# ---- logistic_sched ----
### The metal 1 layer, logistic_sched

Supply wires on this layer in grey.
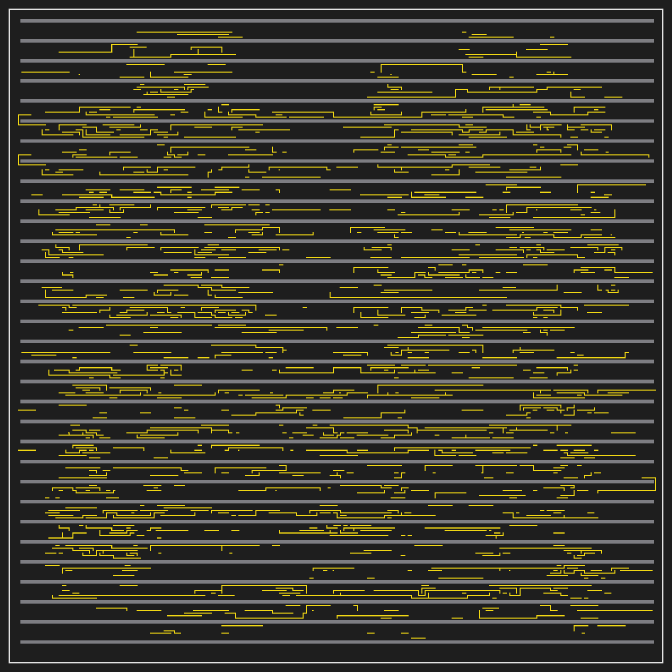

--- src/rtl/logistic_sched.sv ---
// logistic_sched: debounces the sample keys, aligns recomputes to vertical blanking and sequences clear/compute.
// Optional feature: define AUTO_CYCLE_EN to auto-advance the sample every AUTO_FRAMES blanking intervals.
module logistic_sched #(
    parameter logic [15:0] DEBOUNCE_CYCLES = 16'd50000,
    parameter logic [3:0]  CLEAR_CYCLES    = 4'd4,
    parameter logic [23:0] CALC_TIMEOUT    = 24'd4000000,
    parameter logic [7:0]  AUTO_FRAMES     = 8'd120
) (
    input  logic       CLK,
    input  logic       RST,
    input  logic       vnotactive,
    input  logic [4:0] key_d,
    input  logic [4:0] key_c,
    input  logic       calc_done,
    output logic [3:0] sample_num,
    output logic       logistic_rst_n,
    output logic       calc_en,
    output logic       busy,
    output logic       frame_valid,
    output logic       timeout_err
);

    localparam logic [3:0] NONE_CODE = 4'hF;

    typedef enum logic [1:0] {IDLE, WAIT_BLANK, CLEAR, CALC} state_t;

    state_t      state;
    logic [9:0]  keys_n;
    logic [3:0]  key_code;
    logic [3:0]  last_code;
    logic [15:0] stable_cnt;
    logic [15:0] cnt_next;
    logic        code_changed;
    logic        just_stable;
    logic        armed;
    logic        key_accept;
    logic [3:0]  key_accept_code;
    logic        pending_valid;
    logic [3:0]  pending_code;
    logic [3:0]  req_code;
    logic        vna_prev;
    logic        blank_rise;
    logic [3:0]  clr_cnt;
    logic [23:0] calc_cnt;
    logic        auto_post;
    logic [3:0]  auto_code;

    assign keys_n     = {key_c, key_d};
    assign blank_rise = vnotactive && !vna_prev;

    // Descending scan so the lowest-numbered pressed key wins.
    always_comb begin
        key_code = NONE_CODE;
        for (int i = 9; i >= 0; i--) begin
            if (!keys_n[i]) key_code = 4'(i);
        end
    end

    always_comb begin
        code_changed = (key_code != last_code);
        if (code_changed)
            cnt_next = 16'd1;
        else if (stable_cnt == DEBOUNCE_CYCLES)
            cnt_next = stable_cnt;
        else
            cnt_next = stable_cnt + 16'd1;
        just_stable = (cnt_next == DEBOUNCE_CYCLES) &&
                      (code_changed || (stable_cnt != DEBOUNCE_CYCLES));
    end

    // A press is only accepted once a stable release has re-armed the debouncer.
    always_ff @(posedge CLK) begin
        if (RST) begin
            last_code       <= NONE_CODE;
            stable_cnt      <= 16'd0;
            armed           <= 1'b1;
            key_accept      <= 1'b0;
            key_accept_code <= 4'd0;
            vna_prev        <= 1'b1;
        end else begin
            last_code  <= key_code;
            stable_cnt <= cnt_next;
            key_accept <= 1'b0;
            vna_prev   <= vnotactive;
            if (just_stable) begin
                if (key_code == NONE_CODE) begin
                    armed <= 1'b1;
                end else if (armed) begin
                    key_accept      <= 1'b1;
                    key_accept_code <= key_code;
                    armed           <= 1'b0;
                end
            end
        end
    end

`ifdef AUTO_CYCLE_EN
    logic [7:0] frame_cnt;
    logic       auto_tick;

    assign auto_tick = blank_rise && (state == IDLE) && !pending_valid;
    assign auto_post = auto_tick && !key_accept && (frame_cnt == AUTO_FRAMES - 8'd1);
    assign auto_code = (sample_num == 4'd9) ? 4'd0 : sample_num + 4'd1;

    always_ff @(posedge CLK) begin
        if (RST)
            frame_cnt <= 8'd0;
        else if (key_accept || auto_post)
            frame_cnt <= 8'd0;
        else if (auto_tick)
            frame_cnt <= frame_cnt + 8'd1;
    end
`else
    logic unused_auto_frames;

    assign auto_post          = 1'b0;
    assign auto_code          = 4'd0;
    assign unused_auto_frames = ^AUTO_FRAMES;
`endif

    // Single-entry mailbox: a new request overwrites an unconsumed one.
    always_ff @(posedge CLK) begin
        if (RST) begin
            pending_valid <= 1'b0;
            pending_code  <= 4'd0;
        end else if (key_accept) begin
            pending_valid <= 1'b1;
            pending_code  <= key_accept_code;
        end else if (auto_post) begin
            pending_valid <= 1'b1;
            pending_code  <= auto_code;
        end else if ((state == IDLE) && pending_valid) begin
            pending_valid <= 1'b0;
        end
    end

    always_ff @(posedge CLK) begin
        if (RST) begin
            state          <= WAIT_BLANK;
            req_code       <= 4'd0;
            sample_num     <= 4'd0;
            logistic_rst_n <= 1'b0;
            calc_en        <= 1'b0;
            busy           <= 1'b1;
            frame_valid    <= 1'b0;
            timeout_err    <= 1'b0;
            clr_cnt        <= 4'd0;
            calc_cnt       <= 24'd0;
        end else begin
            case (state)
                IDLE: begin
                    if (pending_valid) begin
                        state    <= WAIT_BLANK;
                        req_code <= pending_code;
                        busy     <= 1'b1;
                    end
                end
                WAIT_BLANK: begin
                    if (blank_rise) begin
                        state          <= CLEAR;
                        sample_num     <= req_code;
                        frame_valid    <= 1'b0;
                        logistic_rst_n <= 1'b0;
                        clr_cnt        <= 4'd0;
                    end
                end
                CLEAR: begin
                    if (clr_cnt == CLEAR_CYCLES - 4'd1) begin
                        state          <= CALC;
                        logistic_rst_n <= 1'b1;
                        calc_en        <= 1'b1;
                        calc_cnt       <= 24'd0;
                    end else begin
                        clr_cnt <= clr_cnt + 4'd1;
                    end
                end
                CALC: begin
                    // calc_done takes precedence over a timeout landing on the same cycle.
                    if (calc_done) begin
                        state       <= IDLE;
                        calc_en     <= 1'b0;
                        frame_valid <= 1'b1;
                        busy        <= 1'b0;
                    end else if (calc_cnt == CALC_TIMEOUT - 24'd1) begin
                        state       <= IDLE;
                        calc_en     <= 1'b0;
                        timeout_err <= 1'b1;
                        busy        <= 1'b0;
                    end else begin
                        calc_cnt <= calc_cnt + 24'd1;
                    end
                end
                default: state <= IDLE;
            endcase
        end
    end

endmodule

--- config.mk ---
export PLATFORM = sky130hd
export DESIGN_NAME = logistic_sched
export DESIGN_NICKNAME = d
export VERILOG_FILES = /design/src/rtl/logistic_sched.sv
export SDC_FILE = /design/constraint.sdc
export NUM_CORES = 1
export LEC_CHECK = 0
export CORE_MARGIN = 1
export CORE_UTILIZATION = 50
export CTS_CLUSTER_SIZE = 25
export DETAILED_ROUTE_END_ITERATION = 16
export PLACE_DENSITY_LB_ADDON = 0.12
export SYNTH_ARGS = -nofsm -noshare
export SYNTH_HDL_FRONTEND = slang
export SYNTH_SLANG_ARGS = --single-unit
--- constraint.sdc ---
create_clock -name CLK -period 2.3 [get_ports CLK]
set_input_delay 0.23 -clock CLK [delete_from_list [all_inputs] [get_ports CLK]]
set_output_delay 0.23 -clock CLK [all_outputs]
set_load 0.005 [all_outputs]
# ---- writeback_regfile ----
[src/rtl/cpu_pkg.sv]
// ============================================================================
//  Module   : cpu_pkg
//  Brief    : Shared integer-pipeline constants for the writeback stage.
//  Revision : 1.0  initial release
// ============================================================================
`timescale 1ns/10ps
`default_nettype none

package cpu_pkg;
  localparam int          XLEN       = 32;
  localparam int          REG_ADDR_W = 5;
  localparam int          NUM_REGS   = 32;
  localparam logic [4:0]  ZERO_REG   = 5'd0;
endpackage

`default_nettype wire

[src/rtl/regfile_array.sv]
// ============================================================================
//  Module   : regfile_array
//  Brief    : 32 x XLEN register storage, one write port, two raw read ports.
//  Revision : 1.0  initial release
// ============================================================================
`timescale 1ns/10ps
`default_nettype none

module regfile_array
  import cpu_pkg::*;
#(
  parameter int XLEN = cpu_pkg::XLEN
) (
  input  logic                  clk,
  input  logic                  rst,
  input  logic                  we,
  input  logic [REG_ADDR_W-1:0] waddr,
  input  logic [XLEN-1:0]       wdata,
  input  logic [REG_ADDR_W-1:0] raddr1,
  input  logic [REG_ADDR_W-1:0] raddr2,
  output logic [XLEN-1:0]       rdata1,
  output logic [XLEN-1:0]       rdata2
);

  logic [XLEN-1:0] w_regs [NUM_REGS];

  for (genvar i = 0; i < NUM_REGS; i++) begin : g_entry
    if (i == 0) begin : g_zero
      // x0 has no storage; it is hardwired to zero
      assign w_regs[i] = '0;
    end else begin : g_reg
      logic [XLEN-1:0] r_q;
      always_ff @(posedge clk or posedge rst) begin
        if (rst) begin
          r_q <= '0;
        end else if (we && (waddr == REG_ADDR_W'(i))) begin
          r_q <= wdata;
        end
      end
      assign w_regs[i] = r_q;
    end
  end

  assign rdata1 = w_regs[raddr1];
  assign rdata2 = w_regs[raddr2];

endmodule

`default_nettype wire

[src/rtl/writeback_regfile.sv]
// ============================================================================
//  Module   : writeback_regfile
//  Brief    : MEM/WB consumer: writeback mux, register file with bypassed
//             reads, forwarding export and retired-writeback counter.
//  Revision : 1.0  initial release
// ============================================================================
`timescale 1ns/10ps
`default_nettype none

module writeback_regfile
  import cpu_pkg::*;
#(
  parameter int XLEN      = cpu_pkg::XLEN,
  parameter int BYPASS_EN = 1,
  parameter int CNT_W     = 32
) (
  input  logic                  clk,
  input  logic                  rst,
  input  logic [XLEN-1:0]       alu_result_in,
  input  logic [XLEN-1:0]       mem_data_in,
  input  logic [REG_ADDR_W-1:0] rd_in,
  input  logic                  reg_write_in,
  input  logic                  mem_to_reg_in,
  input  logic [REG_ADDR_W-1:0] rs1_addr,
  input  logic [REG_ADDR_W-1:0] rs2_addr,
  output logic [XLEN-1:0]       rs1_data,
  output logic [XLEN-1:0]       rs2_data,
  output logic [XLEN-1:0]       wb_data,
  output logic                  wb_valid,
  output logic [REG_ADDR_W-1:0] wb_rd,
  output logic [CNT_W-1:0]      retire_count
);

  localparam logic c_bypass = (BYPASS_EN != 0);

  logic [XLEN-1:0]  w_raw1;
  logic [XLEN-1:0]  w_raw2;
  logic             w_hit1;
  logic             w_hit2;
  logic [CNT_W-1:0] r_retire_count;

  assign wb_data  = mem_to_reg_in ? mem_data_in : alu_result_in;
  assign wb_valid = reg_write_in && (rd_in != ZERO_REG);
  assign wb_rd    = rd_in;

  regfile_array #(
    .XLEN (XLEN)
  ) u_array (
    .clk    (clk),
    .rst    (rst),
    .we     (wb_valid),
    .waddr  (rd_in),
    .wdata  (wb_data),
    .raddr1 (rs1_addr),
    .raddr2 (rs2_addr),
    .rdata1 (w_raw1),
    .rdata2 (w_raw2)
  );

  // Same-cycle bypass lets decode see a result before it lands in the array
  assign w_hit1 = c_bypass && wb_valid && (rs1_addr == rd_in);
  assign w_hit2 = c_bypass && wb_valid && (rs2_addr == rd_in);

  assign rs1_data = (rs1_addr == ZERO_REG) ? '0 : (w_hit1 ? wb_data : w_raw1);
  assign rs2_data = (rs2_addr == ZERO_REG) ? '0 : (w_hit2 ? wb_data : w_raw2);

  // Counts writeback slots, so x0 writes retire too
  always_ff @(posedge clk or posedge rst) begin
    if (rst) begin
      r_retire_count <= '0;
    end else if (reg_write_in) begin
      r_retire_count <= r_retire_count + CNT_W'(1);
    end
  end

  assign retire_count = r_retire_count;

endmodule

`default_nettype wire

[config.mk]
export PLATFORM = sky130hd
export DESIGN_NAME = writeback_regfile
export DESIGN_NICKNAME = d
export VERILOG_FILES = /design/src/rtl/cpu_pkg.sv /design/src/rtl/regfile_array.sv /design/src/rtl/writeback_regfile.sv
export SDC_FILE = /design/constraint.sdc
export NUM_CORES = 2
export LEC_CHECK = 0
export CAP_MARGIN = 20
export CORE_MARGIN = 3
export CORE_UTILIZATION = 62
export DETAILED_ROUTE_END_ITERATION = 8
export GPL_TIMING_DRIVEN = 0
export PLACE_DENSITY = 0.81
export SLEW_MARGIN = 20
export SYNTH_ARGS = -nofsm -noshare
export SYNTH_HDL_FRONTEND = slang
export SYNTH_SLANG_ARGS = --single-unit
[constraint.sdc]
create_clock -name clk -period 41.4 [get_ports clk]
set_input_delay 6.21 -clock clk [delete_from_list [all_inputs] [get_ports clk]]
set_output_delay 6.21 -clock clk [all_outputs]
set_load 0.02 [all_outputs]
# ---- instr_fetch_stage ----
## config.mk

```make
export PLATFORM = sky130hd
export DESIGN_NAME = instr_fetch_stage
export DESIGN_NICKNAME = d
export VERILOG_FILES = /design/src/rtl/fetch_pkg.sv /design/src/rtl/fetch_fifo.sv /design/src/rtl/instr_fetch_stage.sv
export SDC_FILE = /design/constraint.sdc
export NUM_CORES = 1
export LEC_CHECK = 0
export CELL_PAD_IN_SITES_DETAIL_PLACEMENT = 0
export CELL_PAD_IN_SITES_GLOBAL_PLACEMENT = 1
export CORE_MARGIN = 2
export CORE_UTILIZATION = 40
export DETAILED_ROUTE_END_ITERATION = 16
export GPL_ROUTABILITY_DRIVEN = 0
export PLACE_DENSITY = 0.75
export SYNTH_ARGS = -nofsm -noshare
export SYNTH_HDL_FRONTEND = slang
export SYNTH_HIERARCHICAL = 1
export SYNTH_SLANG_ARGS = --single-unit
```

## constraint.sdc

```tcl
create_clock -name clk -period 8.8 [get_ports clk]
set_input_delay 0.88 -clock clk [delete_from_list [all_inputs] [get_ports clk]]
set_output_delay 0.88 -clock clk [all_outputs]
set_load 0.05 [all_outputs]
```

## src/rtl/fetch_pkg.sv

```systemverilog
// Shared types and constants for the PPU instruction-fetch stage.
package fetch_pkg;

    localparam int unsigned FETCH_ADDR_W = 32;
    localparam int unsigned FETCH_DATA_W = 32;

    localparam logic [FETCH_ADDR_W-1:0] PC_STEP          = 32'd4;
    localparam logic [FETCH_ADDR_W-1:0] RESET_PC_DEFAULT = 32'h0000_0000;

    typedef enum logic {
        IDLE = 1'b0,
        WAIT = 1'b1
    } fetch_state_t;

    // One IF->ID buffer entry: the fetch address and the word found there.
    typedef struct packed {
        logic [FETCH_ADDR_W-1:0] pc;
        logic [FETCH_DATA_W-1:0] instr;
    } fetch_entry_t;

endpackage

```

## src/rtl/fetch_fifo.sv

```systemverilog
// Shift-style IF->ID buffer. Slot 0 is always the oldest entry, so the head
// presented to ID comes straight from a register. Supports push, pop, a purge
// that keeps only the oldest surviving entry (delay slot), and a full clear.
module fetch_fifo
    import fetch_pkg::*;
#(
    parameter  int unsigned DEPTH = 2,
    localparam int unsigned CNT_W = $clog2(DEPTH + 1)
) (
    input  logic               clk,
    input  logic               reset_n,
    input  logic               push,
    input  fetch_entry_t       push_entry,
    input  logic               pop,
    input  logic               purge_keep_oldest,
    input  logic               clear,
    output fetch_entry_t       head,
    output logic [CNT_W-1:0]   count
);

    fetch_entry_t     entries_q [DEPTH];
    fetch_entry_t     entries_d [DEPTH];
    logic [CNT_W-1:0] count_d;
    logic [CNT_W-1:0] kept;

    // Next contents: pop shifts toward slot 0, purge trims to one, push appends.
    always_comb begin
        // NOTE: every output of this block gets a default first, so no path leaves it unassigned and no latch is inferred.
        entries_d = entries_q;
        kept      = count;
        if (pop && (count != '0)) begin
            for (int i = 0; i < int'(DEPTH) - 1; i++) begin
                entries_d[i] = entries_q[i + 1];
            end
            kept = count - CNT_W'(1);
        end
        if (purge_keep_oldest && (kept > CNT_W'(1))) begin
            kept = CNT_W'(1);
        end
        count_d = kept;
        if (push && (kept < CNT_W'(DEPTH))) begin
            for (int i = 0; i < int'(DEPTH); i++) begin
                if (CNT_W'(i) == kept) begin
                    entries_d[i] = push_entry;
                end
            end
            count_d = kept + CNT_W'(1);
        end
        if (clear) begin
            count_d = '0;
        end
    end

    // Payload storage.
    // NOTE: the payload array has no reset; count alone says which slots are valid, so clearing the data would only cost reset fan-out.
    always_ff @(posedge clk) begin
        entries_q <= entries_d;
    end

    // Occupancy, the only state that must be clean after reset.
    always_ff @(posedge clk or negedge reset_n) begin
        if (!reset_n) begin
            count <= '0;
        end else begin
            count <= count_d;
        end
    end

    assign head = entries_q[0];

endmodule

```

## src/rtl/instr_fetch_stage.sv

```systemverilog
// IF stage of the PPU pipeline: PC/nPC tracking with MIPS delay-slot
// semantics, one outstanding instruction-memory request, and a small
// IF->ID buffer (fetch_fifo).
// Optional build macro FETCH_PERF_CNT_EN adds the perf_fetched and
// perf_bubbles counters.
// The buffered entry type is sized by fetch_pkg, so ADDR_W and DATA_W must
// match FETCH_ADDR_W and FETCH_DATA_W.
module instr_fetch_stage
    import fetch_pkg::*;
#(
    parameter int unsigned       ADDR_W     = FETCH_ADDR_W,
    parameter int unsigned       DATA_W     = FETCH_DATA_W,
    parameter logic [ADDR_W-1:0] RESET_PC   = RESET_PC_DEFAULT,
    parameter int unsigned       FIFO_DEPTH = 2
) (
    input  logic              clk,
    input  logic              reset_n,
    output logic              imem_req,
    output logic [ADDR_W-1:0] imem_addr,
    input  logic              imem_rvalid,
    input  logic [DATA_W-1:0] imem_rdata,
    output logic              id_valid,
    input  logic              id_ready,
    output logic [DATA_W-1:0] id_instr,
    output logic [ADDR_W-1:0] id_pc,
    input  logic              redirect_valid,
    input  logic [ADDR_W-1:0] redirect_pc,
    input  logic              flush_valid,
    input  logic [ADDR_W-1:0] flush_pc
`ifdef FETCH_PERF_CNT_EN
    ,
    output logic [31:0]       perf_fetched,
    output logic [31:0]       perf_bubbles
`endif
);

    localparam int unsigned CNT_W = $clog2(FIFO_DEPTH + 1);

    fetch_state_t      state;
    logic [ADDR_W-1:0] fetch_pc;
    logic [ADDR_W-1:0] target_pc;
    logic              target_pending;
    logic              drop_rsp;

    logic [CNT_W-1:0]  fifo_count;
    fetch_entry_t      head;
    fetch_entry_t      push_entry;
    logic              pop;
    logic              rsp_arrives;
    logic              slot_in_fifo;
    logic              redirect_take;
    logic              fifo_push;
    logic              room;

    assign pop           = id_valid & id_ready;
    assign rsp_arrives   = (state == WAIT) & imem_rvalid;
    // The branch is the head; a second entry behind it is the delay slot.
    assign slot_in_fifo  = fifo_count >= CNT_W'(2);
    assign redirect_take = redirect_valid & ~flush_valid;
    // Responses younger than a buffered delay slot, or overtaken by a flush, never enter the buffer.
    assign fifo_push     = rsp_arrives & ~drop_rsp & ~flush_valid & ~(redirect_take & slot_in_fifo);
    // Only IDLE issues, so nothing is outstanding when room is evaluated.
    assign room          = fifo_count < CNT_W'(FIFO_DEPTH);

    assign push_entry.pc    = imem_addr;
    assign push_entry.instr = imem_rdata;

    fetch_fifo #(
        .DEPTH(FIFO_DEPTH)
    ) u_fifo (
        .clk              (clk),
        .reset_n          (reset_n),
        .push             (fifo_push),
        .push_entry       (push_entry),
        .pop              (pop),
        .purge_keep_oldest(redirect_take),
        .clear            (flush_valid),
        .head             (head),
        .count            (fifo_count)
    );

    assign id_valid = fifo_count != '0;
    assign id_pc    = head.pc;
    assign id_instr = head.instr;

    // Fetch FSM with registered request outputs plus PC, drop and redirect bookkeeping.
    always_ff @(posedge clk or negedge reset_n) begin
        if (!reset_n) begin
            state          <= IDLE;
            imem_req       <= 1'b0;
            imem_addr      <= RESET_PC;
            fetch_pc       <= RESET_PC;
            target_pc      <= RESET_PC;
            target_pending <= 1'b0;
            drop_rsp       <= 1'b0;
        end else begin
            // NOTE: non-blocking assignments let every branch below read pre-edge state, and a later assignment to the same register overrides an earlier one.
            imem_req <= 1'b0;

            if (rsp_arrives) begin
                drop_rsp <= 1'b0;
            end

            if (flush_valid) begin
                fetch_pc       <= flush_pc;
                target_pending <= 1'b0;
                if ((state == WAIT) && !imem_rvalid) begin
                    drop_rsp <= 1'b1;
                end
            end else if (redirect_valid) begin
                if (slot_in_fifo) begin
                    // Delay slot already buffered: anything in flight is younger.
                    fetch_pc <= redirect_pc;
                    if ((state == WAIT) && !imem_rvalid) begin
                        drop_rsp <= 1'b1;
                    end
                end else if (state == WAIT) begin
                    // The in-flight response is the delay slot; keep it.
                    fetch_pc <= redirect_pc;
                end else begin
                    // Delay slot not requested yet: fetch it, then jump.
                    target_pending <= 1'b1;
                    target_pc      <= redirect_pc;
                end
            end

            unique case (state)
                IDLE: begin
                    if (!flush_valid && !redirect_valid && room) begin
                        state     <= WAIT;
                        imem_req  <= 1'b1;
                        imem_addr <= fetch_pc;
                        if (target_pending) begin
                            fetch_pc       <= target_pc;
                            target_pending <= 1'b0;
                        end else begin
                            fetch_pc <= fetch_pc + ADDR_W'(PC_STEP);
                        end
                    end
                end
                WAIT: begin
                    if (imem_rvalid) begin
                        state <= IDLE;
                    end
                end
                default: state <= IDLE;
            endcase
        end
    end

`ifdef FETCH_PERF_CNT_EN
    // Wrapping counters of delivered instructions and starved ID cycles.
    always_ff @(posedge clk or negedge reset_n) begin
        if (!reset_n) begin
            perf_fetched <= 32'd0;
            perf_bubbles <= 32'd0;
        end else begin
            if (pop) begin
                perf_fetched <= perf_fetched + 32'd1;
            end
            if (id_ready && !id_valid) begin
                perf_bubbles <= perf_bubbles + 32'd1;
            end
        end
    end
`endif

endmodule

```


==> gallery <==
Cell placement.
(a)
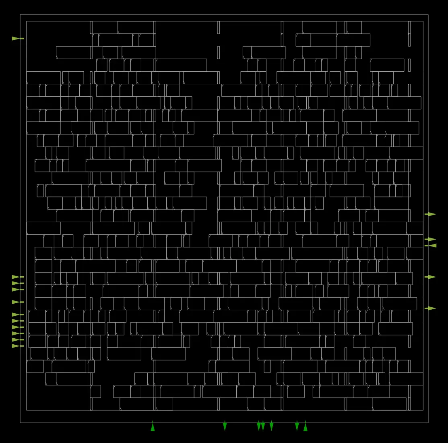
(b)
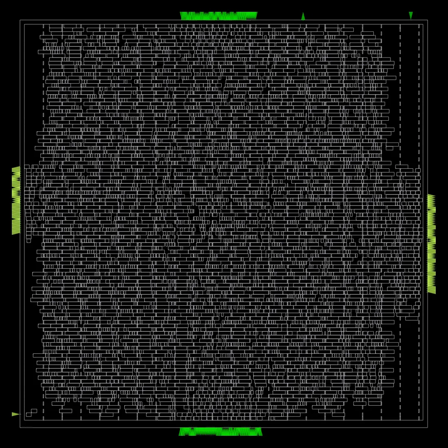
(c)
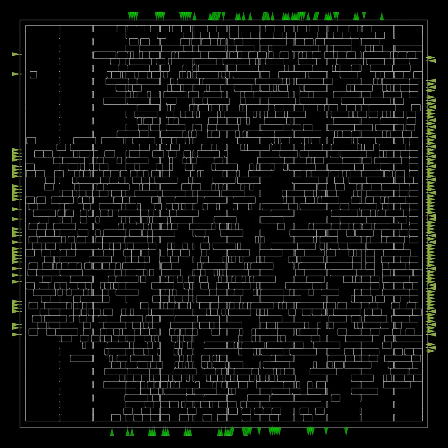
(a): logistic_sched
(b): writeback_regfile
(c): instr_fetch_stage

### Signal wires by layer, writeback_regfile

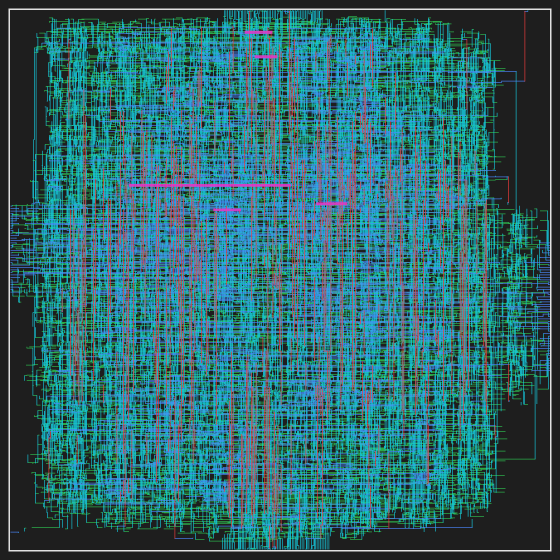
metal 2: in cyan, wire length 84.6 mm. metal 4: in red, wire length 13,900 um. metal 3: in blue, wire length 30.1 mm. metal 5: in magenta, wire length 143 um. metal 1: in green, wire length 64.0 mm.

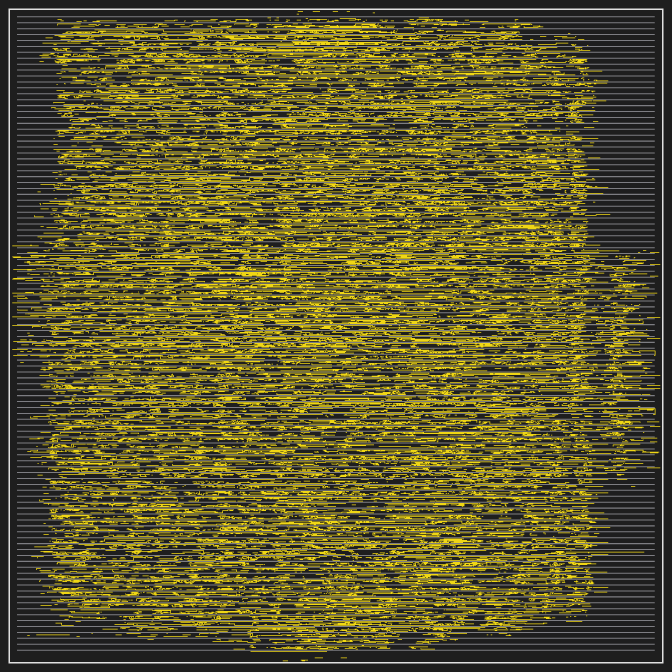
*The metal 1 layer, writeback_regfile*
Supply wires on this layer in grey.
The layer carries 64.0 mm of wire. The wires run mostly horizontal.

==> flow_summary.toml, writeback_regfile <==
# yosys + openroad results
[timing]
maxSlewHeadroom_pct = 2.39
rsz0062_at_grt = "no"
final_hold_viol_count = 0

[worst_setup_path]
path_depth = 10
arrival_ps = 11220
max_stage_delay_ps = 1110
r2r_end = "retire_count[26]$_DFFE_PP0P_"

[job]
cap_viol_max_count = 1

[status]
violations = "capacitance limit"
run_status = "finished with violations"

[synth]
floorplan.nets = 4894
synth_seq_share_pct = 47.9

[place]
gp_congestion = 1.01
port_buffers = 208
post_dp_cell_area_mm2 = 0.0573

[route]
drtIter0Drc = 6934
remaining_drc_errors = 0
drt-met1-wl_um = 64000

[hold_path]
hold_depth = 1
==> writeback_regfile: layout make-up <==
type	instances	area, um^2
repair buffers	218	2360
clock inverters	62	701
fillers	5808	24200
multi-input cells	3236	25600
plain buffers	513	2180
clock buffers	139	3020
well taps	1144	1430
flip-flops and latches	1024	25600
inverters	37	146
diodes	6	15.0
==> writeback_regfile: registers in the layout, summed over array words and instances, names as in the netlist <==
| register | cells |
|---|---|
| u_array.g_entry.g_reg.r_q | 992 |
| retire_count | 32 |
==> writeback_regfile: kinds of logic after synthesis <==
kind of cell | synth area share [%]
mux | 23.5
fa+ha+maj | 0.0234
simple gates | 9.88
xor+xnor | 0.672
flops | 47.9
compound gates | 13.6
buf+inv | 4.34
==> writeback_regfile: power by group <==
group	internal, uW	switching, uW
Sequential	1220	193
Clock	596	436
Combinational	391	414
==> writeback_regfile: stage by stage <==
| stage | std cells | util [%] | worst slack [ps] |
|---|---|---|---|
| after floorplan | 4810 | - | 6370 |
| after global placement | 6162 | 66.8 | -4360 |
| after detailed placement | 6172 | 67.2 | 24510 |
| after CTS | 6373 | 71.5 | 24500 |
| after global routing | 6374 | 71.6 | 24190 |
| final | 6379 | 71.6 | 23970 |
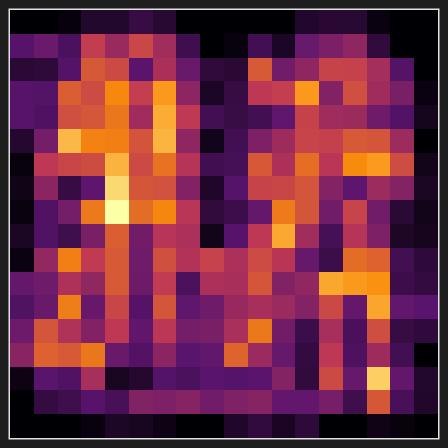
*Routed metal per tile, logistic_sched*
18 x 18 tiles, from black (low) to pale yellow (high), scaled to the fullest tile. Values are wire area over tile area, all layers added.
The mean over all tiles is 0.14. 27% of the tiles are over half the peak. The fullest tile reaches 0.42. 7.7% of the tiles are nearly empty.
Routed WL per cell: 12.2 um
all-layer global routing usage: 19.9%
vias: 3,078

About 'The metal 1 layer' of logistic_sched:
The layer carries 3,430 um of wire. The wires run mostly horizontal. 454 nets have wire on it. The layer holds 48% of the routed length. The longest straight run is 24.8 um.
final wirelength: 7160 um
GR met1 Demand/Resource: 24.3%

==> flow_summary.toml, logistic_sched <==
# yosys + openroad results
[clock_network]
ctsHoldBuffers = 0
cts.reportedPaths.clkPinSlew_ps = 70
cts_made_buffers = 9

[synth]
ys_top_logic_family = "simple AND/OR/NAND/NOR gates"
ys_area_mm2 = 0.00374
floorplan.nets = 458
async_flop_share_pct = 0

[layout]
nets = 504

[status]
run_status = "finished clean"

[place]
port_buffers = 22
post-place-ws_ps = -8.04

[hold_path]
holdCritPathClass = "register to register"

[route]
top_layer_used = "met4"

[worst_setup_path]
slowest_stage = "a311oi_4"
crit_chain = "inv_4, ha_4, nand2_2, nor3_2, nand4_1, a211o_1, a311oi_4, nand4_4, mux2_4"

[floorplanning]
core_area_mm2 = 0.00725

[global_route]
grt_max_degree = 23
-- logistic_sched: final timing paths --
check,start,slack (ps),endpoint
hold / removal,armed$_SDFFE_PP1N_,460,armed$_SDFFE_PP1N_
setup reg to reg,stable_cnt[0]$_SDFF_PP0_,30,key_accept_code[0]$_SDFFE_PP0P_
setup / recovery,stable_cnt[0]$_SDFF_PP0_,30,key_accept_code[0]$_SDFFE_PP0P_
hold reg to reg,armed$_SDFFE_PP1N_,460,armed$_SDFFE_PP1N_
-- logistic_sched: flip-flops by register name, summed over array words and instances (netlist names), 2 cells and up --
| register | cells |
|---|---|
| calc_cnt | 24 |
| sample_num | 4 |
| state | 2 |
| last_code | 4 |
| key_accept_code | 4 |
| req_code | 4 |
| clr_cnt | 4 |
| stable_cnt | 16 |
| pending_code | 4 |
-- logistic_sched: area by class of cell --
| cell class | count | area [um^2] | area share (%) |
|---|---|---|---|
| clock inverter | 5 | 78.8 | 1.75 |
| multi-input combinational | 332 | 2180 | 48.2 |
| timing repair buffer | 53 | 453 | 10.0 |
| clock buffer | 10 | 128 | 2.83 |
| tap | 99 | 124 | 2.74 |
| sequential | 75 | 1510 | 33.5 |
| inverter | 11 | 43.8 | 0.970 |
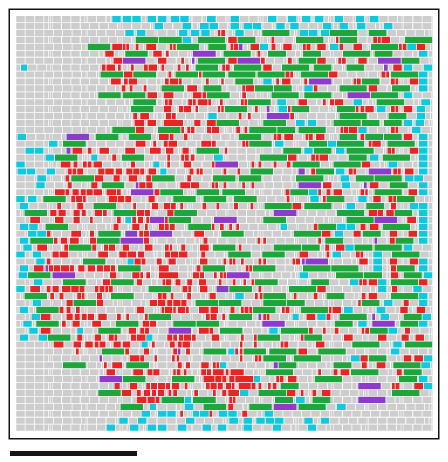
*Cell classes on the final placement, instr_fetch_stage*
Scale bar: 50 um. Fill, decap, tap and diode cells in grey.
combinational and other logic: in red, cells 648. sequential cells: in green, cells 230. clock drivers and dummy loads: in purple, cells 46. remaining buffers and delay cells: in cyan, cells 215.
core area: 0.0267 mm^2
Row Count: 60

==> flow_summary.toml, instr_fetch_stage <==
# yosys + openroad results
[status]
run_status = "finished clean"

[layout]
final-comb-area_mm2 = 0.00415
n_clock_buffer = 35
fin_cells = 1480
nets = 1227
layout_top_cells = "198 x clkdlybuf4s50_1, 162 x nand2_1, 111 x o21ai_0"

[floorplanning]
die_w_um = 168

[clock_network]
cts_tree = "yes"

[route]
routedWlPerCell_um = 18.2

[power]
vdd_drop_max_mv = 0.116
p_leak_uw = 0.00561

[worst_setup_path]
crit_fanout = 86
crit_end = "u_fifo/head[34]$_DFF_P_"
arrival_ps = 4650

[timing]
setup_viol = 0
tightest_slew_ps = 1040
whs_ps = 262
post-route-period-util_pct = 48.5

[global_route]
use_met1_pct = 28.2
met3_usage_pct = 2.84

[synth]
syn_avg_cell_area_um2 = 10.7
adder_share_pct = 0.464
floorplan.nets = 1116
## instr_fetch_stage: worst max-delay path, cell delays in order
cell and delay (ps):
clkdlybuf4s50_1 450, buf_4 260, inv_1 200, nor2_1 370
nor2b_1 150, a21oi_1 390, ha_1 210, nand2_1 90
a211oi_4 170, buf_4 470, buf_4 710, o21ai_0 220
## instr_fetch_stage: power breakdown
| group | internal (uW) | switching, uW | total [uW] |
|---|---|---|---|
| Clock | 587 | 425 | 1010 |
| Combinational | 523 | 956 | 1480 |
| Sequential | 1350 | 193 | 1550 |
| Total | 2460 | 1570 | 4040 |
## instr_fetch_stage: synthesized netlist by cell type, types with 11 or more instances
cell type	count	area (um^2)
inv_1	18	67.6
clkbuf_1	33	124
o211a_1	13	130
o21ai_1	11	55.1
mux2_2	35	394
nand3_1	11	55.1
buf_2	22	110
dfrtp_1	102	2550
nand2_1	162	608
a21oi_1	17	85.1
a211oi_1	15	113
nor3_1	14	70.1
mux2i_1	83	831
o21ai_0	111	556
o21a_1	12	90.1
edfxtp_1	64	1920
dfxtp_1	64	1280
buf_4	66	495

# ---- control_unit ----
[src/rtl/cpu_ctrl_pkg.sv]
// Shared definitions for the multicycle CPU main controller.
//   state_t  : 5-bit controller state encoding (RESET is all-zero so the
//              debug port reads 0 while reset is held)
//   OP_* / FN_*    : instruction opcode and R-type funct codes
//   IORD_*, REGDST_*, DATA_*, SRCA_*, SRCB_*, ALU_*, PCSRC_* : mux/ALU codes
//   ctrl_t   : bundle of every control output driven by the controller
package cpu_ctrl_pkg;

  typedef enum logic [4:0] {
    S_RESET      = 5'd0,
    S_FETCH      = 5'd1,
    S_FETCH_WAIT = 5'd2,
    S_IR_LOAD    = 5'd3,
    S_DECODE     = 5'd4,
    S_EXEC_R     = 5'd5,
    S_WB_R       = 5'd6,
    S_EXEC_I     = 5'd7,
    S_WB_I       = 5'd8,
    S_ADDR       = 5'd9,
    S_MEM_RD     = 5'd10,
    S_WB_LW      = 5'd11,
    S_MEM_WR     = 5'd12,
    S_BRANCH     = 5'd13,
    S_JUMP       = 5'd14,
    S_EXC_OVF    = 5'd15,
    S_EXC_OPC    = 5'd16,
    S_EXC_RD     = 5'd17,
    S_EXC_LOAD   = 5'd18
  } state_t;

  localparam logic [5:0] OP_RTYPE = 6'h00;
  localparam logic [5:0] OP_ADDI  = 6'h08;
  localparam logic [5:0] OP_LW    = 6'h23;
  localparam logic [5:0] OP_SW    = 6'h2B;
  localparam logic [5:0] OP_BEQ   = 6'h04;
  localparam logic [5:0] OP_J     = 6'h02;

  localparam logic [5:0] FN_ADD = 6'h20;
  localparam logic [5:0] FN_SUB = 6'h22;
  localparam logic [5:0] FN_AND = 6'h24;

  localparam logic [1:0] IORD_PC     = 2'd0;
  localparam logic [1:0] IORD_ALUOUT = 2'd1;
  localparam logic [1:0] IORD_EXC    = 2'd2;

  localparam logic [1:0] REGDST_RT = 2'd0;
  localparam logic [1:0] REGDST_RD = 2'd1;
  localparam logic [1:0] REGDST_SP = 2'd2;

  localparam logic [1:0] DATA_ALUOUT = 2'd0;
  localparam logic [1:0] DATA_MDR    = 2'd1;
  localparam logic [1:0] DATA_SPINIT = 2'd2;

  localparam logic SRCA_PC = 1'b0;
  localparam logic SRCA_A  = 1'b1;

  localparam logic [1:0] SRCB_B      = 2'd0;
  localparam logic [1:0] SRCB_FOUR   = 2'd1;
  localparam logic [1:0] SRCB_IMM    = 2'd2;
  localparam logic [1:0] SRCB_IMM_SH = 2'd3;

  localparam logic [2:0] ALU_ADD  = 3'd0;
  localparam logic [2:0] ALU_SUB  = 3'd1;
  localparam logic [2:0] ALU_AND  = 3'd2;
  localparam logic [2:0] ALU_PASS = 3'd7;

  localparam logic [1:0] PCSRC_ALU    = 2'd0;
  localparam logic [1:0] PCSRC_ALUOUT = 2'd1;
  localparam logic [1:0] PCSRC_JUMP   = 2'd2;
  localparam logic [1:0] PCSRC_EXC    = 2'd3;

  typedef struct packed {
    logic       pc_write;
    logic       pc_write_cond;
    logic       mem_write;
    logic       ir_write;
    logic       reg_write;
    logic       a_write;
    logic       b_write;
    logic       epc_write;
    logic [1:0] iord;
    logic [1:0] reg_dst;
    logic [1:0] data_src;
    logic       alu_src_a;
    logic [1:0] alu_src_b;
    logic [2:0] alu_op;
    logic [1:0] pc_source;
  } ctrl_t;

  // True for the R-type functions this controller implements.
  function automatic logic funct_valid(input logic [5:0] fn);
    return (fn == FN_ADD) || (fn == FN_SUB) || (fn == FN_AND);
  endfunction

  function automatic logic [2:0] funct_aluop(input logic [5:0] fn);
    case (fn)
      FN_ADD:  return ALU_ADD;
      FN_SUB:  return ALU_SUB;
      FN_AND:  return ALU_AND;
      default: return ALU_PASS;
    endcase
  endfunction

endpackage

[src/rtl/control_unit.sv]
// Multicycle main controller (Moore FSM) for the CPU datapath.
// Ports:
//   clock, reset            : rising-edge clock, async active-high reset
//   opcode, funct           : IR[31:26], IR[5:0]
//   zero, overflow          : ALU flags (zero is consumed by the datapath via PCWriteCond)
//   PCWrite..EPCWrite       : register / memory write enables
//   IorD, RegDst, DataSrc, ALUSrcA, ALUSrcB, ALUOp, PCSource : mux and ALU selects
//   state_dbg               : current state encoding
module control_unit
  import cpu_ctrl_pkg::*;
#(
  parameter logic [31:0] SP_INIT    = 32'd227,
  parameter int unsigned MEM_WAIT   = 1,
  parameter logic [31:0] EXC_VECTOR = 32'd0
) (
  input  logic       clock,
  input  logic       reset,
  input  logic [5:0] opcode,
  input  logic [5:0] funct,
  input  logic       zero,
  input  logic       overflow,
  output logic       PCWrite,
  output logic       PCWriteCond,
  output logic       MemWrite,
  output logic       IRWrite,
  output logic       RegWrite,
  output logic       AWrite,
  output logic       BWrite,
  output logic       EPCWrite,
  output logic [1:0] IorD,
  output logic [1:0] RegDst,
  output logic [1:0] DataSrc,
  output logic       ALUSrcA,
  output logic [1:0] ALUSrcB,
  output logic [2:0] ALUOp,
  output logic [1:0] PCSource,
  output logic [4:0] state_dbg
);

  // FETCH itself is the first memory-read cycle, so FETCH_WAIT only covers
  // the extra cycles. MEM_RD and EXC_RD hold their address for the read
  // cycle plus the extra wait cycles.
  localparam logic [1:0] C_FW_LAST = 2'((MEM_WAIT == 0) ? 0 : MEM_WAIT - 1);
  localparam logic [1:0] C_RD_LAST = 2'(MEM_WAIT);

  state_t     r_state;
  state_t     w_state_next;
  logic [1:0] r_wait_cnt;
  logic       w_wait_entry;
  logic       w_fw_done;
  logic       w_rd_done;
  ctrl_t      w_ctrl;
  ctrl_t      w_ctrl_out;
  logic       w_unused_params;

  // SP_INIT and the exception vector are constants muxed in by the datapath;
  // the zero flag acts through PCWriteCond in the datapath as well.
  assign w_unused_params = ^{SP_INIT, EXC_VECTOR, zero};

  assign w_wait_entry = (w_state_next != r_state) &&
                        (w_state_next inside {S_FETCH_WAIT, S_MEM_RD, S_EXC_RD});
  assign w_fw_done    = (r_wait_cnt >= C_FW_LAST);
  assign w_rd_done    = (r_wait_cnt >= C_RD_LAST);

  always_ff @(posedge clock or posedge reset) begin
    if (reset) begin
      r_state    <= S_RESET;
      r_wait_cnt <= 2'd0;
    end else begin
      r_state <= w_state_next;
      if (w_wait_entry)
        r_wait_cnt <= 2'd0;
      else if (r_wait_cnt != 2'd3)
        r_wait_cnt <= r_wait_cnt + 2'd1;
    end
  end

  always_comb begin
    w_state_next = S_RESET;
    case (r_state)
      S_RESET:      w_state_next = S_FETCH;
      S_FETCH:      w_state_next = (MEM_WAIT == 0) ? S_IR_LOAD : S_FETCH_WAIT;
      S_FETCH_WAIT: w_state_next = w_fw_done ? S_IR_LOAD : S_FETCH_WAIT;
      S_IR_LOAD:    w_state_next = S_DECODE;
      S_DECODE: begin
        case (opcode)
          OP_RTYPE:     w_state_next = funct_valid(funct) ? S_EXEC_R : S_EXC_OPC;
          OP_ADDI:      w_state_next = S_EXEC_I;
          OP_LW, OP_SW: w_state_next = S_ADDR;
          OP_BEQ:       w_state_next = S_BRANCH;
          OP_J:         w_state_next = S_JUMP;
          default:      w_state_next = S_EXC_OPC;
        endcase
      end
      // AND cannot overflow, so the flag is ignored for it.
      S_EXEC_R: w_state_next = (overflow && (funct == FN_ADD || funct == FN_SUB))
                               ? S_EXC_OVF : S_WB_R;
      S_EXEC_I: w_state_next = overflow ? S_EXC_OVF : S_WB_I;
      S_ADDR:   w_state_next = (opcode == OP_LW) ? S_MEM_RD : S_MEM_WR;
      S_MEM_RD: w_state_next = w_rd_done ? S_WB_LW : S_MEM_RD;
      S_EXC_OVF, S_EXC_OPC: w_state_next = S_EXC_RD;
      S_EXC_RD: w_state_next = w_rd_done ? S_EXC_LOAD : S_EXC_RD;
      S_WB_R, S_WB_I, S_WB_LW, S_MEM_WR, S_BRANCH, S_JUMP, S_EXC_LOAD:
        w_state_next = S_FETCH;
      default:  w_state_next = S_RESET;
    endcase
  end

  always_comb begin
    w_ctrl = '0;
    case (r_state)
      S_RESET: begin
        w_ctrl.reg_write = 1'b1;
        w_ctrl.reg_dst   = REGDST_SP;
        w_ctrl.data_src  = DATA_SPINIT;
      end
      S_FETCH: begin
        w_ctrl.iord      = IORD_PC;
        w_ctrl.alu_src_a = SRCA_PC;
        w_ctrl.alu_src_b = SRCB_FOUR;
        w_ctrl.alu_op    = ALU_ADD;
        w_ctrl.pc_source = PCSRC_ALU;
        w_ctrl.pc_write  = 1'b1;
      end
      S_IR_LOAD: w_ctrl.ir_write = 1'b1;
      S_DECODE: begin
        w_ctrl.a_write   = 1'b1;
        w_ctrl.b_write   = 1'b1;
        w_ctrl.alu_src_a = SRCA_PC;
        w_ctrl.alu_src_b = SRCB_IMM_SH;
        w_ctrl.alu_op    = ALU_ADD;
      end
      // funct comes from the IR, which is stable for the whole instruction.
      S_EXEC_R: begin
        w_ctrl.alu_src_a = SRCA_A;
        w_ctrl.alu_src_b = SRCB_B;
        w_ctrl.alu_op    = funct_aluop(funct);
      end
      S_WB_R: begin
        w_ctrl.reg_write = 1'b1;
        w_ctrl.reg_dst   = REGDST_RD;
        w_ctrl.data_src  = DATA_ALUOUT;
      end
      S_EXEC_I, S_ADDR: begin
        w_ctrl.alu_src_a = SRCA_A;
        w_ctrl.alu_src_b = SRCB_IMM;
        w_ctrl.alu_op    = ALU_ADD;
      end
      S_WB_I: begin
        w_ctrl.reg_write = 1'b1;
        w_ctrl.reg_dst   = REGDST_RT;
        w_ctrl.data_src  = DATA_ALUOUT;
      end
      S_MEM_RD: w_ctrl.iord = IORD_ALUOUT;
      S_WB_LW: begin
        w_ctrl.reg_write = 1'b1;
        w_ctrl.reg_dst   = REGDST_RT;
        w_ctrl.data_src  = DATA_MDR;
      end
      S_MEM_WR: begin
        w_ctrl.iord      = IORD_ALUOUT;
        w_ctrl.mem_write = 1'b1;
      end
      S_BRANCH: begin
        w_ctrl.alu_src_a     = SRCA_A;
        w_ctrl.alu_src_b     = SRCB_B;
        w_ctrl.alu_op        = ALU_SUB;
        w_ctrl.pc_write_cond = 1'b1;
        w_ctrl.pc_source     = PCSRC_ALUOUT;
      end
      S_JUMP: begin
        w_ctrl.pc_write  = 1'b1;
        w_ctrl.pc_source = PCSRC_JUMP;
      end
      // EPC <= PC - 4 (PC was already advanced in FETCH).
      S_EXC_OVF, S_EXC_OPC: begin
        w_ctrl.epc_write = 1'b1;
        w_ctrl.alu_src_a = SRCA_PC;
        w_ctrl.alu_src_b = SRCB_FOUR;
        w_ctrl.alu_op    = ALU_SUB;
      end
      S_EXC_RD: w_ctrl.iord = IORD_EXC;
      S_EXC_LOAD: begin
        w_ctrl.pc_write  = 1'b1;
        w_ctrl.pc_source = PCSRC_EXC;
      end
      default: w_ctrl = '0;
    endcase
  end

  // Reset forces every control output low immediately, before any clock edge.
  assign w_ctrl_out = reset ? '0 : w_ctrl;

  assign PCWrite     = w_ctrl_out.pc_write;
  assign PCWriteCond = w_ctrl_out.pc_write_cond;
  assign MemWrite    = w_ctrl_out.mem_write;
  assign IRWrite     = w_ctrl_out.ir_write;
  assign RegWrite    = w_ctrl_out.reg_write;
  assign AWrite      = w_ctrl_out.a_write;
  assign BWrite      = w_ctrl_out.b_write;
  assign EPCWrite    = w_ctrl_out.epc_write;
  assign IorD        = w_ctrl_out.iord;
  assign RegDst      = w_ctrl_out.reg_dst;
  assign DataSrc     = w_ctrl_out.data_src;
  assign ALUSrcA     = w_ctrl_out.alu_src_a;
  assign ALUSrcB     = w_ctrl_out.alu_src_b;
  assign ALUOp       = w_ctrl_out.alu_op;
  assign PCSource    = w_ctrl_out.pc_source;
  assign state_dbg   = r_state;

endmodule

[config.mk]
export PLATFORM = sky130hd
export DESIGN_NAME = control_unit
export DESIGN_NICKNAME = d
export VERILOG_FILES = /design/src/rtl/cpu_ctrl_pkg.sv /design/src/rtl/control_unit.sv
export SDC_FILE = /design/constraint.sdc
export NUM_CORES = 1
export LEC_CHECK = 0
export ABC_AREA = 1
export CORE_MARGIN = 3
export CORE_UTILIZATION = 37
export DETAILED_ROUTE_END_ITERATION = 7
export PLACE_DENSITY = 0.75
export SLEW_MARGIN = 0
export SYNTH_ARGS = -nofsm -noshare
export SYNTH_HDL_FRONTEND = slang
export SYNTH_SLANG_ARGS = --single-unit
[constraint.sdc]
create_clock -name clock -period 1.42 [get_ports clock]
set_clock_uncertainty 0.1 [all_clocks]
set_input_delay 0.142 -clock clock [delete_from_list [all_inputs] [get_ports clock]]
set_output_delay 0.142 -clock clock [all_outputs]
set_load 0.01 [all_outputs]
# ---- dm_access_ctrl_flat ----
## config.mk

```make
export PLATFORM = sky130hd
export DESIGN_NAME = dm_access_ctrl_flat
export DESIGN_NICKNAME = d
export VERILOG_FILES = /design/src/rtl/dm_access_ctrl_pkg.sv /design/src/rtl/dm_access_ctrl_if.sv /design/src/rtl/dm_access_ctrl_load_ext.sv /design/src/rtl/dm_access_ctrl.sv /design/src/flat_wrapper.sv
export SDC_FILE = /design/constraint.sdc
export NUM_CORES = 1
export LEC_CHECK = 0
export ABC_AREA = 1
export ABC_CLOCK_PERIOD_IN_PS = 4300
export CAP_MARGIN = 25
export CORE_AREA = 2 2 135 137
export CTS_BUF_LIST = sky130_fd_sc_hd__clkbuf_4 sky130_fd_sc_hd__clkbuf_8 sky130_fd_sc_hd__clkbuf_16
export DETAILED_ROUTE_END_ITERATION = 6
export DIE_AREA = 0 0 137 139
export PLACE_DENSITY = 0.6
export REMOVE_ABC_BUFFERS = 1
export SETUP_SLACK_MARGIN = 0.15
export SLEW_MARGIN = 20
export SYNTH_ARGS = -nofsm -noshare
export SYNTH_HDL_FRONTEND = slang
export SYNTH_HIERARCHICAL = 1
export SYNTH_SLANG_ARGS = --single-unit
```

## constraint.sdc

```tcl
create_clock -name clk -period 4.3 [get_ports clk]
set_input_delay 0.86 -clock clk [delete_from_list [all_inputs] [get_ports clk]]
set_output_delay 0.86 -clock clk [all_outputs]
set_load 0.005 [all_outputs]
```

## src/rtl/dm_access_ctrl_pkg.sv

```systemverilog
// Shared types and helpers for the M-stage data memory access controller:
// FSM state encoding, load-type codes and the legality checks for exceptions.
package dm_access_ctrl_pkg;

  typedef enum logic [1:0] {
    DMA_IDLE = 2'd0,
    DMA_REQ  = 2'd1,
    DMA_DONE = 2'd2
  } dma_state_e;

  localparam logic [2:0] LD_LW  = 3'd0;
  localparam logic [2:0] LD_LB  = 3'd1;
  localparam logic [2:0] LD_LBU = 3'd2;
  localparam logic [2:0] LD_LH  = 3'd3;
  localparam logic [2:0] LD_LHU = 3'd4;

  // Only naturally aligned byte, halfword and word enables are accepted.
  function automatic logic byteen_legal(input logic [3:0] be);
    logic ok;
    case (be)
      4'b0001, 4'b0010, 4'b0100, 4'b1000,
      4'b0011, 4'b1100, 4'b1111: ok = 1'b1;
      default:                   ok = 1'b0;
    endcase
    return ok;
  endfunction

  function automatic logic load_misaligned(input logic [2:0] lt, input logic [1:0] a);
    logic mis;
    case (lt)
      LD_LW:         mis = (a != 2'b00);
      LD_LH, LD_LHU: mis = a[0];
      default:       mis = 1'b0;
    endcase
    return mis;
  endfunction

endpackage

```

## src/rtl/dm_access_ctrl_if.sv

```systemverilog
// Single-outstanding request/acknowledge data bus between the access
// controller (master) and the variable-latency memory (slave).
interface dm_access_ctrl_if;
  logic        bus_req;
  logic        bus_we;
  logic [31:0] bus_addr;
  logic [3:0]  bus_byteen;
  logic [31:0] bus_wdata;
  logic        bus_ack;
  logic [31:0] bus_rdata;

  modport master (
    output bus_req, bus_we, bus_addr, bus_byteen, bus_wdata,
    input  bus_ack, bus_rdata
  );

  modport slave (
    input  bus_req, bus_we, bus_addr, bus_byteen, bus_wdata,
    output bus_ack, bus_rdata
  );
endinterface

```

## src/rtl/dm_access_ctrl_load_ext.sv

```systemverilog
// Combinational load extender: picks the byte/halfword addressed by the low
// address bits and sign- or zero-extends it. Also usable by W-stage forwarding.
module dm_access_ctrl_load_ext
  import dm_access_ctrl_pkg::*;
(
  input  logic [31:0] i_rdata,
  input  logic [1:0]  i_addr_lo,
  input  logic [2:0]  i_load_type,
  output logic [31:0] o_data
);

  logic [31:0] w_shifted;
  logic [7:0]  w_byte;
  logic [15:0] w_half;

  assign w_shifted = i_rdata >> {i_addr_lo, 3'b000};
  assign w_byte    = w_shifted[7:0];
  assign w_half    = i_addr_lo[1] ? i_rdata[31:16] : i_rdata[15:0];

  // Extension select by load kind.
  always_comb begin
    o_data = i_rdata;
    case (i_load_type)
      LD_LW:   o_data = i_rdata;
      LD_LB:   o_data = {{24{w_byte[7]}}, w_byte};
      LD_LBU:  o_data = {24'h00_0000, w_byte};
      LD_LH:   o_data = {{16{w_half[15]}}, w_half};
      LD_LHU:  o_data = {16'h0000, w_half};
      default: o_data = i_rdata;
    endcase
  end

endmodule

```

## src/rtl/dm_access_ctrl.sv

```systemverilog
// M-stage memory access controller: issues one bus transaction per load/store,
// stalls the pipeline while it is in flight, times out, and extends load data.
module dm_access_ctrl
  import dm_access_ctrl_pkg::*;
#(
  parameter int MAX_WAIT = 16
) (
  input  logic                  clk,
  input  logic                  reset,
  input  logic                  m_valid,
  input  logic                  m_is_load,
  input  logic                  m_is_store,
  input  logic [31:0]           m_addr,
  input  logic [3:0]            m_data_byteen,
  input  logic [31:0]           m_wdata,
  input  logic [2:0]            m_load_type,
  dm_access_ctrl_if.master      bus,
  output logic                  stall,
  output logic                  w_valid,
  output logic [31:0]           w_rdata,
  output logic                  exc_adel,
  output logic                  exc_ades,
  output logic                  bus_err
);

  localparam int CW = $clog2(MAX_WAIT);
  localparam logic [CW-1:0] CNT_LAST = CW'(MAX_WAIT - 1);

  dma_state_e  r_state;
  dma_state_e  w_state_nxt;
  logic [CW-1:0] r_cnt;
  logic [31:0] r_addr;
  logic [3:0]  r_byteen;
  logic [31:0] r_wdata;
  logic [2:0]  r_ld_type;
  logic        r_we;
  logic [31:0] r_w_rdata;
  logic        w_start;
  logic        w_ack;
  logic        w_tmo;
  logic [31:0] w_ext;

  assign exc_adel = m_valid & m_is_load & load_misaligned(m_load_type, m_addr[1:0]);
  assign exc_ades = m_valid & m_is_store & ~byteen_legal(m_data_byteen);
  assign w_start  = (r_state == DMA_IDLE) & m_valid & (m_is_load | m_is_store)
                    & ~exc_adel & ~exc_ades;

  assign stall          = w_start | (r_state == DMA_REQ);
  assign bus.bus_req    = (r_state == DMA_REQ);
  assign bus.bus_we     = r_we;
  assign bus.bus_addr   = {r_addr[31:2], 2'b00};
  assign bus.bus_byteen = r_byteen;
  assign bus.bus_wdata  = r_wdata;
  assign w_valid        = (r_state == DMA_DONE);
  assign w_rdata        = r_w_rdata;
  // Timeout flag is raised during the last REQ cycle itself; an ack that cycle wins.
  assign bus_err        = w_tmo;

  dm_access_ctrl_load_ext u_load_ext (
    .i_rdata     (bus.bus_rdata),
    .i_addr_lo   (r_addr[1:0]),
    .i_load_type (r_ld_type),
    .o_data      (w_ext)
  );

  // State register.
  always_ff @(posedge clk) begin
    if (reset) r_state <= DMA_IDLE;
    else       r_state <= w_state_nxt;
  end

  // Next-state and completion decode; the ack is only honoured in REQ.
  always_comb begin
    w_state_nxt = r_state;
    w_ack       = 1'b0;
    w_tmo       = 1'b0;
    case (r_state)
      DMA_IDLE: begin
        if (w_start) w_state_nxt = DMA_REQ;
        else         w_state_nxt = DMA_IDLE;
      end
      DMA_REQ: begin
        if (bus.bus_ack) begin
          w_ack       = 1'b1;
          w_state_nxt = DMA_DONE;
        end else if (r_cnt == CNT_LAST) begin
          w_tmo       = 1'b1;
          w_state_nxt = DMA_DONE;
        end else begin
          w_state_nxt = DMA_REQ;
        end
      end
      DMA_DONE: w_state_nxt = DMA_IDLE;
      default:  w_state_nxt = DMA_IDLE;
    endcase
  end

  // Request latching, wait counter and result capture.
  always_ff @(posedge clk) begin
    if (reset) begin
      r_cnt     <= '0;
      r_addr    <= 32'h0000_0000;
      r_byteen  <= 4'b0000;
      r_wdata   <= 32'h0000_0000;
      r_ld_type <= 3'd0;
      r_we      <= 1'b0;
      r_w_rdata <= 32'h0000_0000;
    end else begin
      case (r_state)
        DMA_IDLE: begin
          if (w_start) begin
            r_cnt     <= '0;
            r_addr    <= m_addr;
            r_byteen  <= m_is_store ? m_data_byteen : 4'b1111;
            r_wdata   <= m_is_store ? m_wdata : 32'h0000_0000;
            r_ld_type <= m_load_type;
            r_we      <= m_is_store;
          end
        end
        DMA_REQ: begin
          r_cnt <= r_cnt + 1'b1;
          if (w_ack)      r_w_rdata <= r_we ? 32'h0000_0000 : w_ext;
          else if (w_tmo) r_w_rdata <= 32'h0000_0000;
        end
        default: ;
      endcase
    end
  end

endmodule

```

## src/flat_wrapper.sv

```systemverilog
// flat-port wrapper written by rule: the top's interface ports become plain ports
module dm_access_ctrl_flat import dm_access_ctrl_pkg::*;
#(
  parameter int MAX_WAIT = 16
)
  (clk, reset, m_valid, m_is_load, m_is_store, m_addr, m_data_byteen, m_wdata, m_load_type, stall, w_valid, w_rdata, exc_adel, exc_ades, bus_err, bus_bus_req, bus_bus_we, bus_bus_addr, bus_bus_byteen, bus_bus_wdata, bus_bus_ack, bus_bus_rdata);
  dm_access_ctrl_if bus_i ();
  input  logic clk;
  input  logic reset;
  input  logic m_valid;
  input  logic m_is_load;
  input  logic m_is_store;
  input  logic [31:0] m_addr;
  input  logic [3:0] m_data_byteen;
  input  logic [31:0] m_wdata;
  input  logic [2:0] m_load_type;
  output logic stall;
  output logic w_valid;
  output logic [31:0] w_rdata;
  output logic exc_adel;
  output logic exc_ades;
  output logic bus_err;
  output wire logic [$bits(bus_i.bus_req)-1:0] bus_bus_req;
  output wire logic [$bits(bus_i.bus_we)-1:0] bus_bus_we;
  output wire logic [$bits(bus_i.bus_addr)-1:0] bus_bus_addr;
  output wire logic [$bits(bus_i.bus_byteen)-1:0] bus_bus_byteen;
  output wire logic [$bits(bus_i.bus_wdata)-1:0] bus_bus_wdata;
  input wire logic [$bits(bus_i.bus_ack)-1:0] bus_bus_ack;
  input wire logic [$bits(bus_i.bus_rdata)-1:0] bus_bus_rdata;
  assign bus_bus_req = bus_i.bus_req;
  assign bus_bus_we = bus_i.bus_we;
  assign bus_bus_addr = bus_i.bus_addr;
  assign bus_bus_byteen = bus_i.bus_byteen;
  assign bus_bus_wdata = bus_i.bus_wdata;
  assign bus_i.bus_ack = bus_bus_ack;
  assign bus_i.bus_rdata = bus_bus_rdata;
  dm_access_ctrl #(.MAX_WAIT(MAX_WAIT)) u_core (.clk(clk), .reset(reset), .m_valid(m_valid), .m_is_load(m_is_load), .m_is_store(m_is_store), .m_addr(m_addr), .m_data_byteen(m_data_byteen), .m_wdata(m_wdata), .m_load_type(m_load_type), .bus(bus_i), .stall(stall), .w_valid(w_valid), .w_rdata(w_rdata), .exc_adel(exc_adel), .exc_ades(exc_ades), .bus_err(bus_err));
endmodule
```

# ---- hazard_stall_ctrl ----
**src/rtl/hazard_stall_ctrl_pkg.sv**
```systemverilog
// Shared constants and types for the pipeline stall/flush controller.
package hazard_stall_ctrl_pkg;

  typedef logic [4:0] reg_addr_t;
  typedef logic [1:0] stage_time_t;

  // Tuse of 3 marks a source operand the ID instruction does not read.
  localparam stage_time_t TUSE_NONE = 2'd3;

  // Tnew of 0 means the producer result can already be forwarded.
  localparam stage_time_t TNEW_READY = 2'd0;

  // Register $0 is hardwired and never creates a dependency.
  localparam reg_addr_t REG_ZERO = 5'd0;

  // Default mult/div unit latencies and busy counter width.
  localparam int MULT_CYCLES_DEF = 5;
  localparam int DIV_CYCLES_DEF  = 10;
  localparam int CNT_W_DEF       = 4;

endpackage

```
**src/rtl/hazard_stall_ctrl_md_busy_counter.sv**
```systemverilog
// Busy counter for the multi-cycle mult/div unit, with a one-cycle done pulse.
module md_busy_counter
  import hazard_stall_ctrl_pkg::*;
#(
  parameter int MULT_CYCLES = MULT_CYCLES_DEF,
  parameter int DIV_CYCLES  = DIV_CYCLES_DEF,
  parameter int CNT_W       = CNT_W_DEF
) (
  input  logic i_clk,
  input  logic i_rst_n,
  input  logic i_start,
  input  logic i_is_div,
  output logic o_busy,
  output logic o_done
);

  localparam logic [CNT_W-1:0] LP_MULT_LOAD = CNT_W'(MULT_CYCLES);
  localparam logic [CNT_W-1:0] LP_DIV_LOAD  = CNT_W'(DIV_CYCLES);
  localparam logic [CNT_W-1:0] LP_ONE       = CNT_W'(1);

  logic [CNT_W-1:0] r_cnt;
  logic             r_done;

  // Load on start (a new start reloads), otherwise count down and stop at zero;
  // done is raised for the cycle right after the counter leaves 1.
  always_ff @(posedge i_clk or negedge i_rst_n) begin
    if (!i_rst_n) begin
      r_cnt  <= '0;
      r_done <= 1'b0;
    end else begin
      if (i_start) begin
        r_cnt <= i_is_div ? LP_DIV_LOAD : LP_MULT_LOAD;
      end else if (r_cnt != '0) begin
        r_cnt <= r_cnt - LP_ONE;
      end
      r_done <= (r_cnt == LP_ONE) && !i_start;
    end
  end

  assign o_busy = (r_cnt != '0);
  assign o_done = r_done;

endmodule

```
**src/rtl/hazard_stall_ctrl.sv**
```systemverilog
// Stall/flush controller: compares ID operand Tuse against EX/MEM producer Tnew
// and blocks HI/LO users while the mult/div unit is occupied.
module hazard_stall_ctrl
  import hazard_stall_ctrl_pkg::*;
#(
  parameter int MULT_CYCLES = MULT_CYCLES_DEF,
  parameter int DIV_CYCLES  = DIV_CYCLES_DEF,
  parameter int CNT_W       = CNT_W_DEF
) (
  input  logic       clk,
  input  logic       reset,
  input  logic [4:0] id_rs,
  input  logic [4:0] id_rt,
  input  logic [1:0] id_tuse_rs,
  input  logic [1:0] id_tuse_rt,
  input  logic       id_uses_hilo,
  input  logic [4:0] ex_wa,
  input  logic [1:0] ex_tnew,
  input  logic [4:0] mem_wa,
  input  logic [1:0] mem_tnew,
  input  logic       ex_md_start,
  input  logic       ex_md_is_div,
  output logic       stall,
  output logic       pc_en,
  output logic       flush_id_ex,
  output logic       md_busy,
  output logic       md_done
);

  logic w_hz_rs;
  logic w_hz_rt;
  logic w_hz_md;
  logic w_md_busy;
  logic w_md_done;

  // A source stalls when a matching producer in EX or MEM will not have its
  // result ready by the time ID needs it. Each stage is checked on its own.
  function automatic logic src_hazard(
    input reg_addr_t   addr,
    input stage_time_t tuse,
    input reg_addr_t   e_wa,
    input stage_time_t e_tnew,
    input reg_addr_t   m_wa,
    input stage_time_t m_tnew
  );
    logic l_ex;
    logic l_mem;
    l_ex  = (addr == e_wa) && (tuse < e_tnew) && (e_tnew != TNEW_READY);
    l_mem = (addr == m_wa) && (tuse < m_tnew) && (m_tnew != TNEW_READY);
    return (addr != REG_ZERO) && (tuse != TUSE_NONE) && (l_ex || l_mem);
  endfunction

  md_busy_counter #(
    .MULT_CYCLES (MULT_CYCLES),
    .DIV_CYCLES  (DIV_CYCLES),
    .CNT_W       (CNT_W)
  ) u_md_busy_counter (
    .i_clk    (clk),
    .i_rst_n  (reset),
    .i_start  (ex_md_start),
    .i_is_div (ex_md_is_div),
    .o_busy   (w_md_busy),
    .o_done   (w_md_done)
  );

  // Same-cycle hazard detection; a start in EX already blocks HI/LO users.
  always_comb begin
    w_hz_rs = src_hazard(id_rs, id_tuse_rs, ex_wa, ex_tnew, mem_wa, mem_tnew);
    w_hz_rt = src_hazard(id_rt, id_tuse_rt, ex_wa, ex_tnew, mem_wa, mem_tnew);
    w_hz_md = id_uses_hilo && (w_md_busy || ex_md_start);
  end

  // Stall freezes PC and IF/ID and bubbles ID/EX so older stages keep draining.
  always_comb begin
    stall       = w_hz_rs || w_hz_rt || w_hz_md;
    pc_en       = !stall;
    flush_id_ex = stall;
    md_busy     = w_md_busy;
    md_done     = w_md_done;
  end

endmodule

```
**config.mk**
```make
export PLATFORM = sky130hd
export DESIGN_NAME = hazard_stall_ctrl
export DESIGN_NICKNAME = d
export VERILOG_FILES = /design/src/rtl/hazard_stall_ctrl_pkg.sv /design/src/rtl/hazard_stall_ctrl_md_busy_counter.sv /design/src/rtl/hazard_stall_ctrl.sv
export SDC_FILE = /design/constraint.sdc
export NUM_CORES = 1
export LEC_CHECK = 0
export CAP_MARGIN = 20
export CELL_PAD_IN_SITES_DETAIL_PLACEMENT = 1
export CELL_PAD_IN_SITES_GLOBAL_PLACEMENT = 1
export CORE_AREA = 2 2 55 57
export DETAILED_ROUTE_END_ITERATION = 8
export DIE_AREA = 0 0 57 59
export HOLD_SLACK_MARGIN = 0.03
export MAX_ROUTING_LAYER = met4
export PLACE_DENSITY_LB_ADDON = 0.1
export REMOVE_ABC_BUFFERS = 1
export SLEW_MARGIN = 40
export SYNTH_ARGS = -nofsm -noshare
export SYNTH_HDL_FRONTEND = slang
export SYNTH_SLANG_ARGS = --single-unit
```
**constraint.sdc**
```tcl
create_clock -name clk -period 3.4 [get_ports clk]
set_clock_uncertainty 0.1 [all_clocks]
set_input_delay 0.85 -clock clk [delete_from_list [all_inputs] [get_ports clk]]
set_output_delay 0.85 -clock clk [all_outputs]
set_load 0.03 [all_outputs]
```
# ---- writeback_queue ----
[config.mk]
export PLATFORM = sky130hd
export DESIGN_NAME = writeback_queue
export DESIGN_NICKNAME = d
export VERILOG_FILES = /design/src/rtl/writeback_queue.sv
export SDC_FILE = /design/constraint.sdc
export NUM_CORES = 1
export LEC_CHECK = 0
export ABC_AREA = 0
export CORE_MARGIN = 2
export CORE_UTILIZATION = 30
export DETAILED_ROUTE_END_ITERATION = 16
export PLACE_DENSITY = 0.48
export SLEW_MARGIN = 20
export SYNTH_ARGS = -nofsm -noshare
export SYNTH_HDL_FRONTEND = slang
export SYNTH_SLANG_ARGS = --single-unit
[constraint.sdc]
create_clock -name clock -period 2.8 [get_ports clock]
set_input_delay 0.42 -clock clock [delete_from_list [all_inputs] [get_ports clock]]
set_output_delay 0.42 -clock clock [all_outputs]
set_load 0.02 [all_outputs]
[src/rtl/writeback_queue.sv]
// In-order register-file writeback queue merging ALU/load (port A) and multdiv (port B) writes.
// The head entry is written every non-empty cycle; query_pending flags registers with a queued write.
module writeback_queue #(
    parameter int DEPTH = 4,
    parameter int CW    = 3
) (
    input  logic          clock,
    input  logic          ctrl_reset,
    input  logic          a_valid,
    input  logic [4:0]    a_reg,
    input  logic [31:0]   a_data,
    output logic          a_ready,
    input  logic          b_valid,
    input  logic [4:0]    b_reg,
    input  logic [31:0]   b_data,
    output logic          b_ready,
    output logic          ctrl_writeEN,
    output logic [4:0]    ctrl_writeReg,
    output logic [31:0]   data_writeReg,
    input  logic [4:0]    query_reg,
    output logic          query_pending,
    output logic [CW-1:0] count,
    output logic          full,
    output logic          empty
);
    localparam int PW = $clog2(DEPTH);

    logic [4:0]    reg_mem  [DEPTH];
    logic [31:0]   data_mem [DEPTH];
    logic [PW-1:0] rptr;
    logic [PW-1:0] wptr;
    logic [PW-1:0] b_slot;
    logic          pop;
    logic          a_enq;
    logic          b_enq;

    assign full    = (count == CW'(DEPTH));
    assign empty   = (count == '0);
    assign pop     = ~empty;

    // Readiness uses only the registered count so it never depends on the pop.
    assign a_ready = ~full;
    assign a_enq   = a_valid & a_ready & (a_reg != 5'd0);
    assign b_ready = (count <= CW'(DEPTH - 2)) | (~full & ~a_enq);
    assign b_enq   = b_valid & b_ready & (b_reg != 5'd0);
    assign b_slot  = wptr + PW'(a_enq);

    always_ff @(posedge clock or posedge ctrl_reset) begin
        if (ctrl_reset) begin
            rptr  <= '0;
            wptr  <= '0;
            count <= '0;
        end else begin
            rptr  <= rptr + PW'(pop);
            wptr  <= wptr + PW'(a_enq) + PW'(b_enq);
            count <= count + CW'(a_enq) + CW'(b_enq) - CW'(pop);
        end
    end

    // Storage needs no reset; only slots covered by count are ever observed.
    always_ff @(posedge clock) begin
        if (a_enq) begin
            reg_mem[wptr]  <= a_reg;
            data_mem[wptr] <= a_data;
        end
        if (b_enq) begin
            reg_mem[b_slot]  <= b_reg;
            data_mem[b_slot] <= b_data;
        end
    end

    always_comb begin
        ctrl_writeEN  = pop;
        ctrl_writeReg = 5'd0;
        data_writeReg = 32'd0;
        if (pop) begin
            ctrl_writeReg = reg_mem[rptr];
            data_writeReg = data_mem[rptr];
        end
    end

    // Scan the occupied slots, starting from the head, for a matching destination.
    always_comb begin
        logic [PW-1:0] slot;
        query_pending = 1'b0;
        slot          = '0;
        for (int i = 0; i < DEPTH; i++) begin
            slot = rptr + PW'(i);
            if ((CW'(i) < count) && (reg_mem[slot] == query_reg) && (query_reg != 5'd0))
                query_pending = 1'b1;
        end
    end
endmodule

### Routed metal per tile, control_unit

11 x 11 tiles, from black (low) to pale yellow (high), scaled to the fullest tile. Values are wire area over tile area, all layers added.
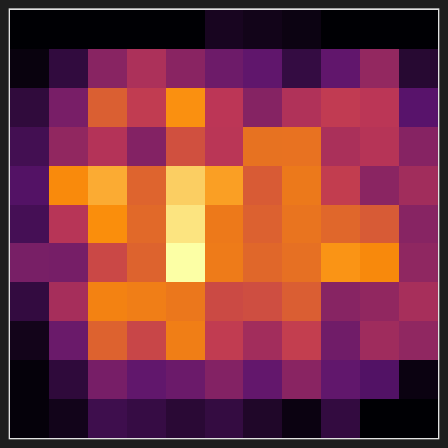
35% of the tiles are over half the peak. The emptiest ninth of the die: upper left. The mean over all tiles is 0.35. 9.9% of the tiles are nearly empty. The densest ninth of the die: centre.
final wirelength: 6280 um
Routed WL per cell: 20.7 um

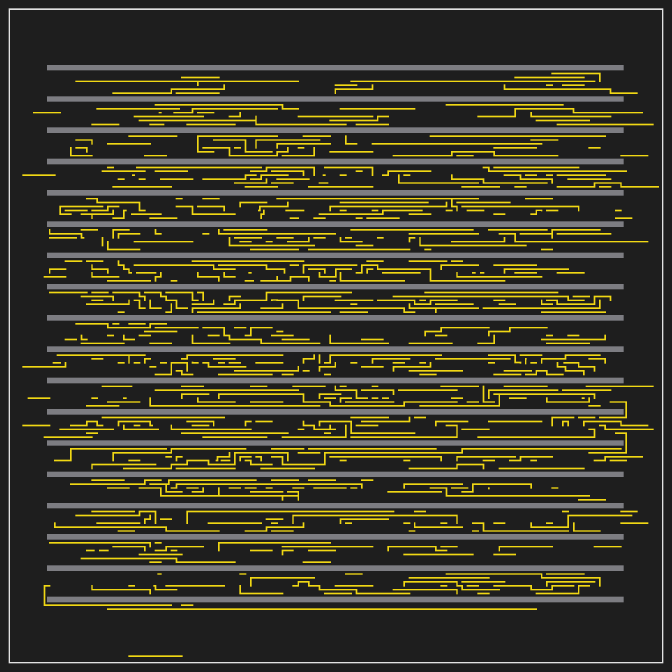
*The metal 1 layer, control_unit*
Supply wires on this layer in grey.
266 nets have wire on it. The layer carries 2,170 um of wire.
GR met1 Demand/Resource: 29.5%
vias: 1,801

==> flow_summary.toml, control_unit <==
# yosys + openroad results
[synth]
top_cells_by_count = "36 x nor2_1, 33 x inv_1, 31 x nand2_1"
adder_share_pct = 2.63
ys_sh_xor_pct = 0.921
async_flop_share_pct = 100

[timing]
setup_viol = 30
maxSlewHeadroom_pct = 82.3
rsz0062_at_grt = "yes"
worst_slack_ps = -658

[worst_setup_path]
max_stage_delay_ps = 450
arrival_ps = 1840
cp.buffers_inverters = 3

[route]
drtPass1Iterations = 6
vias_per_cell = 5.92

[layout]
final_cell_area_mm2 = 0.00219
nFillCells = 65
utilization_pct = 94.4
layout_top_cells = "39 x buf_4, 24 x buf_6, 20 x inv_1, 20 x buf_2"

[status]
violations = "setup timing"
run_status = "finished with violations"

[clock_network]
post_cts_buffers = 15

[floorplanning]
core_area_mm2 = 0.00232

[job]
cap_viol_max_count = 0
## control_unit: kinds of logic (layout without fill, tap and decap cells)
| family | after synthesis | after routing |
|---|---|---|
| DFF | 7 | 7 |
| buffers and inverters | 41 | 143 |
| AOI/OAI and AO/OA | 15 | 15 |
| and+or+nand+nor | 108 | 108 |
| adders and majority gates | 2 | 2 |
| xor gates and xnor gates | 1 | 1 |
## control_unit: per-stage QoR
stage	TNS, ps	cells
floorplan	-324	174
global placement	-11450	275
detailed placement	-11910	275
CTS	-8290	291
global route	-13880	304
finish	-12770	304
## control_unit: layer usage
layer / track usage [%] / share of wire, % / vias up
met1: 29.5 / 35 / 820
met3: 4.14 / 10 / 59
met5: 0 / 0 / -
li1: - / - / 753
met2: 52.6 / 47 / 169
met4: 13.2 / 8.3 / 0
## control_unit: tightest hold or removal path, delay by kind of cell
family / cells / cell delay [ps]
buf+inv: 4 / 870
## control_unit: registers in the layout, summed over array words and instances (netlist names)
register	cells
r_wait_cnt	2
state_dbg	5
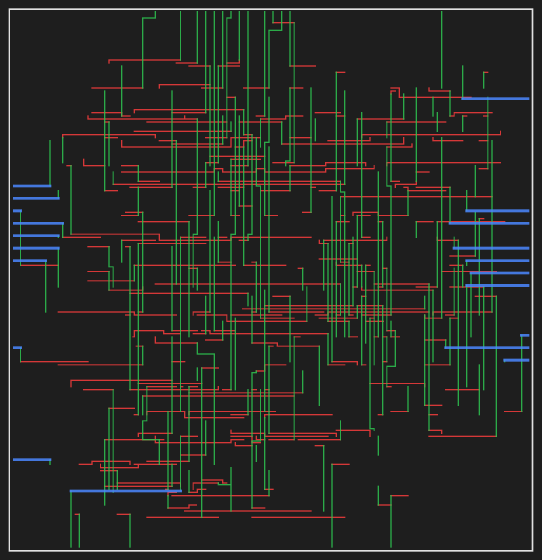
*Signal wires by layer, hazard_stall_ctrl*
metal 1: in red, wire length 1,090 um. metal 3: in blue, wire length 107 um. metal 2: in green, wire length 1,370 um.

==> flow_summary.toml, hazard_stall_ctrl <==
# yosys + openroad results
[timing]
min_period_ps = 3450
post-route-period-util_pct = 102
setup_viol = 3
rsz0062_at_grt = "yes"
worst_slack_ps = -53.4
whs_ps = 527

[floorplanning]
core_area_mm2 = 0.00271

[synth]
synth_top_cell_by_area = "xnor2_1"
ys_cells = 79

[layout]
area_growth_pct = 102
n_clock_buffer = 4
post_route_cells_drive_above_1_share_pct = 34.3

[global_route]
grt_pass1_vias = 863
overflow = 0
antenna_found_initial = 0

[status]
violations = "setup timing"
run_status = "finished with violations"

[hold_path]
hold_depth = 2

[worst_setup_path]
start_kind = "input pin"
crit_fanout = 2

[clock_network]
cts_buffer_depth = 2
cts_root_buf = "clkbuf_4"

[route]
remaining_drc_errors = 0
[hazard_stall_ctrl: logic make-up (layout without fill, tap and decap cells)]
logic type,Yosys count,after routing,share of synthesized area [%]
buffers and inverters,6,67,3.67
DFF,5,5,17.5
xor gates and xnor gates,23,23,28.1
adders and majority gates,7,7,12.2
AOI/OAI and AO/OA,12,12,16.1
and+or+nand+nor,26,26,22.5
[hazard_stall_ctrl: synth_stat cells (2+ instances only)]
| master | n |
|---|---|
| xnor2_1 | 15 |
| o21ai_1 | 2 |
| ha_1 | 7 |
| inv_1 | 5 |
| or4_1 | 2 |
| xor2_1 | 8 |
| a2bb2oi_1 | 3 |
| nor4_1 | 2 |
| nand2_1 | 8 |
| nor3_1 | 2 |
| nand4_1 | 3 |
| o31ai_1 | 2 |
| dfrtp_1 | 5 |
[hazard_stall_ctrl: report_power, final]
group          leakage, uW  internal [uW]  switching, uW  total [uW]
clock            0.0000150           44.4           24.5        68.9
combinational     0.000591            120            107         227
sequential       0.0000620           72.2           11.8        84.0
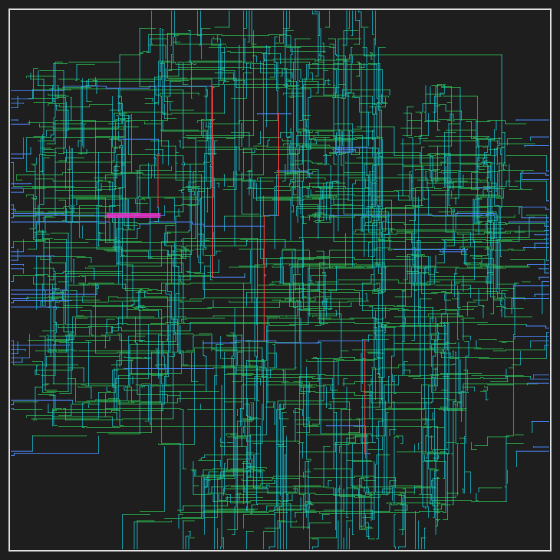
*Signal wires by layer, writeback_queue*
metal 4: in red, wire length 189 um. metal 1: in green, wire length 10,900 um. metal 3: in blue, wire length 933 um. metal 2: in cyan, wire length 11,300 um. metal 5: in magenta, wire length 15.6 um.
all-layer global routing usage: 16.1%
final wirelength: 23,300 um

==> flow_summary.toml, writeback_queue <==
# yosys + openroad results
[status]
run_status = "finished with violations"
violations = "setup timing"

[synth]
ys_types = 40
ys_sh_aoi_pct = 1.24
simple_gate_area_share_pct = 4.51
synth_seq_share_pct = 53.9
synth_warnings = 0
mux_share_pct = 33.0
async_flop_share_pct = 4.52

[worst_setup_path]
rr_startpoint = "count[2]$_DFF_PP0_"
max_stage_delay_ps = 490
r2r_end = "data_mem[1][17]$_DFFE_PP_"

[power]
p_leak_uw = 0.00427

[clock_network]
cts.reportedPaths.clkPinSlew_ps = 70
clock_sinks = 155
cts_made_buffers = 17

[layout]
max_flop_register = "data_mem"
post_route_cells_drive_above_1_share_pct = 40.7

[timing]
final_hold_viol_count = 0
min_period_ps = 2990
worst_slack_ps = -187
setup_viol = 1
rsz0062_at_grt = "yes"

[place]
port_buffers = 128

[floorplanning]
core_area_mm2 = 0.0279
## writeback_queue: through the flow
stage	hold WS, ps	power [uW]
after CTS	229	14600
after floorplan	223	8510
after global routing	250	15200
after detailed placement	684	12000
after global placement	688	11900
final	231	14300
## writeback_queue: layer usage
layer  up-vias  wire length [um]  global-route usage (%)
met1      2689             10900                    21.8
met4         2               189                    3.50
met3        16               932                    3.52
met2       111             11300                    26.4
met5         -                15                       0
li1       2445                 -                       -
## writeback_queue: cell type report
type                            instances  area share [%]
Clock buffer                           17            3.57
Tap cell                              378            3.97
Inverter                               11           0.368
Timing Repair Buffer                  222            19.6
Clock inverter                         15            1.75
Multi-Input combinational cell        313            31.8
Sequential cell                       155            38.8
## writeback_queue: logic make-up (layout without fill, tap and decap cells)
family | Yosys count | after routing
mux | 204 | 204
flops | 155 | 155
compound gates | 13 | 13
simple gates | 61 | 61
xor+xnor | 27 | 27
fa+ha+maj | 8 | 8
buf+inv | 48 | 265
## writeback_queue: power breakdown
group | internal [uW] | switching [uW]
clock network | 1440 | 1020
registers | 3740 | 321
logic | 3990 | 3820
total | 9180 | 5170
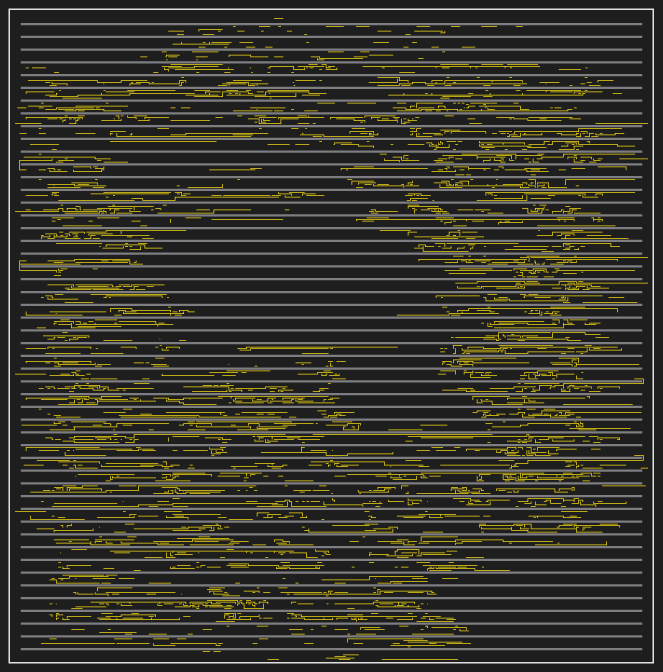
*The metal 1 layer, dm_access_ctrl_flat*
Supply wires on this layer in grey.
The layer holds 42% of the routed length. The wires run mostly horizontal. 965 nets have wire on it. The longest straight run is 46.5 um. The layer carries 7,380 um of wire.
GR met1 Demand/Resource: 21.8%
vias: 5,757

==> flow_summary.toml, dm_access_ctrl_flat <==
# yosys + openroad results
[status]
run_status = "finished clean"

[clock_network]
ctsHoldBuffers = 0
cts_buffer_depth = 2
clock_sinks = 110

[worst_setup_path]
cp.required_ps = 3440
crit_end = "stall"
path_depth = 10
arrival_ps = 2410

[hold_path]
worstHoldStart = "u_core/bus.bus_wdata[24]$_SDFFE_PP0P_"

[timing]
skew_ps = 4.59

[global_route]
grtUsageTotal_pct = 18.1
grt_pass1_wl_um = 27400

[place]
dp.cells = 1228

[layout]
seq_cells = 110
nets = 1121
layout_top_cell = "nand2_1"
n_all_buffers = 224
layout_top_cells = "259 x nand2_1, 212 x clkdlybuf4s50_1, 110 x dfxtp_1"

[synth]
top_area_share_pct = 38.7
syn_avg_cell_area_um2 = 6.59

[floorplanning]
die_w_um = 137

[route]
vias_per_cell = 4.62
ant_nets = 0
routedWlPerCell_um = 14.0
==> dm_access_ctrl_flat: metal layers <==
| layer | wire length [um] | share of wire (%) |
|---|---|---|
| met5 | 0 | 0 |
| met4 | 287 | 1.6 |
| met3 | 1590 | 9.1 |
| met2 | 8200 | 47 |
| met1 | 7380 | 42 |
==> dm_access_ctrl_flat: power by group through the flow <==
stage / Clock, uW / Combinational [uW] / Sequential (uW)
floorplan: 0 / 275 / 1150
global placement: 0 / 610 / 1140
detailed placement: 0 / 612 / 1140
CTS: 861 / 615 / 1110
global route: 901 / 680 / 1120
finish: 835 / 609 / 1110
==> dm_access_ctrl_flat: state kept, by name, summed over array words and instances, names as in the netlist <==
name and cells:
u_core/r_ld_type 3, u_core/r_cnt 4, u_core/bus.bus_we 1, u_core/bus.bus_wdata 32, u_core/r_state 2, u_core/w_rdata 32, u_core/bus.bus_byteen 4, u_core/r_addr 32
==> dm_access_ctrl_flat: cell usage after synthesis, drive strengths merged <==
cell type / n
nand2: 266
dfxtp: 110
nor2: 88
inv: 85
a21oi: 73
nand3: 66
buf: 57
o21ai: 47
nand4: 34
clkbuf: 31
nor3: 3
conb: 1
ha: 1
nand3b: 1

==> gallery <==
Cell classes on the final placement.
picture 1
Scale bar: 20 um. Fill, decap, tap and diode cells in grey.
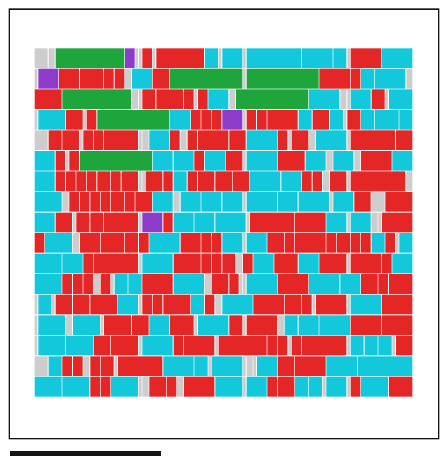
picture 2
Scale bar: 50 um. Fill, decap, tap and diode cells in grey.
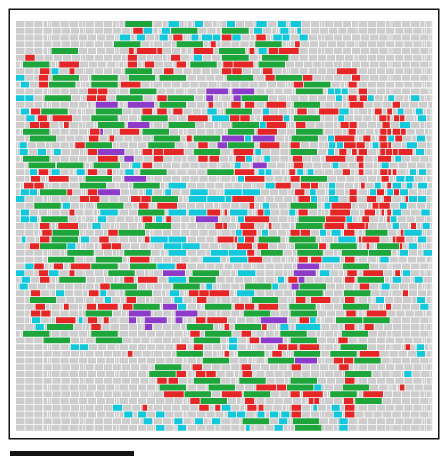
picture 3
Scale bar: 20 um. Fill, decap, tap and diode cells in grey.
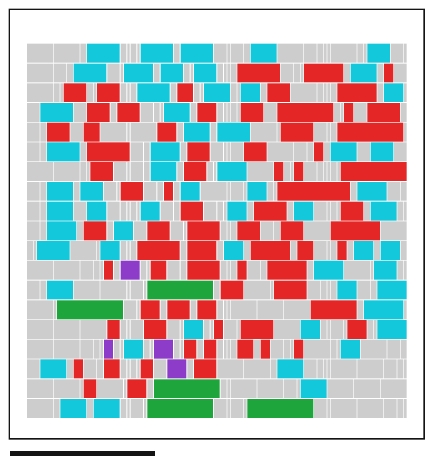
picture 4
Scale bar: 50 um. Fill, decap, tap and diode cells in grey.
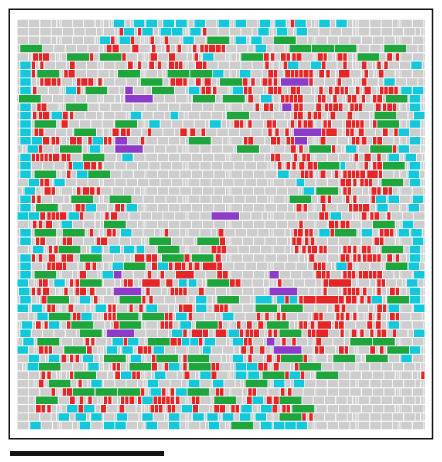
picture 4 -> dm_access_ctrl_flat
picture 1 -> control_unit
picture 3 -> hazard_stall_ctrl
picture 2 -> writeback_queue

Key to picture 4:
combinational and other logic: in red, cells 666. clock drivers and dummy loads: in purple, cells 16. remaining buffers and delay cells: in cyan, cells 224. sequential cells: in green, cells 110.



==> layout pictures side by side <==
Cell placement.
image #1
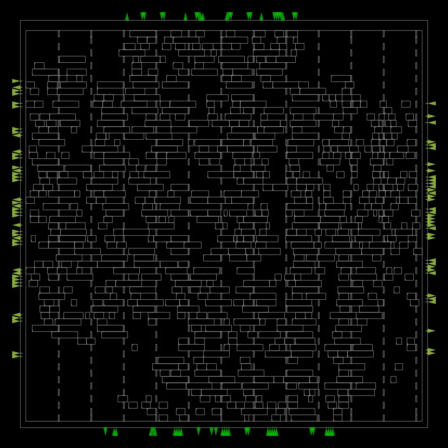
image #2
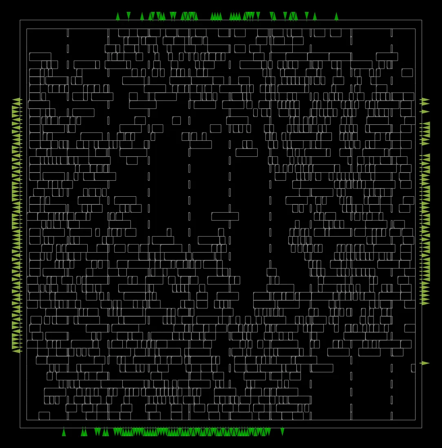
image #3
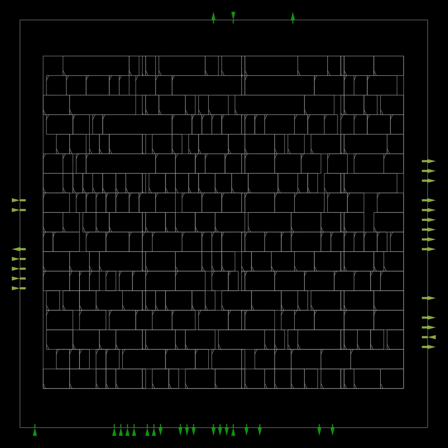
image #4
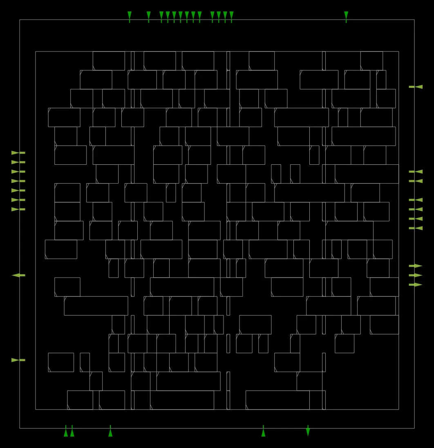
| from | picture |
|---|---|
| control_unit | image #3 |
| hazard_stall_ctrl | image #4 |
| writeback_queue | image #1 |
| dm_access_ctrl_flat | image #2 |
- highest utilization: image #3
- most sequential cells: image #1


## Gallery

Signal wires by layer.
Plate I
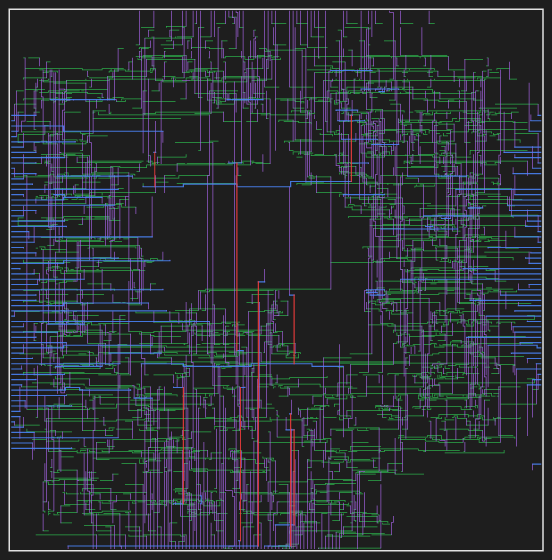
Plate II
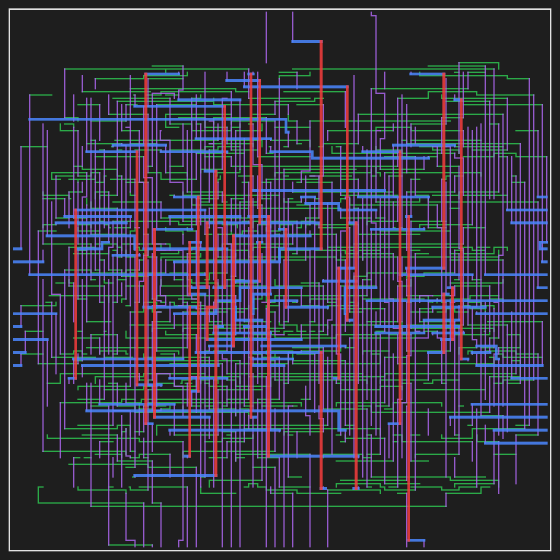
Plate III
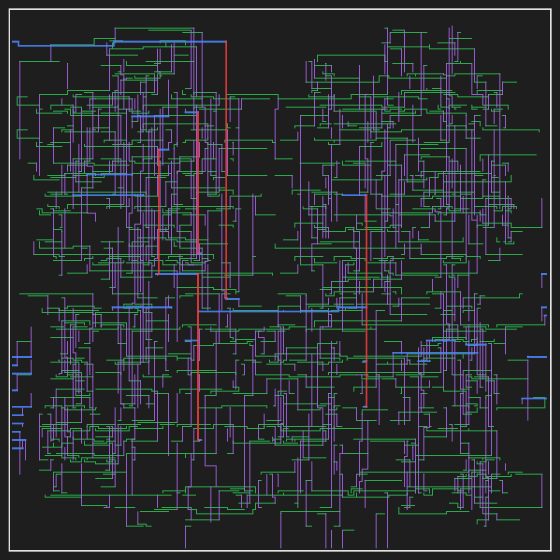
Plate IV
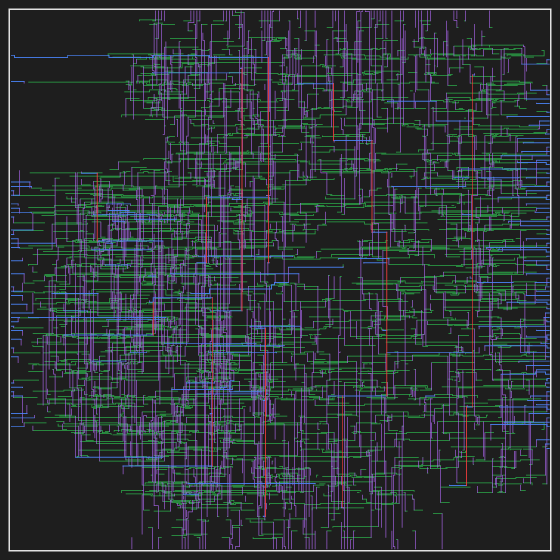
Plate I: dm_access_ctrl_flat
Plate III: logistic_sched
Plate II: control_unit
Plate IV: instr_fetch_stage

Power and IR drop assume default switching activity.
